# ---- alu_cmd_ctrl ----
Fig. 1: alu_cmd_ctrl, congestion heat map
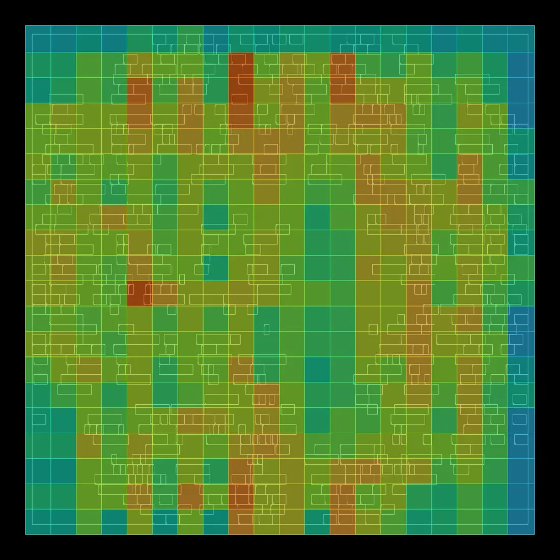

==> src/rtl/alu_cmd_ctrl.sv <==
// alu_cmd_ctrl: command-side controller for a combinational ALU.
// Accepts 4-bit function commands over a valid/ready handshake and keeps an
// accumulator as the ALU left operand. Each ALU input is driven from a flop.
// The ALU result is captured one cycle after accept. The response is then
// returned over a second valid/ready handshake.
// Optional feature: define ALU_CMD_CTRL_SAT_EN to saturate ADD/SUB on overflow.
module alu_cmd_ctrl #(
    parameter int SIZE = 32
) (
    input  logic            clk_i,
    input  logic            rst_i,
    input  logic            cmd_valid_i,
    output logic            cmd_ready_o,
    input  logic [3:0]      cmd_func_i,
    input  logic [SIZE-1:0] cmd_operand_i,
    output logic [SIZE-1:0] alu_op1_o,
    output logic [SIZE-1:0] alu_op2_o,
    output logic [3:0]      alu_opc_o,
    input  logic [SIZE-1:0] alu_result_i,
    input  logic            alu_zero_i,
    input  logic            alu_ovf_i,
    output logic            rsp_valid_o,
    input  logic            rsp_ready_i,
    output logic [SIZE-1:0] rsp_data_o,
    output logic            rsp_zero_o,
    output logic            rsp_ovf_o,
    output logic            rsp_err_o,
    output logic            sticky_ovf_o
);

    typedef enum logic [1:0] {
        ST_IDLE = 2'd0,
        ST_EXEC = 2'd1,
        ST_RESP = 2'd2
    } state_t;

    localparam logic [3:0] FUNC_ADD   = 4'd5;
    localparam logic [3:0] FUNC_SUB   = 4'd6;
    localparam logic [3:0] FUNC_LOAD  = 4'd12;
    localparam logic [3:0] FUNC_CLEAR = 4'd13;
    localparam logic [3:0] OPC_RESET  = 4'b0100;

    localparam logic [SIZE-1:0] SAT_POS = {1'b0, {(SIZE-1){1'b1}}};
    localparam logic [SIZE-1:0] SAT_NEG = {1'b1, {(SIZE-1){1'b0}}};

    state_t          state_q, state_d;
    logic [SIZE-1:0] acc_q, acc_d;
    logic [SIZE-1:0] op1_q, op1_d;
    logic [SIZE-1:0] op2_q, op2_d;
    logic [3:0]      opc_q, opc_d;
    logic [3:0]      func_q, func_d;
    logic            cmd_ready_q, cmd_ready_d;
    logic            rsp_valid_q, rsp_valid_d;
    logic            rsp_zero_q, rsp_zero_d;
    logic            rsp_ovf_q, rsp_ovf_d;
    logic            rsp_err_q, rsp_err_d;
    logic            sticky_q, sticky_d;

    // Map the command function code onto the ALU operation encoding.
    // Non-ALU codes (LOAD, CLEAR, illegal) park the ALU on ADD.
    function automatic logic [3:0] decode_func(input logic [3:0] f);
        logic [3:0] opc;
        case (f)
            4'd0:    opc = 4'b1000;
            4'd1:    opc = 4'b1001;
            4'd2:    opc = 4'b1010;
            4'd3:    opc = 4'b1011;
            4'd4:    opc = 4'b1100;
            4'd5:    opc = 4'b0100;
            4'd6:    opc = 4'b0101;
            4'd7:    opc = 4'b0110;
            4'd8:    opc = 4'b0000;
            4'd9:    opc = 4'b0001;
            4'd10:   opc = 4'b0010;
            4'd11:   opc = 4'b0011;
            default: opc = OPC_RESET;
        endcase
        return opc;
    endfunction

    // Next-state and register-update logic for the IDLE/EXEC/RESP sequencer.
    always_comb begin
        state_d     = state_q;
        acc_d       = acc_q;
        op1_d       = op1_q;
        op2_d       = op2_q;
        opc_d       = opc_q;
        func_d      = func_q;
        cmd_ready_d = cmd_ready_q;
        rsp_valid_d = rsp_valid_q;
        rsp_zero_d  = rsp_zero_q;
        rsp_ovf_d   = rsp_ovf_q;
        rsp_err_d   = rsp_err_q;
        sticky_d    = sticky_q;

        case (state_q)
            ST_IDLE: begin
                if (cmd_valid_i) begin
                    state_d     = ST_EXEC;
                    op1_d       = acc_q;
                    op2_d       = cmd_operand_i;
                    opc_d       = decode_func(cmd_func_i);
                    func_d      = cmd_func_i;
                    cmd_ready_d = 1'b0;
                end else begin
                    state_d = ST_IDLE;
                end
            end
            ST_EXEC: begin
                state_d     = ST_RESP;
                rsp_valid_d = 1'b1;
                case (func_q)
                    FUNC_LOAD: begin
                        acc_d      = op2_q;
                        rsp_zero_d = (op2_q == {SIZE{1'b0}});
                        rsp_ovf_d  = 1'b0;
                        rsp_err_d  = 1'b0;
                    end
                    FUNC_CLEAR: begin
                        acc_d      = {SIZE{1'b0}};
                        rsp_zero_d = 1'b1;
                        rsp_ovf_d  = 1'b0;
                        rsp_err_d  = 1'b0;
                        sticky_d   = 1'b0;
                    end
                    4'd14, 4'd15: begin
                        acc_d      = acc_q;
                        rsp_zero_d = (acc_q == {SIZE{1'b0}});
                        rsp_ovf_d  = 1'b0;
                        rsp_err_d  = 1'b1;
                    end
                    default: begin
                        acc_d      = alu_result_i;
                        rsp_zero_d = alu_zero_i;
                        rsp_ovf_d  = alu_ovf_i;
                        rsp_err_d  = 1'b0;
                        sticky_d   = sticky_q | alu_ovf_i;
`ifdef ALU_CMD_CTRL_SAT_EN
                        // Clamp toward the sign of the left operand; the
                        // clamped value is never zero.
                        if (alu_ovf_i && ((func_q == FUNC_ADD) || (func_q == FUNC_SUB))) begin
                            acc_d      = op1_q[SIZE-1] ? SAT_NEG : SAT_POS;
                            rsp_zero_d = 1'b0;
                        end else begin
                            acc_d      = alu_result_i;
                            rsp_zero_d = alu_zero_i;
                        end
`endif
                    end
                endcase
            end
            ST_RESP: begin
                if (rsp_ready_i) begin
                    state_d     = ST_IDLE;
                    rsp_valid_d = 1'b0;
                    cmd_ready_d = 1'b1;
                end else begin
                    state_d = ST_RESP;
                end
            end
            default: begin
                state_d     = ST_IDLE;
                rsp_valid_d = 1'b0;
                cmd_ready_d = 1'b1;
            end
        endcase
    end

    // State and datapath registers; reset aborts any operation in flight.
    always_ff @(posedge clk_i or posedge rst_i) begin
        if (rst_i) begin
            state_q     <= ST_IDLE;
            acc_q       <= {SIZE{1'b0}};
            op1_q       <= {SIZE{1'b0}};
            op2_q       <= {SIZE{1'b0}};
            opc_q       <= OPC_RESET;
            func_q      <= 4'd0;
            cmd_ready_q <= 1'b1;
            rsp_valid_q <= 1'b0;
            rsp_zero_q  <= 1'b0;
            rsp_ovf_q   <= 1'b0;
            rsp_err_q   <= 1'b0;
            sticky_q    <= 1'b0;
        end else begin
            state_q     <= state_d;
            acc_q       <= acc_d;
            op1_q       <= op1_d;
            op2_q       <= op2_d;
            opc_q       <= opc_d;
            func_q      <= func_d;
            cmd_ready_q <= cmd_ready_d;
            rsp_valid_q <= rsp_valid_d;
            rsp_zero_q  <= rsp_zero_d;
            rsp_ovf_q   <= rsp_ovf_d;
            rsp_err_q   <= rsp_err_d;
            sticky_q    <= sticky_d;
        end
    end

    assign cmd_ready_o  = cmd_ready_q;
    assign alu_op1_o    = op1_q;
    assign alu_op2_o    = op2_q;
    assign alu_opc_o    = opc_q;
    assign rsp_valid_o  = rsp_valid_q;
    assign rsp_data_o   = acc_q;
    assign rsp_zero_o   = rsp_zero_q;
    assign rsp_ovf_o    = rsp_ovf_q;
    assign rsp_err_o    = rsp_err_q;
    assign sticky_ovf_o = sticky_q;

endmodule

==> config.mk <==
export PLATFORM = sky130hd
export DESIGN_NAME = alu_cmd_ctrl
export DESIGN_NICKNAME = d
export VERILOG_FILES = /design/src/rtl/alu_cmd_ctrl.sv
export SDC_FILE = /design/constraint.sdc
export NUM_CORES = 1
export LEC_CHECK = 0
export CORE_MARGIN = 1.5
export CORE_UTILIZATION = 25
export DETAILED_ROUTE_END_ITERATION = 8
export PLACE_DENSITY = 0.48
export SETUP_SLACK_MARGIN = 0.1
export SYNTH_ARGS = -nofsm -noshare
export SYNTH_HDL_FRONTEND = slang
export SYNTH_SLANG_ARGS = --single-unit
==> constraint.sdc <==
create_clock -name clk_i -period 12.1 [get_ports clk_i]
set_clock_uncertainty 0.15 [all_clocks]
set_input_delay 2.42 -clock clk_i [delete_from_list [all_inputs] [get_ports clk_i]]
set_output_delay 2.42 -clock clk_i [all_outputs]
set_load 0.1 [all_outputs]
# ---- zclk_phase_ctrl ----
File: config.mk
export PLATFORM = sky130hd
export DESIGN_NAME = zclk_phase_ctrl
export DESIGN_NICKNAME = d
export VERILOG_FILES = /design/src/rtl/zclk_pkg.sv /design/src/rtl/zclk_phase_ctrl_sync2.sv /design/src/rtl/zclk_phase_ctrl.sv
export SDC_FILE = /design/constraint.sdc
export NUM_CORES = 1
export LEC_CHECK = 0
export CORE_MARGIN = 5
export CORE_UTILIZATION = 57
export CTS_CLUSTER_SIZE = 14
export DETAILED_ROUTE_END_ITERATION = 16
export PLACE_DENSITY = 0.8
export REMOVE_ABC_BUFFERS = 1
export SKIP_LAST_GASP = 1
export SLEW_MARGIN = 40
export SYNTH_ARGS = -nofsm -noshare
export SYNTH_HDL_FRONTEND = slang
export SYNTH_SLANG_ARGS = --single-unit
File: constraint.sdc
create_clock -name clk -period 4.9 [get_ports clk]
set_input_delay 0.735 -clock clk [delete_from_list [all_inputs] [get_ports clk]]
set_output_delay 0.735 -clock clk [all_outputs]
set_load 0.02 [all_outputs]
File: src/rtl/zclk_pkg.sv
// Shared definitions for the Z80 clock-phase controller: turbo encodings,
// turbo-FSM states and default timeout sizing.
package zclk_pkg;

    localparam logic [1:0] T35  = 2'b00;
    localparam logic [1:0] T70  = 2'b01;
    localparam logic [1:0] T140 = 2'b10;

    typedef enum logic {
        ST_IDLE  = 1'b0,
        ST_ARMED = 1'b1
    } turbo_state_e;

    localparam int TIMEOUT_DEF = 4096;
    localparam int TO_W_DEF    = 13;

    // One-hot strobe vector for a 2-bit phase value.
    function automatic logic [3:0] phase_onehot(input logic [1:0] phase);
        return 4'b0001 << phase;
    endfunction

endpackage

File: src/rtl/zclk_phase_ctrl_sync2.sv
// Two-flop synchroniser for asynchronous active-low strobes; resets to all ones
// so every strobe reads as inactive until real samples arrive.
module sync2 #(
    parameter int W = 1
) (
    input  logic         clk,
    input  logic         rst_n,
    input  logic [W-1:0] d,
    output logic [W-1:0] q
);

    logic [W-1:0] meta_q;
    logic [W-1:0] sync_q;

    always_ff @(posedge clk or negedge rst_n) begin
        if (!rst_n) begin
            meta_q <= '1;
            sync_q <= '1;
        end else begin
            meta_q <= d;
            sync_q <= meta_q;
        end
    end

    assign q = sync_q;

endmodule

File: src/rtl/zclk_phase_ctrl.sv
// Z80 clock-generator front end: 7 MHz phase strobes, control-strobe resync,
// iorq_s pulse and the refresh-gated effective turbo setting.
module zclk_phase_ctrl
    import zclk_pkg::*;
#(
    parameter logic [1:0] TURBO_RST = T35,
    parameter int         TIMEOUT   = TIMEOUT_DEF,
    parameter int         TO_W      = TO_W_DEF
) (
    input  logic       clk,
    input  logic       rst_n,
    input  logic       zpos,
    input  logic       rfsh_n,
    input  logic       mreq_n,
    input  logic       iorq_n,
    input  logic       m1_n,
    input  logic [1:0] turbo_req,
    output logic       c0,
    output logic       c1,
    output logic       c2,
    output logic       c3,
    output logic [1:0] turbo,
    output logic       turbo_sw,
    output logic       iorq_s
);

    localparam logic [TO_W-1:0] TIMER_LAST = TO_W'(TIMEOUT - 1);
    localparam logic [TO_W-1:0] TIMER_MAX  = '1;

    logic [3:0] strobes_s;
    logic       rfsh_n_s;
    logic       mreq_n_s;
    logic       iorq_n_s;
    logic       m1_n_s;

    sync2 #(.W(4)) u_sync (
        .clk   (clk),
        .rst_n (rst_n),
        .d     ({rfsh_n, mreq_n, iorq_n, m1_n}),
        .q     (strobes_s)
    );

    assign {rfsh_n_s, mreq_n_s, iorq_n_s, m1_n_s} = strobes_s;

    logic [1:0]      phase_q,     phase_d;
    logic [3:0]      c_q,         c_d;
    logic            iorq_prev_q, iorq_prev_d;
    logic            iorq_s_q,    iorq_s_d;
    turbo_state_e    state_q,     state_d;
    logic [TO_W-1:0] timer_q,     timer_d;
    logic [1:0]      turbo_q,     turbo_d;
    logic            turbo_sw_q,  turbo_sw_d;
    logic            refr;

    always_comb begin
        phase_d     = phase_q + 2'd1;
        c_d         = phase_onehot(phase_d);
        iorq_prev_d = iorq_n_s;
        // INTA cycles (M1 low) must not look like ordinary I/O accesses.
        iorq_s_d    = iorq_prev_q & ~iorq_n_s & m1_n_s;
    end

    assign refr = zpos & ~rfsh_n_s & ~mreq_n_s;

    // Turbo only moves during a refresh cycle (or on timeout) so the clock
    // generator never sees a change mid-access; the live request always wins.
    always_comb begin
        state_d    = state_q;
        timer_d    = timer_q;
        turbo_d    = turbo_q;
        turbo_sw_d = 1'b0;
        case (state_q)
            ST_IDLE: begin
                if (turbo_req != turbo_q) begin
                    timer_d = '0;
                    state_d = ST_ARMED;
                end
            end
            ST_ARMED: begin
                if (timer_q != TIMER_MAX) begin
                    timer_d = timer_q + 1'b1;
                end
                if (turbo_req == turbo_q) begin
                    state_d = ST_IDLE;
                end else if (refr || (timer_q == TIMER_LAST)) begin
                    turbo_d    = turbo_req;
                    turbo_sw_d = 1'b1;
                    state_d    = ST_IDLE;
                end
            end
            default: state_d = ST_IDLE;
        endcase
    end

    always_ff @(posedge clk or negedge rst_n) begin
        if (!rst_n) begin
            phase_q     <= 2'd3;
            c_q         <= '0;
            iorq_prev_q <= 1'b1;
            iorq_s_q    <= 1'b0;
            state_q     <= ST_IDLE;
            timer_q     <= '0;
            turbo_q     <= TURBO_RST;
            turbo_sw_q  <= 1'b0;
        end else begin
            phase_q     <= phase_d;
            c_q         <= c_d;
            iorq_prev_q <= iorq_prev_d;
            iorq_s_q    <= iorq_s_d;
            state_q     <= state_d;
            timer_q     <= timer_d;
            turbo_q     <= turbo_d;
            turbo_sw_q  <= turbo_sw_d;
        end
    end

    assign c0       = c_q[0];
    assign c1       = c_q[1];
    assign c2       = c_q[2];
    assign c3       = c_q[3];
    assign turbo    = turbo_q;
    assign turbo_sw = turbo_sw_q;
    assign iorq_s   = iorq_s_q;

endmodule


==> layout pictures side by side <==
Met2 routing.
shot_01.png
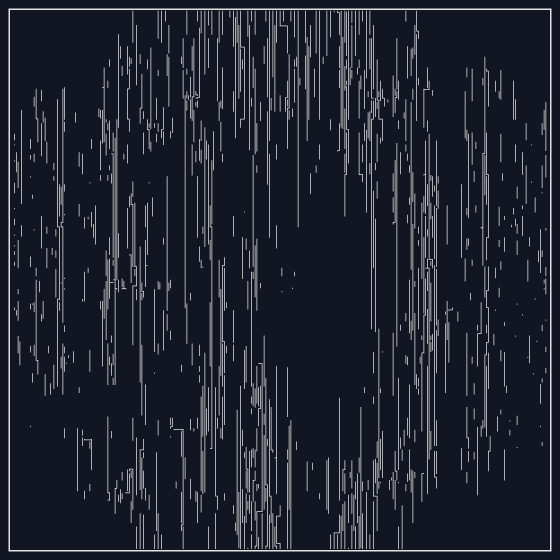
shot_02.png
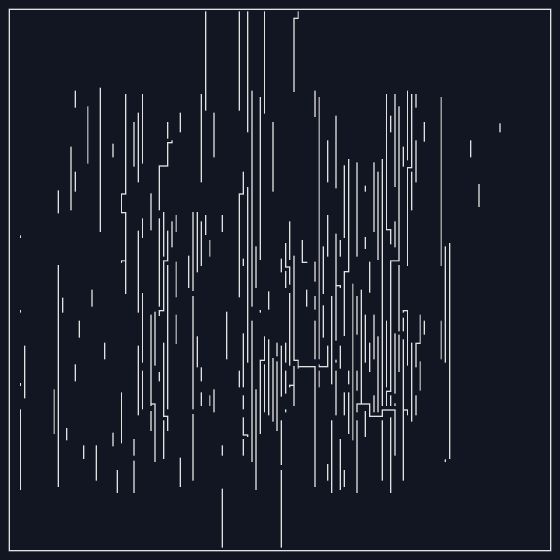
For alu_cmd_ctrl, see shot_01.png.
For zclk_phase_ctrl, see shot_02.png.

Fig. 2: zclk_phase_ctrl, M3 wires
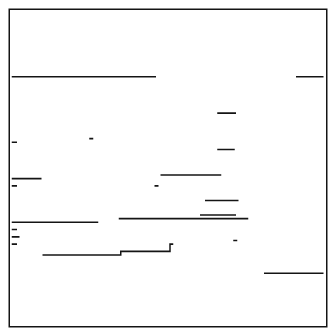
main direction = horizontal
share of all routed wire = 6.0%
nets with wire on the layer = 16

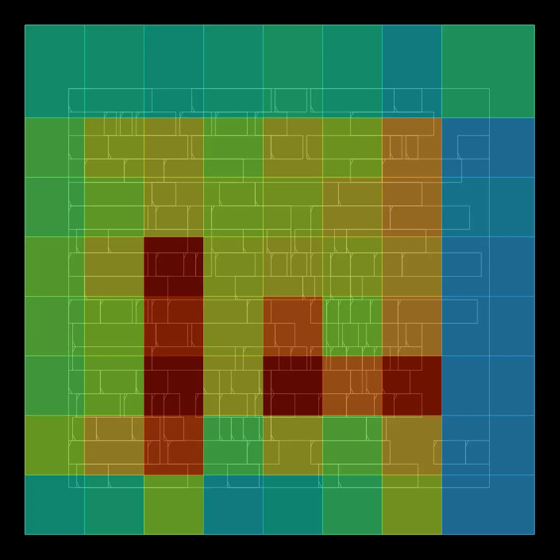
Fig. 3. Congestion heat map (zclk_phase_ctrl).
grt met3 use: 6.54%
GRT Overall Usage: 17.3%
wire per inst: 15.1 um
grt met2 use: 27.6%
gr busiest metal: met2

==> changes_impl.md, zclk_phase_ctrl <==
### Changed

- Status: finished, final reports clean
- DR vias/cell: approximately 5.7
- CP Capture Type: output pin
- Num ports: 17
- Vias in the first global route: 938
- Yosys stat chip area: 0.00137 sq mm
- Top Layout Cells: dfrtp_1 (22), clkdlybuf4s50_1 (16), dfstp_2 (11)
- Remaining global-route overflow: 0
- Slew headroom: approximately two thirds
- Most numerous logic cell after layout: dfrtp_1
- RSZ-0062 raised after global routing: false
- Synth async-reset ratio: 100%
- Largest net degree at the start of global routing: 34
- DR WL met3: around 150 um
- Post-CTS Hold Buffers: 0
- Non-Filler Instances: 163
- Rows: 17
- Post-CTS setup buffers: 0
- Syn Inst Count: about 110
- WS Path Type: flop to output pin
- Met1 usage: approximately 20%
- Worst-case reg-to-reg path depth: 5
- Max reg flops: 13
- Max-slew violations: 0
- Final Setup Violations: 0
-- zclk_phase_ctrl: layout make-up --
type | instances | share of cell area [%]
flip-flops and latches | 33 | 50.7
multi-input cells | 71 | 30.5
repair buffers | 17 | 10.1
clock buffers | 7 | 3.33
well taps | 28 | 2.12
clock inverters | 1 | 1.81
inverters | 6 | 1.36
-- zclk_phase_ctrl: worst min-delay path by stage --
stage | from | endpoint | depth (start not counted)
after floorplan | u_sync.meta_q[0]$_DFF_PN1_ | u_sync.q[0]$_DFF_PN1_ | 0
after global placement | u_sync.meta_q[1]$_DFF_PN1_ | u_sync.q[1]$_DFF_PN1_ | 0
after detailed placement | u_sync.meta_q[3]$_DFF_PN1_ | u_sync.q[3]$_DFF_PN1_ | 0
after CTS | u_sync.meta_q[3]$_DFF_PN1_ | u_sync.q[3]$_DFF_PN1_ | 0
after global routing | u_sync.meta_q[1]$_DFF_PN1_ | u_sync.q[1]$_DFF_PN1_ | 0
final | u_sync.meta_q[3]$_DFF_PN1_ | u_sync.q[3]$_DFF_PN1_ | 0
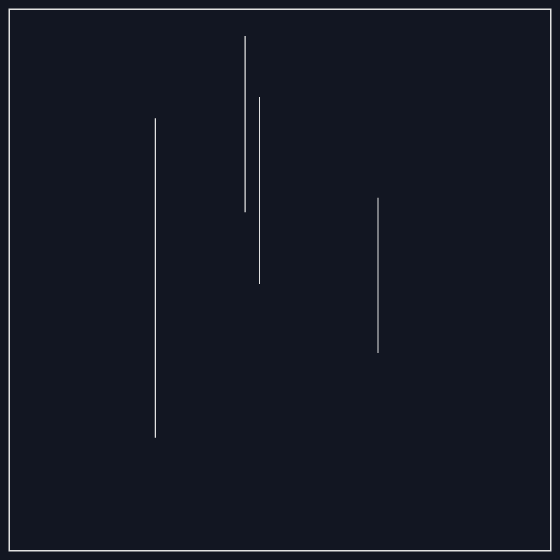
Fig. 4. Met4 routing (alu_cmd_ctrl).
main direction = vertical
nets with wire on the layer = 3

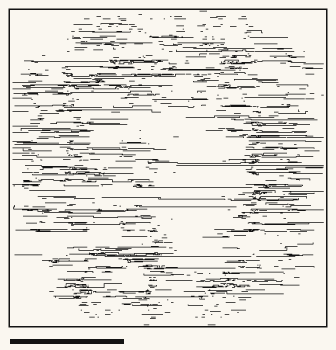
Fig. 5. Metal 1 (alu_cmd_ctrl).
The bar under the picture is 50 um long.
main direction = horizontal
share of all routed wire = 45%
via count: 3537
met1 usage: 18.9%

About Fig. 1:
grt met2 use: 22.6%
Layout Utilization: 38.3%
GRT Overall Usage: 14.3%

==> changes_impl.md, alu_cmd_ctrl <==
### Changed

- Nets: 613
- Slew headroom: 28.6%
- Hold Path End: rsp_ovf_o$_DFFE_PP0P_
- Crit-path max cell delay: between 1000 and 1500 ps
- RR Endpoint: rsp_data_o[19]$_DFFE_PP0P_
- Post-synth seq share: between 60% and 70%
- Number of cells in Yosys stat: 366
- CP delay by family, top: buffers and inverters
- Yosys xor share: 0%
- Synth logic family: multiplexers
- Global-route wire length before repair: between 20000 and 25000 um
- Status: finished, final reports clean
- Cts bufs inserted: 9
- Inst Count DP: approximately 760
- Non-Filler Instances: between 700 and 800
- Highest Clock Rate: between 0.2 and 0.25 GHz
- CP Cell Sequence: clkdlybuf4s50_1
- Worst setup path start: cmd_ready_o$_DFFE_PP1P_
- Basic Gates by Area: ~8.2%
[alu_cmd_ctrl: cells by family after synthesis]
family	after synthesis
DFF	112
AOI/OAI and AO/OA	82
and+or+nand+nor	78
muxes	67
buffers and inverters	27
[alu_cmd_ctrl: metal layers]
layer / part of all wire [%] / up-vias / track usage [%]
met2: 47 / 111 / 22.6
met3: 6.2 / 12 / 4.02
met4: 1.6 / 0 / 5.04
met1: 45 / 1738 / 18.9
li1: - / 1676 / -
met5: 0 / - / 0
[alu_cmd_ctrl: layout make-up]
class                           instances  share of cell area [%]
Sequential cell                       112                    40.7
Timing Repair Buffer                  182                    26.3
Multi-Input combinational cell        227                    23.9
Tap cell                              229                    4.16
Clock buffer                           10                    3.47
Clock inverter                          6                   0.981
Inverter                                7                   0.418
[alu_cmd_ctrl: registers in the layout (all words and copies together), names as in the netlist]
signal,count
state_q,2
sticky_ovf_o,1
alu_opc_o,4
rsp_data_o,32
rsp_ovf_o,1
alu_op2_o,32
rsp_valid_o,1
cmd_ready_o,1
rsp_err_o,1
alu_op1_o,32
func_q,4
rsp_zero_o,1

# ---- async_sr_sequencer ----
File: config.mk
export PLATFORM = sky130hd
export DESIGN_NAME = async_sr_sequencer
export DESIGN_NICKNAME = d
export VERILOG_FILES = /design/src/rtl/async_sr_pkg.sv /design/src/rtl/rst_release_sync.sv /design/src/rtl/async_sr_sequencer.sv
export SDC_FILE = /design/constraint.sdc
export NUM_CORES = 1
export LEC_CHECK = 0
export CORE_ASPECT_RATIO = 0.9
export CORE_UTILIZATION = 30
export DETAILED_ROUTE_END_ITERATION = 12
export PLACE_DENSITY_LB_ADDON = 0.12
export REMOVE_ABC_BUFFERS = 1
export SYNTH_ARGS = -nofsm -noshare
export SYNTH_HDL_FRONTEND = slang
export SYNTH_SLANG_ARGS = --single-unit
export TNS_END_PERCENT = 10
File: constraint.sdc
create_clock -name CLK -period 2.3 [get_ports CLK]
set_input_delay 0.69 -clock CLK [delete_from_list [all_inputs] [get_ports CLK]]
set_output_delay 0.69 -clock CLK [all_outputs]
set_load 0.05 [all_outputs]
File: src/rtl/async_sr_pkg.sv
// Shared types and constants for the async set/reset pulse sequencer.
package async_sr_pkg;

    localparam int unsigned OP_W = 2;

    typedef enum logic [1:0] {
        POR   = 2'd0,
        IDLE  = 2'd1,
        PULSE = 2'd2,
        RECOV = 2'd3
    } state_e;

    localparam logic [OP_W-1:0] OP_NOP = 2'b00;
    localparam logic [OP_W-1:0] OP_RST = 2'b01;
    localparam logic [OP_W-1:0] OP_SET = 2'b10;
    localparam logic [OP_W-1:0] OP_ILL = 2'b11;

    // Asserted level of the bank's RSTB/SETB pins.
    localparam logic ASSERT_LVL = 1'b0;

endpackage

File: src/rtl/rst_release_sync.sv
// Reset-release synchronizer: clears asynchronously, releases after STAGES rising edges.
module rst_release_sync #(
    parameter int unsigned STAGES = 2
) (
    input  logic clk_i,
    input  logic rst_ni,
    output logic rel_o
);

    logic [STAGES-1:0] sync_q;

    always_ff @(posedge clk_i or negedge rst_ni) begin
        if (!rst_ni) begin
            sync_q <= '0;
        end else begin
            sync_q <= {sync_q[STAGES-2:0], 1'b1};
        end
    end

    assign rel_o = sync_q[STAGES-1];

endmodule

File: src/rtl/async_sr_sequencer.sv
// Shapes valid/ready requests into min-width active-low set/reset pulses with a
// clock-enable recovery guard; reset is asserted asynchronously and released synchronously.
module async_sr_sequencer
    import async_sr_pkg::*;
#(
    parameter int unsigned PULSE_CYC   = 2,
    parameter int unsigned RECOV_CYC   = 2,
    parameter int unsigned SYNC_STAGES = 2,
    parameter int unsigned CNT_W       = 4
) (
    input  logic            CLK,
    input  logic            RSTB,
    input  logic            req_valid,
    input  logic [OP_W-1:0] req_op,
    output logic            req_ready,
    output logic            rstb_o,
    output logic            setb_o,
    output logic            clk_en,
    output logic            done,
    output logic            op_err
);

    localparam logic [CNT_W-1:0] PULSE_LD = CNT_W'(PULSE_CYC);
    localparam logic [CNT_W-1:0] RECOV_LD = CNT_W'(RECOV_CYC);
    localparam logic [CNT_W-1:0] CNT_ONE  = CNT_W'(1);

    state_e            state_q, state_d;
    logic [CNT_W-1:0]  cnt_q, cnt_d;
    logic [OP_W-1:0]   op_q, op_d;
    logic              pend_q, pend_d;
    logic              rstb_q, rstb_d;
    logic              setb_q, setb_d;
    logic              clken_q, clken_d;
    logic              done_q, done_d;
    logic              err_q, err_d;
    logic              rel;
    logic              last_cnt;

    rst_release_sync #(
        .STAGES (SYNC_STAGES)
    ) u_rel_sync (
        .clk_i  (CLK),
        .rst_ni (RSTB),
        .rel_o  (rel)
    );

    always_ff @(posedge CLK or negedge RSTB) begin
        if (!RSTB) begin
            state_q <= POR;
            cnt_q   <= PULSE_LD;
            op_q    <= OP_NOP;
            pend_q  <= 1'b0;
            rstb_q  <= ASSERT_LVL;
            setb_q  <= ~ASSERT_LVL;
            clken_q <= 1'b0;
            done_q  <= 1'b0;
            err_q   <= 1'b0;
        end else begin
            state_q <= state_d;
            cnt_q   <= cnt_d;
            op_q    <= op_d;
            pend_q  <= pend_d;
            rstb_q  <= rstb_d;
            setb_q  <= setb_d;
            clken_q <= clken_d;
            done_q  <= done_d;
            err_q   <= err_d;
        end
    end

    assign last_cnt = (cnt_q <= CNT_ONE);

    // Next state, then registered outputs decoded from the next state so pins track state exactly.
    always_comb begin
        state_d = state_q;
        cnt_d   = cnt_q;
        op_d    = op_q;
        pend_d  = pend_q;
        rstb_d  = ~ASSERT_LVL;
        setb_d  = ~ASSERT_LVL;
        clken_d = 1'b0;
        done_d  = 1'b0;
        err_d   = 1'b0;

        case (state_q)
            POR: begin
                if (rel) begin
                    if (last_cnt) begin
                        state_d = RECOV;
                        cnt_d   = RECOV_LD;
                    end else begin
                        cnt_d = cnt_q - CNT_ONE;
                    end
                end
            end
            IDLE: begin
                // One-cycle accept slot between handshake and pulse start.
                if (pend_q) begin
                    state_d = PULSE;
                    cnt_d   = PULSE_LD;
                    pend_d  = 1'b0;
                end else if (req_valid && (req_op != OP_NOP)) begin
                    op_d   = req_op;
                    pend_d = 1'b1;
                end
            end
            PULSE: begin
                if (last_cnt) begin
                    state_d = RECOV;
                    cnt_d   = RECOV_LD;
                end else begin
                    cnt_d = cnt_q - CNT_ONE;
                end
            end
            RECOV: begin
                if (last_cnt) begin
                    state_d = IDLE;
                    cnt_d   = '0;
                end else begin
                    cnt_d = cnt_q - CNT_ONE;
                end
            end
            default: begin
                state_d = POR;
                cnt_d   = PULSE_LD;
            end
        endcase

        case (state_d)
            POR: begin
                rstb_d = ASSERT_LVL;
            end
            IDLE: begin
                clken_d = 1'b1;
            end
            PULSE: begin
                case (op_d)
                    OP_RST:         rstb_d = ASSERT_LVL;
                    OP_SET, OP_ILL: setb_d = ASSERT_LVL;
                    default:        ;
                endcase
            end
            RECOV: begin
                done_d = (cnt_d == CNT_ONE);
                err_d  = (cnt_d == CNT_ONE) && (state_q != POR) && (op_d == OP_ILL);
            end
            default: ;
        endcase
    end

    assign req_ready = (state_q == IDLE) && !pend_q;
    assign rstb_o    = rstb_q;
    assign setb_o    = setb_q;
    assign clk_en    = clken_q;
    assign done      = done_q;
    assign op_err    = err_q;

endmodule

# ---- pipelined_ctrl_unit_flat ----
### config.mk
export PLATFORM = sky130hd
export DESIGN_NAME = pipelined_ctrl_unit_flat
export DESIGN_NICKNAME = d
export VERILOG_FILES = /design/src/rtl/pipelined_ctrl_unit_if.sv /design/src/rtl/pipelined_ctrl_unit.sv /design/src/flat_wrapper.sv
export SDC_FILE = /design/constraint.sdc
export NUM_CORES = 1
export LEC_CHECK = 0
export ABC_CLOCK_PERIOD_IN_PS = 2750
export CAP_MARGIN = 20
export CORE_MARGIN = 2
export CORE_UTILIZATION = 30
export DETAILED_ROUTE_END_ITERATION = 6
export PLACE_DENSITY = 0.73
export SYNTH_ARGS = -nofsm -noshare
export SYNTH_HDL_FRONTEND = slang
export SYNTH_SLANG_ARGS = --single-unit
### constraint.sdc
create_clock -name clk -period 2.75 [get_ports clk]
set_clock_uncertainty 0.05 [all_clocks]
set_input_delay 0.55 -clock clk [delete_from_list [all_inputs] [get_ports clk]]
set_output_delay 0.55 -clock clk [all_outputs]
set_load 0.03 [all_outputs]
### src/rtl/pipelined_ctrl_unit_if.sv
// Signal bundle for pipelined_ctrl_unit: ID inputs, hazard hooks, EX flags and EX-stage controls.
// master = pipeline/hazard side that drives instructions, slave = the control unit.
interface pipelined_ctrl_unit_if #(
    parameter int ILL_CNT_W = 8
);
    logic                 id_valid;
    logic [31:0]          id_instr;
    logic                 stall;
    logic                 flush;
    logic                 ex_zero;
    logic                 ex_lt;
    logic                 ex_ltu;
    logic                 ex_valid;
    logic                 ex_reg_write;
    logic                 ex_mem_write;
    logic [2:0]           ex_imm_src;
    logic                 ex_alu_src;
    logic [1:0]           ex_result_src;
    logic [1:0]           ex_alu_op;
    logic                 ex_jump;
    logic                 ex_jalr;
    logic                 ex_muldiv;
    logic [2:0]           ex_funct3;
    logic                 ex_pc_src;
    logic                 ex_illegal;
    logic [ILL_CNT_W-1:0] ill_count;

    modport master (
        output id_valid, id_instr, stall, flush, ex_zero, ex_lt, ex_ltu,
        input  ex_valid, ex_reg_write, ex_mem_write, ex_imm_src, ex_alu_src, ex_result_src,
               ex_alu_op, ex_jump, ex_jalr, ex_muldiv, ex_funct3, ex_pc_src, ex_illegal,
               ill_count
    );

    modport slave (
        input  id_valid, id_instr, stall, flush, ex_zero, ex_lt, ex_ltu,
        output ex_valid, ex_reg_write, ex_mem_write, ex_imm_src, ex_alu_src, ex_result_src,
               ex_alu_op, ex_jump, ex_jalr, ex_muldiv, ex_funct3, ex_pc_src, ex_illegal,
               ill_count
    );
endinterface

### src/rtl/pipelined_ctrl_unit.sv
// RV32I main decoder with a DEPTH-stage control pipeline, EX-stage redirect and illegal counting.
// Define MEXT_EN to accept R-type funct7=0000001 (M extension) and drive ex_muldiv.
module pipelined_ctrl_unit #(
    parameter int DEPTH     = 1,
    parameter int ILL_CNT_W = 8
) (
    input  logic                 clk,
    input  logic                 rst_n,
    pipelined_ctrl_unit_if.slave bus
);
    localparam logic [6:0] OP_LOAD   = 7'b0000011;
    localparam logic [6:0] OP_STORE  = 7'b0100011;
    localparam logic [6:0] OP_R      = 7'b0110011;
    localparam logic [6:0] OP_IMM    = 7'b0010011;
    localparam logic [6:0] OP_LUI    = 7'b0110111;
    localparam logic [6:0] OP_AUIPC  = 7'b0010111;
    localparam logic [6:0] OP_BRANCH = 7'b1100011;
    localparam logic [6:0] OP_JAL    = 7'b1101111;
    localparam logic [6:0] OP_JALR   = 7'b1100111;

    typedef struct packed {
        logic       valid;
        logic       reg_write;
        logic [2:0] imm_src;
        logic       alu_src;
        logic       mem_write;
        logic [1:0] result_src;
        logic [1:0] alu_op;
        logic       jump;
        logic       jalr;
        logic       branch;
`ifdef MEXT_EN
        logic       muldiv;
`endif
        logic [2:0] funct3;
        logic       illegal;
    } stage_t;

    logic [6:0] opcode;
    logic [2:0] funct3;
    logic [6:0] funct7;
    logic       unused_instr_bits;

    assign opcode            = bus.id_instr[6:0];
    assign funct3            = bus.id_instr[14:12];
    assign funct7            = bus.id_instr[31:25];
    assign unused_instr_bits = ^{bus.id_instr[24:15], bus.id_instr[11:7]};

    stage_t               dec;
    logic                 illegal_dec;
    stage_t               stage_d [DEPTH];
    stage_t               stage_q [DEPTH];
    stage_t               ex;
    logic                 branch_cond;
    logic                 pc_src;
    logic                 ex_illegal;
    logic [ILL_CNT_W-1:0] ill_cnt_d;
    logic [ILL_CNT_W-1:0] ill_cnt_q;

    always_comb begin
        // NOTE: defaults first, so no decode path can leave a field unassigned (no latches).
        dec         = '0;
        illegal_dec = 1'b0;
        case (opcode)
            OP_LOAD: begin
                dec.reg_write  = 1'b1;
                dec.alu_src    = 1'b1;
                dec.result_src = 2'b01;
            end
            OP_STORE: begin
                dec.imm_src   = 3'b001;
                dec.alu_src   = 1'b1;
                dec.mem_write = 1'b1;
            end
            OP_R: begin
                dec.reg_write = 1'b1;
                dec.alu_op    = 2'b10;
                case (funct7)
                    7'b0000000, 7'b0100000: illegal_dec = 1'b0;
`ifdef MEXT_EN
                    7'b0000001:             dec.muldiv  = 1'b1;
`endif
                    default:                illegal_dec = 1'b1;
                endcase
            end
            OP_IMM: begin
                dec.reg_write = 1'b1;
                dec.alu_src   = 1'b1;
                dec.alu_op    = 2'b10;
            end
            OP_LUI, OP_AUIPC: begin
                dec.reg_write  = 1'b1;
                dec.imm_src    = 3'b100;
                dec.result_src = 2'b11;
            end
            OP_BRANCH: begin
                dec.imm_src = 3'b010;
                dec.alu_op  = 2'b01;
                dec.branch  = 1'b1;
                illegal_dec = (funct3[2:1] == 2'b01);
            end
            OP_JAL: begin
                dec.reg_write  = 1'b1;
                dec.imm_src    = 3'b011;
                dec.alu_src    = 1'b1;
                dec.result_src = 2'b10;
                dec.jump       = 1'b1;
            end
            OP_JALR: begin
                dec.reg_write  = 1'b1;
                dec.alu_src    = 1'b1;
                dec.result_src = 2'b10;
                dec.jalr       = 1'b1;
            end
            default: illegal_dec = 1'b1;
        endcase
        if (illegal_dec) dec = '0;
        dec.valid   = bus.id_valid;
        dec.funct3  = funct3;
        dec.illegal = illegal_dec;
    end

    assign ex = stage_q[DEPTH-1];

    always_comb begin
        case (ex.funct3)
            3'b000:  branch_cond = bus.ex_zero;
            3'b001:  branch_cond = ~bus.ex_zero;
            3'b100:  branch_cond = bus.ex_lt;
            3'b101:  branch_cond = ~bus.ex_lt;
            3'b110:  branch_cond = bus.ex_ltu;
            3'b111:  branch_cond = ~bus.ex_ltu;
            default: branch_cond = 1'b0;
        endcase
    end

    assign pc_src     = ex.valid & (ex.jump | ex.jalr | (ex.branch & branch_cond));
    assign ex_illegal = ex.valid & ex.illegal;

    // A redirect squashes everything younger than EX, including the instruction entering now.
    always_comb begin
        stage_d[0]       = dec;
        stage_d[0].valid = dec.valid & ~pc_src;
        for (int k = 1; k < DEPTH; k++) begin
            stage_d[k]       = stage_q[k-1];
            stage_d[k].valid = stage_q[k-1].valid & ~pc_src;
        end
    end

    // NOTE: bundles are reset along with valids so every output reads 0 out of reset.
    always_ff @(posedge clk or negedge rst_n) begin
        if (!rst_n) begin
            for (int k = 0; k < DEPTH; k++) stage_q[k] <= '0;
        end else if (bus.flush) begin
            for (int k = 0; k < DEPTH; k++) stage_q[k].valid <= 1'b0;
        end else if (!bus.stall) begin
            // NOTE: non-blocking, so each stage takes its neighbour's pre-edge value.
            for (int k = 0; k < DEPTH; k++) stage_q[k] <= stage_d[k];
        end
    end

    assign ill_cnt_d = (ex_illegal && !bus.stall && !bus.flush && ill_cnt_q != '1)
                     ? ill_cnt_q + 1'b1 : ill_cnt_q;

    always_ff @(posedge clk or negedge rst_n) begin
        if (!rst_n) ill_cnt_q <= '0;
        else        ill_cnt_q <= ill_cnt_d;
    end

    assign bus.ex_valid      = ex.valid;
    assign bus.ex_reg_write  = ex.valid & ex.reg_write;
    assign bus.ex_mem_write  = ex.valid & ex.mem_write;
    assign bus.ex_imm_src    = ex.imm_src;
    assign bus.ex_alu_src    = ex.alu_src;
    assign bus.ex_result_src = ex.result_src;
    assign bus.ex_alu_op     = ex.alu_op;
    assign bus.ex_jump       = ex.valid & ex.jump;
    assign bus.ex_jalr       = ex.valid & ex.jalr;
`ifdef MEXT_EN
    assign bus.ex_muldiv     = ex.valid & ex.muldiv;
`else
    assign bus.ex_muldiv     = 1'b0;
`endif
    assign bus.ex_funct3     = ex.funct3;
    assign bus.ex_pc_src     = pc_src;
    assign bus.ex_illegal    = ex_illegal;
    assign bus.ill_count     = ill_cnt_q;
endmodule

### src/flat_wrapper.sv
// flat-port wrapper written by rule: the top's interface ports become plain ports
module pipelined_ctrl_unit_flat 
#(
    parameter int DEPTH     = 1,
    parameter int ILL_CNT_W = 8
)
  (clk, rst_n, bus_id_valid, bus_id_instr, bus_stall, bus_flush, bus_ex_zero, bus_ex_lt, bus_ex_ltu, bus_ex_valid, bus_ex_reg_write, bus_ex_mem_write, bus_ex_imm_src, bus_ex_alu_src, bus_ex_result_src, bus_ex_alu_op, bus_ex_jump, bus_ex_jalr, bus_ex_muldiv, bus_ex_funct3, bus_ex_pc_src, bus_ex_illegal, bus_ill_count);
  pipelined_ctrl_unit_if #(.ILL_CNT_W(ILL_CNT_W)) bus_i ();
  input  logic clk;
  input  logic rst_n;
  input wire logic [$bits(bus_i.id_valid)-1:0] bus_id_valid;
  input wire logic [$bits(bus_i.id_instr)-1:0] bus_id_instr;
  input wire logic [$bits(bus_i.stall)-1:0] bus_stall;
  input wire logic [$bits(bus_i.flush)-1:0] bus_flush;
  input wire logic [$bits(bus_i.ex_zero)-1:0] bus_ex_zero;
  input wire logic [$bits(bus_i.ex_lt)-1:0] bus_ex_lt;
  input wire logic [$bits(bus_i.ex_ltu)-1:0] bus_ex_ltu;
  output wire logic [$bits(bus_i.ex_valid)-1:0] bus_ex_valid;
  output wire logic [$bits(bus_i.ex_reg_write)-1:0] bus_ex_reg_write;
  output wire logic [$bits(bus_i.ex_mem_write)-1:0] bus_ex_mem_write;
  output wire logic [$bits(bus_i.ex_imm_src)-1:0] bus_ex_imm_src;
  output wire logic [$bits(bus_i.ex_alu_src)-1:0] bus_ex_alu_src;
  output wire logic [$bits(bus_i.ex_result_src)-1:0] bus_ex_result_src;
  output wire logic [$bits(bus_i.ex_alu_op)-1:0] bus_ex_alu_op;
  output wire logic [$bits(bus_i.ex_jump)-1:0] bus_ex_jump;
  output wire logic [$bits(bus_i.ex_jalr)-1:0] bus_ex_jalr;
  output wire logic [$bits(bus_i.ex_muldiv)-1:0] bus_ex_muldiv;
  output wire logic [$bits(bus_i.ex_funct3)-1:0] bus_ex_funct3;
  output wire logic [$bits(bus_i.ex_pc_src)-1:0] bus_ex_pc_src;
  output wire logic [$bits(bus_i.ex_illegal)-1:0] bus_ex_illegal;
  output wire logic [$bits(bus_i.ill_count)-1:0] bus_ill_count;
  assign bus_i.id_valid = bus_id_valid;
  assign bus_i.id_instr = bus_id_instr;
  assign bus_i.stall = bus_stall;
  assign bus_i.flush = bus_flush;
  assign bus_i.ex_zero = bus_ex_zero;
  assign bus_i.ex_lt = bus_ex_lt;
  assign bus_i.ex_ltu = bus_ex_ltu;
  assign bus_ex_valid = bus_i.ex_valid;
  assign bus_ex_reg_write = bus_i.ex_reg_write;
  assign bus_ex_mem_write = bus_i.ex_mem_write;
  assign bus_ex_imm_src = bus_i.ex_imm_src;
  assign bus_ex_alu_src = bus_i.ex_alu_src;
  assign bus_ex_result_src = bus_i.ex_result_src;
  assign bus_ex_alu_op = bus_i.ex_alu_op;
  assign bus_ex_jump = bus_i.ex_jump;
  assign bus_ex_jalr = bus_i.ex_jalr;
  assign bus_ex_muldiv = bus_i.ex_muldiv;
  assign bus_ex_funct3 = bus_i.ex_funct3;
  assign bus_ex_pc_src = bus_i.ex_pc_src;
  assign bus_ex_illegal = bus_i.ex_illegal;
  assign bus_ill_count = bus_i.ill_count;
  pipelined_ctrl_unit #(.DEPTH(DEPTH), .ILL_CNT_W(ILL_CNT_W)) u_core (.clk(clk), .rst_n(rst_n), .bus(bus_i));
endmodule
# ---- decoder_seq ----
===== src/rtl/decoder_seq_pkg.sv =====
// Shared definitions for the sequenced line decoder: FSM state encoding and
// command mode constants.
package decoder_seq_pkg;

    typedef enum logic [1:0] {
        ST_IDLE  = 2'd0,
        ST_PULSE = 2'd1,
        ST_HOLD  = 2'd2
    } state_t;

    localparam logic MODE_PULSE = 1'b0;
    localparam logic MODE_LEVEL = 1'b1;

endpackage


===== src/rtl/decoder_seq_pulse_timer.sv =====
// Pulse-length counter: loads PULSE_LEN-1, counts down to zero and parks there.
module pulse_timer #(
    parameter int PULSE_LEN = 4
) (
    input  logic clk,
    input  logic rst_n,
    input  logic load,
    input  logic clear,
    output logic zero
);

    localparam int CNT_W = $clog2(PULSE_LEN + 1);
    localparam logic [CNT_W-1:0] LOAD_VAL = CNT_W'(PULSE_LEN - 1);

    logic [CNT_W-1:0] cnt;

    always_ff @(posedge clk or negedge rst_n) begin
        if (!rst_n) begin
            cnt <= '0;
        end else if (clear) begin
            cnt <= '0;
        end else if (load) begin
            cnt <= LOAD_VAL;
        end else if (cnt != '0) begin
            cnt <= cnt - CNT_W'(1);
        end
    end

    assign zero = (cnt == '0);

endmodule


===== src/rtl/decoder_seq.sv =====
// Sequenced one-hot/one-cold decoder: pulse mode holds a line for PULSE_LEN
// cycles then strobes done; level mode holds a line until clr or a new command.
module decoder_seq
    import decoder_seq_pkg::*;
#(
    parameter int SEL_W     = 2,
    parameter int NOUT      = 2 ** SEL_W,
    parameter int PULSE_LEN = 4,
    parameter int ACT_HIGH  = 1
) (
    input  logic             clk,
    input  logic             rst_n,
    input  logic             en,
    input  logic [SEL_W-1:0] sel,
    input  logic             mode,
    input  logic             in_valid,
    output logic             in_ready,
    input  logic             clr,
    output logic [NOUT-1:0]  dec_out,
    output logic             busy,
    output logic             done
);

    if (SEL_W < 1 || SEL_W > 6) begin : g_bad_sel_w
        $fatal(1, "decoder_seq: SEL_W must be 1..6");
    end
    if (PULSE_LEN < 1) begin : g_bad_pulse_len
        $fatal(1, "decoder_seq: PULSE_LEN must be >= 1");
    end
    if (NOUT != 2 ** SEL_W) begin : g_bad_nout
        $fatal(1, "decoder_seq: NOUT must equal 2**SEL_W");
    end

    state_t          state;
    logic [NOUT-1:0] onehot;
    logic            accept;
    logic            load;
    logic            cnt_zero;

    assign in_ready = en && (state != ST_PULSE);
    assign accept   = in_valid && in_ready;
    assign load     = accept && !clr && (mode == MODE_PULSE);

    pulse_timer #(
        .PULSE_LEN(PULSE_LEN)
    ) u_timer (
        .clk   (clk),
        .rst_n (rst_n),
        .load  (load),
        .clear (clr),
        .zero  (cnt_zero)
    );

    // Accept is impossible while in PULSE, so it can be tested ahead of expiry.
    always_ff @(posedge clk or negedge rst_n) begin
        if (!rst_n) begin
            state  <= ST_IDLE;
            onehot <= '0;
            busy   <= 1'b0;
            done   <= 1'b0;
        end else begin
            done <= 1'b0;
            if (clr) begin
                state  <= ST_IDLE;
                onehot <= '0;
                busy   <= 1'b0;
            end else if (accept) begin
                onehot <= {{(NOUT-1){1'b0}}, 1'b1} << sel;
                busy   <= 1'b1;
                state  <= (mode == MODE_LEVEL) ? ST_HOLD : ST_PULSE;
            end else if (state == ST_PULSE && cnt_zero) begin
                state  <= ST_IDLE;
                onehot <= '0;
                busy   <= 1'b0;
                done   <= 1'b1;
            end
        end
    end

    assign dec_out = (ACT_HIGH != 0) ? onehot : ~onehot;

endmodule


===== config.mk =====
export PLATFORM = sky130hd
export DESIGN_NAME = decoder_seq
export DESIGN_NICKNAME = d
export VERILOG_FILES = /design/src/rtl/decoder_seq_pkg.sv /design/src/rtl/decoder_seq_pulse_timer.sv /design/src/rtl/decoder_seq.sv
export SDC_FILE = /design/constraint.sdc
export NUM_CORES = 1
export LEC_CHECK = 0
export CORE_UTILIZATION = 39
export DETAILED_ROUTE_END_ITERATION = 8
export PLACE_DENSITY = 0.7
export SLEW_MARGIN = 20
export SYNTH_ARGS = -nofsm -noshare
export SYNTH_HDL_FRONTEND = slang
export SYNTH_SLANG_ARGS = --single-unit

===== constraint.sdc =====
create_clock -name clk -period 1.42 [get_ports clk]
set_input_delay 0.142 -clock clk [delete_from_list [all_inputs] [get_ports clk]]
set_output_delay 0.142 -clock clk [all_outputs]
set_load 0.02 [all_outputs]

# ---- fetch_pc_unit ----
--- config.mk ---
export PLATFORM = sky130hd
export DESIGN_NAME = fetch_pc_unit
export DESIGN_NICKNAME = d
export VERILOG_FILES = /design/src/rtl/lc3b_types.sv /design/src/rtl/pred_fifo.sv /design/src/rtl/fetch_pc_unit.sv
export SDC_FILE = /design/constraint.sdc
export NUM_CORES = 1
export LEC_CHECK = 0
export CAP_MARGIN = 20
export CORE_AREA = 2 2 244 246
export CTS_BUF_LIST = sky130_fd_sc_hd__clkbuf_4
export DETAILED_ROUTE_END_ITERATION = 10
export DIE_AREA = 0 0 246 248
export PLACE_DENSITY = 0.5
export SYNTH_ARGS = -nofsm -noshare
export SYNTH_HDL_FRONTEND = slang
export SYNTH_SLANG_ARGS = --single-unit
--- constraint.sdc ---
create_clock -name clk -period 5.17 [get_ports clk]
set_clock_uncertainty 0.1 [all_clocks]
set_input_delay 1.2925 -clock clk [delete_from_list [all_inputs] [get_ports clk]]
set_output_delay 1.2925 -clock clk [all_outputs]
set_load 0.005 [all_outputs]
--- src/rtl/lc3b_types.sv ---
// Shared LC-3b fetch types: machine word and the in-flight prediction record.
package lc3b_types;
  typedef logic [15:0] lc3b_word;

  typedef struct packed {
    lc3b_word pc;
    lc3b_word pred_next;
  } lc3b_fetch_entry;
endpackage

--- src/rtl/pred_fifo.sv ---
// In-order tracker of fetched instructions and their predicted successors.
module pred_fifo
  import lc3b_types::*;
#(
  parameter int DEPTH_BITS = 3
) (
  input  logic            clk,
  input  logic            reset_n,
  input  logic            push,
  input  logic            pop,
  input  logic            clear,
  input  lc3b_fetch_entry din,
  output logic            full,
  output logic            empty,
  output lc3b_fetch_entry head
);
  localparam int DEPTH = 1 << DEPTH_BITS;

  lc3b_fetch_entry mem [DEPTH];
  logic [DEPTH_BITS:0] wptr, rptr;

  // Extra pointer bit distinguishes a full wrap from empty.
  assign empty = (wptr == rptr);
  assign full  = (wptr[DEPTH_BITS] != rptr[DEPTH_BITS]) &&
                 (wptr[DEPTH_BITS-1:0] == rptr[DEPTH_BITS-1:0]);
  assign head  = mem[rptr[DEPTH_BITS-1:0]];

  always_ff @(posedge clk or negedge reset_n) begin
    if (!reset_n) begin
      wptr <= '0;
      rptr <= '0;
    end else if (clear) begin
      wptr <= '0;
      rptr <= '0;
    end else begin
      if (push) wptr <= wptr + 1'b1;
      if (pop)  rptr <= rptr + 1'b1;
    end
  end

  always_ff @(posedge clk) begin
    if (push && !clear) mem[wptr[DEPTH_BITS-1:0]] <= din;
  end
endmodule

--- src/rtl/fetch_pc_unit.sv ---
// Next-PC selection, prediction tracking, mispredict redirect and predictor update.
module fetch_pc_unit
  import lc3b_types::*;
#(
  parameter lc3b_word RESET_PC        = 16'h0000,
  parameter int       FIFO_DEPTH_BITS = 3
) (
  input  logic     clk,
  input  logic     reset_n,
  input  logic     stall,
  output lc3b_word pc,
  output logic     fetch_valid,
  input  logic     pred_cf,
  input  logic     pred_take,
  input  lc3b_word pred_target,
  input  logic     res_valid,
  input  logic     res_is_cf,
  input  logic     res_is_branch,
  input  logic     res_taken,
  input  lc3b_word res_target,
  input  logic [3:0] res_op,
  output logic     redirect,
  output lc3b_word redirect_pc,
  output logic     update,
  output logic     update_is_branch,
  output lc3b_word update_pc,
  output logic     update_taken,
  output lc3b_word update_target,
  output logic [3:0] update_op,
  output lc3b_word branch_count,
  output lc3b_word mispredict_count
);
  lc3b_fetch_entry head;
  logic     full, empty, resolve;
  lc3b_word pred_next, actual_next;

  assign pred_next   = (pred_cf && pred_take) ? pred_target : pc + 16'd2;
  assign resolve     = res_valid && !empty;
  assign actual_next = (res_is_cf && res_taken) ? res_target : head.pc + 16'd2;
  assign redirect    = resolve && (actual_next != head.pred_next);
  assign redirect_pc = redirect ? actual_next : '0;
  assign fetch_valid = !stall && !full && !redirect;

  pred_fifo #(.DEPTH_BITS(FIFO_DEPTH_BITS)) u_fifo (
    .clk     (clk),
    .reset_n (reset_n),
    .push    (fetch_valid),
    .pop     (resolve),
    .clear   (redirect),
    .din     ('{pc: pc, pred_next: pred_next}),
    .full    (full),
    .empty   (empty),
    .head    (head)
  );

  assign update           = resolve && res_is_cf;
  assign update_pc        = update ? head.pc : '0;
  assign update_is_branch = update && res_is_branch;
  assign update_taken     = update && res_taken;
  assign update_target    = update ? res_target : '0;
  assign update_op        = update ? res_op : '0;

  // Redirect wins over stall: the corrected PC always loads.
  always_ff @(posedge clk or negedge reset_n) begin
    if (!reset_n) begin
      pc               <= RESET_PC;
      branch_count     <= '0;
      mispredict_count <= '0;
    end else begin
      if (redirect)         pc <= actual_next;
      else if (fetch_valid) pc <= pred_next;
      if (update_is_branch && branch_count != 16'hFFFF)
        branch_count <= branch_count + 16'd1;
      if (redirect && mispredict_count != 16'hFFFF)
        mispredict_count <= mispredict_count + 16'd1;
    end
  end

  // Resolution with nothing in flight is an upstream protocol error.
  always_ff @(posedge clk) begin
    if (reset_n && res_valid) assert (!empty);
  end
endmodule

==> screenshots <==
M3 wires.
(a)
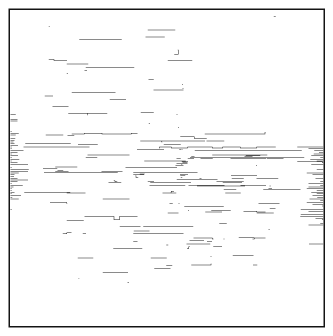
(b)
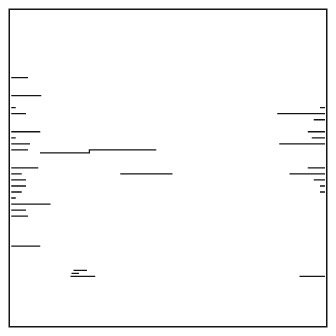
(c)
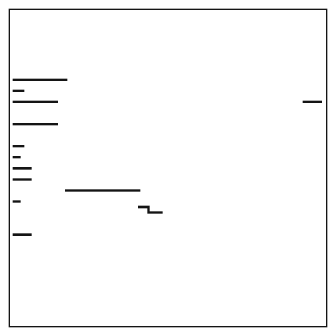
(d)
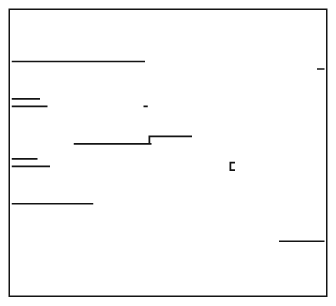
- pipelined_ctrl_unit_flat = (b)
- async_sr_sequencer = (d)
- decoder_seq = (c)
- fetch_pc_unit = (a)

Fig. 6: pipelined_ctrl_unit_flat, metal 1
The bar under the picture is 20 um long.
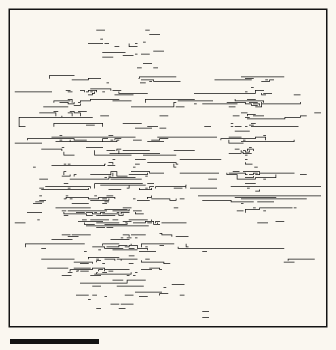
share of all routed wire = 44%
main direction = horizontal
wire length on this layer = 1300 um
nets with wire on the layer = 175
longest straight run = 27.6 um

==> changes_impl.md, pipelined_ctrl_unit_flat <==
### Changed

- Required @ worst endpoint: between 2000 and 2500 ps
- RSZ-0062 raised after global routing: false
- Met1 WL: 1300 um
- Status: finished, final reports clean
- FP Util: a little under a third
- Number of cells in Yosys stat: ~150
- Die width: 71.4 um
- Pre-CTS WS: 366 ps
- Highest Clock Rate: about 0.42 GHz
- Hold Path End: u_core.ex[11]$_DFFE_PN0P_
- Main flop type: dfrtp_1
- Post-CTS Hold Buffers: 0
- Final hold violations: 0
- Die height: just over 70 um
- Crit-path max cell delay: around 450 ps
- Router iterations before antenna repair: 4
- Clock buffers: 3
- CTS tree: built
- Inst Count DP: between 200 and 250
- N_diodes: 0
- PD cells: ~500 mW/mm^2
- Logic share of the area: 32.9%
- Synth top area share: a little under half
- Slowest cell on the critical path: clkdlybuf4s50_1
- Worst-case reg-to-reg path depth: 4
- Crit start category: input pin
- Non-clk bufs: between 50 and 60
- Post_cts resized: 0
- Hold WC Path Type: flop to flop
- Post-CTS setup buffers: 0
- Floorplan Nets: between 150 and 200
- Yosys stat chip area: between 0.001 and 0.0015 sq mm
- Met2 WL: between 1000 and 1500 um
- Tap cells: about 52
- Grt met2 use: about 23%
- H-tree Lvls: 1
- RR Endpoint: u_core.bus.ill_count[1]$_DFFE_PN0P_
- Comb_multi_in: around 110
[pipelined_ctrl_unit_flat: critical path, delay by kind of cell]
kind	cells	cell delay [ps]
xor gates and xnor gates	1	140
and+or+nand+nor	1	160
buffers and inverters	2	600
AOI/OAI and AO/OA	1	230
muxes	1	80
[pipelined_ctrl_unit_flat: cells by family after synthesis]
group           share of synthesized area (%)
simple gates                             24.0
mux                                      2.30
compound gates                           12.4
buf+inv                                  8.36
other cells                             0.275
flops                                    46.0
fa+ha+maj                               0.919
xor+xnor                                 5.79
[pipelined_ctrl_unit_flat: placed cells by master, fill, tap and decap left out, types with 2 or more instances in the layout]
cell type / instances
clkdlybuf4s50_1: 48
nand2_1: 27
dfrtp_1: 25
nor2_1: 9
and2_1: 9
o21ai_0: 9
xor2_1: 8
o31ai_1: 6
nand3_1: 5
a21oi_1: 5
nor3_1: 5
inv_1: 4
buf_4: 4
nand4_1: 3
clkbuf_8: 3
nand2b_1: 2
mux2i_1: 2
or3_1: 2
[pipelined_ctrl_unit_flat: where the power goes]
group          internal (mW)  switching, mW
clock network          0.106          0.121
registers              0.399         0.0396
logic                  0.122          0.138
total                  0.627          0.299
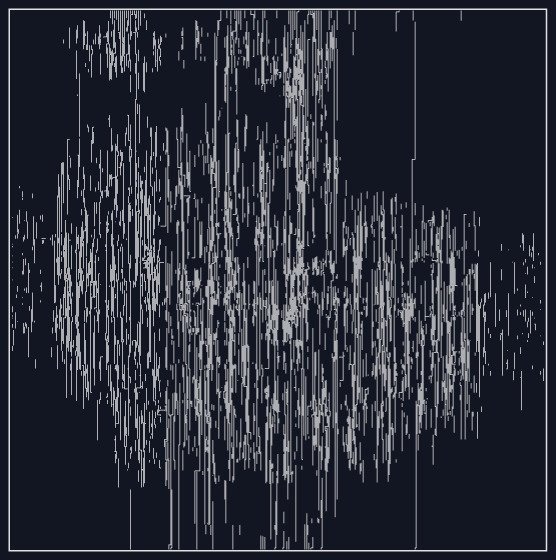
Fig. 7. Met2 routing (fetch_pc_unit).
wire length on this layer = 21.5 mm
longest straight run = 106 um
main direction = vertical
routed wire length: 46600 um
grt met2 use: 24.1%
via count: 10100

==> changes_impl.md, fetch_pc_unit <==
### Changed

- Tool warnings: 29
- Design area: roughly 0.02 sq mm
- Pre-CTS WS: -891 ps
- Synth top area share: 53.1%
- FP Util: about 25%
- Synth logic family: multiplexers
- Post_cts resized: about 170
- Top-count cell post-synth: edfxtp_1
- Required @ worst endpoint: 3780 ps
- Max reg flops: between 200 and 300
- RSZ-0062 raised after global routing: true
- DRT iter0 DRCs: about 800
- Hold WC Path Type: input pin to asynchronous set/reset pin
- Crit path buf inv count: 10
- Max power group: registers
- Basic Gates by Area: roughly a tenth
- Remaining global-route overflow: 0
- Pwr Total: slightly below 9 mW
- Internal power: 5.93 mW
- Crit-path max cell delay: 460 ps
- PD cells: 437 mW/mm^2
- Main flop type: edfxtp_1
- Yosys xor share: slightly above 4%
- Top cells by area: edfxtp_1 (53%), dfrtp_1 (9.7%), mux4_2 (8.2%)
- Final Setup Violations: 18
- DPL Wire Length: around 32000 um
- Area leader, netlist: edfxtp_1
- Syn Inst Count: about 960
- Worst vdd ir: between 0.00015 and 0.0002 V
- Die height: around 250 um
- WS Path Type: flop to output pin
- Max-cap check violation count: 0
- PnR worst setup slack: -733 ps
- #FFs+latches synth: roughly 310
- Status: finished with violations
- FILL cells: roughly 5700
- CTS tree: built
- Die width: roughly 250 um
- Placed Area: between 0.015 and 0.02 sq mm
- Mapped Area: 0.0145 sq mm
- Vias in the first global route: roughly 10000
- Violated checks: negative setup slack
- Highest Clock Rate: between 0.15 and 0.2 GHz
- Synth warnings: 0
- CP Capture Type: output pin
- Floorplan Nets: between 1000 and 1500
- Num ports: 150
- Sequential Power Share: approximately 43%
[fetch_pc_unit: worst max-delay path by stage]
stage | endpoint | cells after the start | slack, ps
finish | redirect_pc[6] | 21 | -730
CTS | redirect_pc[0] | 15 | -990
floorplan | redirect_pc[15] | 15 | 410
global placement | redirect_pc[0] | 11 | -890
detailed placement | redirect_pc[0] | 11 | -890
global route | redirect_pc[6] | 21 | -890
[fetch_pc_unit: worst reg2reg max path: stages (launching register included)]
cell       delay (ps)
dfrtp_4           460
buf_12            150
buf_6             120
buf_6             100
nor2b_4            40
a22o_1            230
nor2_1            120
ha_2              210
inv_2              50
buf_6             120
nor3_4            240
buf_6             130
nand3_4            80
buf_6             150
o2bb2ai_4         110
a2111o_1          390
a2111oi_4         340
a21oi_4           180
buf_12            170
buf_6             120
nor2b_4           100
buf_4             150
and4b_2           320
buf_12            240
[fetch_pc_unit: metal layers]
metal,track usage [%],vias to the layer above,share of wire (%),wire length [um]
li1,-,4574,-,-
met3,3.44,71,6.0,2820
met5,0,-,0,0
met4,4.94,0,1.9,908
met2,24.1,337,46,21500
met1,20.8,5125,46,21400
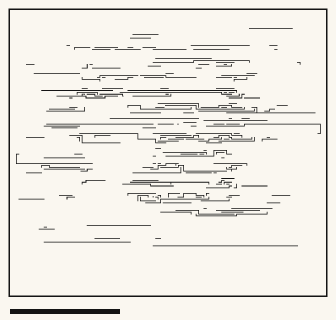
Fig. 8. Metal 1 (async_sr_sequencer).
The bar under the picture is 20 um long.
share of all routed wire = 54%
wire length on this layer = 916 um

==> changes_impl.md, async_sr_sequencer <==
### Changed

- Pwr Total: roughly 1.5 mW
- Max power group: combinational logic
- Status: finished, final reports clean
- CP Cell Sequence: inv_1 -> nand2_1 -> nor2_1 -> buf_12
- Largest net degree at the start of global routing: 12
- Rows: 17
- Switch Pwr: 668 uW
- Highest Clock Rate: ~0.46 GHz
- RR Startpoint: cnt_q[1]$_DFF_PN1_
- DR vias/cell: 5.06
- Reg-to-reg slack, setup: 420 ps
- RSZ-0062 raised after global routing: false
- Placed Area: roughly 960 sq um
- Post-synth seq share: 48.6%
- Slew headroom: around two thirds
- Non-Filler Instances: roughly 130
- Global-route wire length before repair: about 2800 um
- Final Hold Slack: 362 ps
- Cell depth of the worst hold path: 0
- Wire per inst: approximately 14 um
- Worst setup path start: state_q[1]$_DFF_PN0_
- Worst-Skew Late Latency: 290 ps
- Clk buf depth: 2
- Remaining global-route overflow: 0
- Number of buffers added on ports: 10
- Sequential Power: roughly 500 uW
- FP Util: roughly a third
- P&R area growth vs syn: 20.2%
- Num ports: 11
- Cell variety after synth: 36
- DPL Wire Length: between 1000 and 1500 um
- Main flop type: dfrtp_1
- ANT nets after route: 0
- Yosys stat chip area: 828 sq um
- Tmin final: ~2200 ps
- Die height: ~52 um
- Hold Path End: u_rel_sync.sync_q[1]$_DFF_PN0_
- Flip-flops with a built-in enable: 0
- Die ar.: 0.00298 sq mm
- Area leader, netlist: dfrtp_1
- Crit-path max cell delay: 500 ps
- Worst-Margin Slew: 503 ps
- Cycle use final: between 90% and 100%
[async_sr_sequencer: cell type report]
cell class                 instances  area (sq um)  share of cell area, %
clock buffer                       4          36.3                   3.64
multi-input combinational         60           384                   38.6
inverter                           6          22.5                   2.26
sequential                        16           403                   40.5
tap                               28          35.0                   3.52
timing repair buffer              11           115                   11.6
[async_sr_sequencer: metal layers]
metal  share of wire (%)  vias up  GRT usage (%)
li1                    -      323              -
met1                  54      294           18.5
met2                  40       13           17.2
met3                 5.6        2           5.22
met4                0.47        0           3.66
met5                   0        -              0
[async_sr_sequencer: flip-flops by register name, indices dropped and copies added, names as in the netlist]
name,cells
op_q,2
pend_q,1
state_q,2
cnt_q,4
done,1
clk_en,1
rstb_o,1
op_err,1
setb_o,1
u_rel_sync.sync_q,2
[async_sr_sequencer: cells by family after synthesis]
logic type | after synthesis | share of synthesized area (%)
simple gates | 36 | 23.3
buf+inv | 8 | 4.98
compound gates | 21 | 19.6
flops | 16 | 48.6
fa+ha+maj | 2 | 3.02
other cells | 1 | 0.453
[async_sr_sequencer: critical path: cells and delay by family, from the launching register on]
family / cells / cell delay, ps
buffers and inverters: 2 / 390
flip-flops: 1 / 500
AND/OR/NAND/NOR: 2 / 300
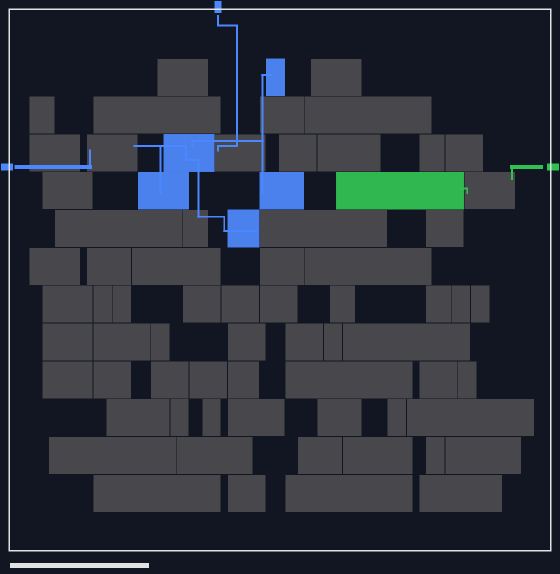
Fig. 9. Port wiring (decoder_seq).
The bar under the picture is 10 um long.
`sel` -> blue  # bits 2, direction input, edge 1 left, 1 top, end cells 5, buffers 2, wire 51.7 um
`done` -> green  # bits 1, direction output, edge right, end cells 1, buffers 1, wire 3.70 um

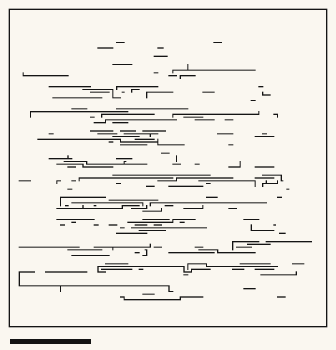
Fig. 10. Metal 1 (decoder_seq).
The bar under the picture is 10 um long.
main direction = horizontal
longest straight run = 18.4 um
nets with wire on the layer = 71
wire length on this layer = 510 um

==> changes_impl.md, decoder_seq <==
### Changed

- Inverters: 5
- Tmin final: approximately 1400 ps
- Max-slew violations: 0
- Syn Inst Count: roughly 46
- Synth top area share: between 50% and 60%
- Grt met2 use: around 31%
- Crit. path cell count: 8
- Wire per inst: between 10 and 15 um
- Comb. pwr: about 560 uW
- Gr busiest metal: met2
- Remaining global-route overflow: 0
- Vias in the first global route: 453
- Violated checks: negative setup slack
- Die ar.: 0.00151 sq mm
- DR WL met3: roughly 40 um
- Area leader, netlist: dfrtp_1
- Sequential Power Share: around a third
- CP delay by family, top: flip-flops
- Core area: between 0.001 and 0.0015 sq mm
- Sink Count: 11
- CTS tree: built
- Flop area: 275 sq um
- Cts bufs inserted: 3
- Final Setup Violations: 1
- Reg-to-reg slack, setup: -3 ps
- Worst-case reg-to-reg path depth: 8
- Dominant class by area: sequential cells
- Clk network pwr share: a little under a fifth
- Switch Pwr: between 400 and 500 uW
- Status: finished with violations
- Met2 WL: approximately 620 um
- Clock transition at the registers of the reported paths: ~70 ps
- #FFs+latches synth: 11
- Cycle use final: 100%
- Max-cap check violation count: 0
- Internal power: approximately 760 uW
- RSZ-0062 raised after global routing: true
- Worst-Margin Slew: about 490 ps
- PD cells: approximately 1400 mW/mm^2
- Crit-path max cell delay: approximately 380 ps
- Grt met3 use: under 10%
- Yosys xor share: 1.65%
- RR Startpoint: u_timer.cnt[0]$_DFFE_PN0P_
- Clock buffers: 4
- Global-route wire length before repair: between 1500 and 2000 um
- GPL Wtd Cong: ~0.76
- DR top layer: met4
- Worst vdd ir: ~0.0009 V
- Initial antenna violation count: 0
- PnR worst setup slack: -3.29 ps
- CP dominant cell by count: buf_4
- Post-CTS setup buffers: 1
- Largest net degree at the start of global routing: 12
- Post-CTS Hold Buffers: 0
==> decoder_seq: metrics by stage <==
step / instance area, sq um / worst slack, ps / std cells / hold WS [ps] / total power, mW
after floorplan: 532 / 16.3 / 46 / -154 / 0.659
after global placement: 731 / -52.6 / 80 / 487 / 0.785
after detailed placement: 731 / -76.8 / 80 / 495 / 0.799
after CTS: 759 / 6.26 / 85 / 212 / 1.03
after global routing: 806 / -74.1 / 86 / 237 / 1.23
final: 806 / -3.29 / 86 / 208 / 1.16
==> decoder_seq: synth_stat cells <==
cell type / count
a21o_2: 1
a21oi_1: 2
a22o_1: 2
a2bb2oi_1: 1
a32o_1: 2
and2b_2: 1
buf_6: 1
dfrtp_1: 11
ha_1: 2
inv_1: 5
nand2_1: 1
nand3b_1: 1
nor2_1: 5
nor2b_4: 1
nor3_1: 2
nor4_1: 2
o211a_1: 1
o21ai_2: 2
o221a_2: 1
or4_4: 1
xor2_1: 1
==> decoder_seq: cells by family after synthesis <==
family | Yosys count
AOI/OAI and AO/OA | 12
buffers and inverters | 6
and+or+nand+nor | 14
DFF | 11
adders and majority gates | 2
xor gates and xnor gates | 1


==> gallery <==
Met2 routing.
Plate I
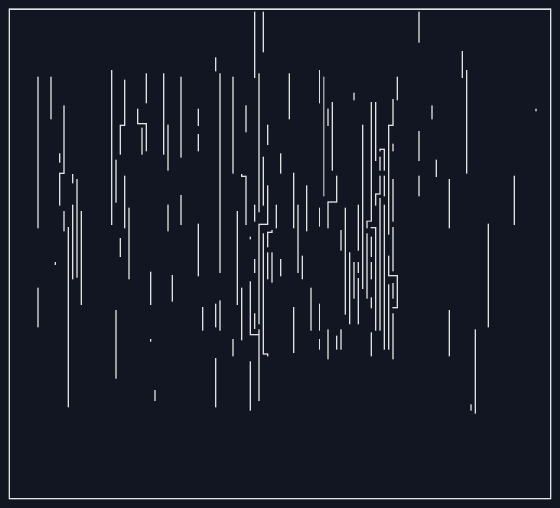
Plate II
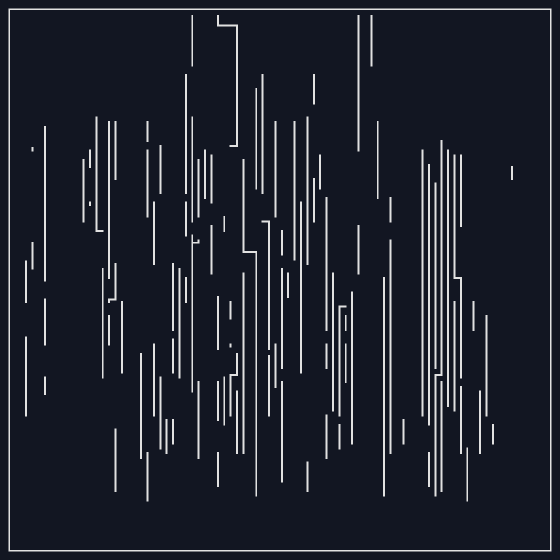
Plate III
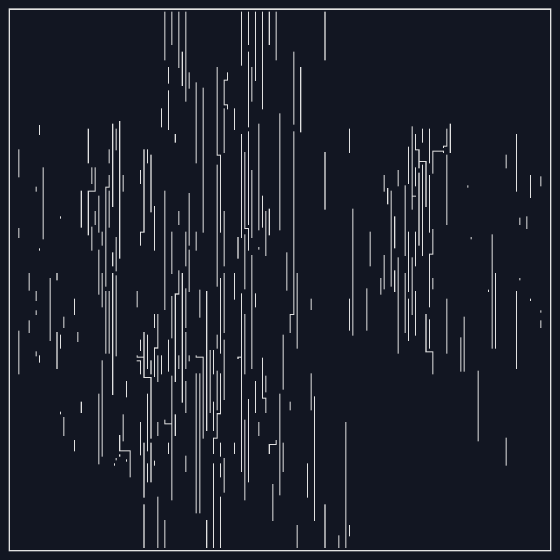
async_sr_sequencer: Plate I
pipelined_ctrl_unit_flat: Plate III
decoder_seq: Plate II


==> notes/layouts.md <==
Pictures saved along the way, in no particular order.

Congestion heat map.
image #1
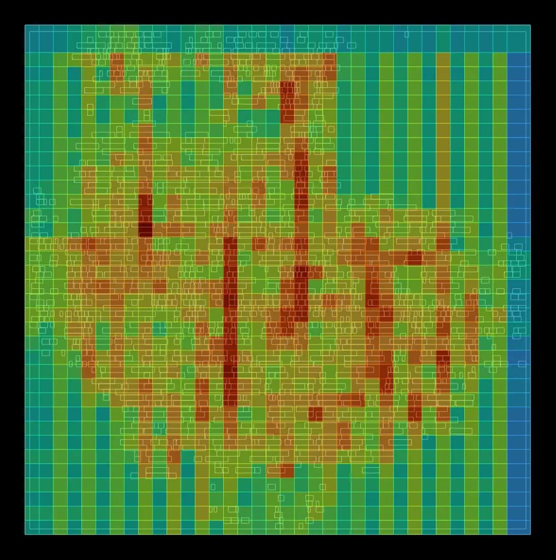
image #2
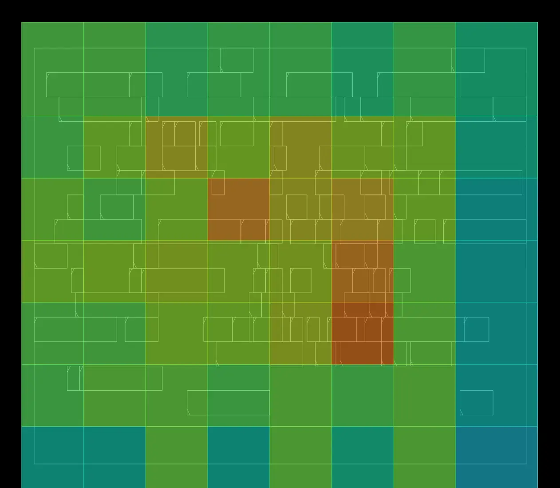
image #3
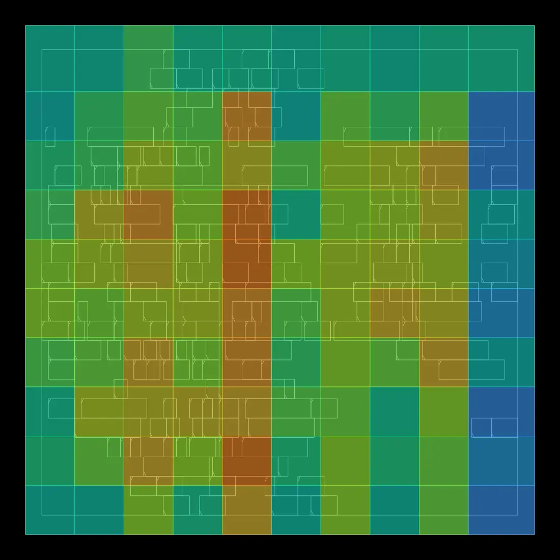
The one with the most wire per cell is image #1.
| from | picture |
|---|---|
| pipelined_ctrl_unit_flat | image #3 |
| fetch_pc_unit | image #1 |
| async_sr_sequencer | image #2 |

Power and IR drop assume default switching activity.
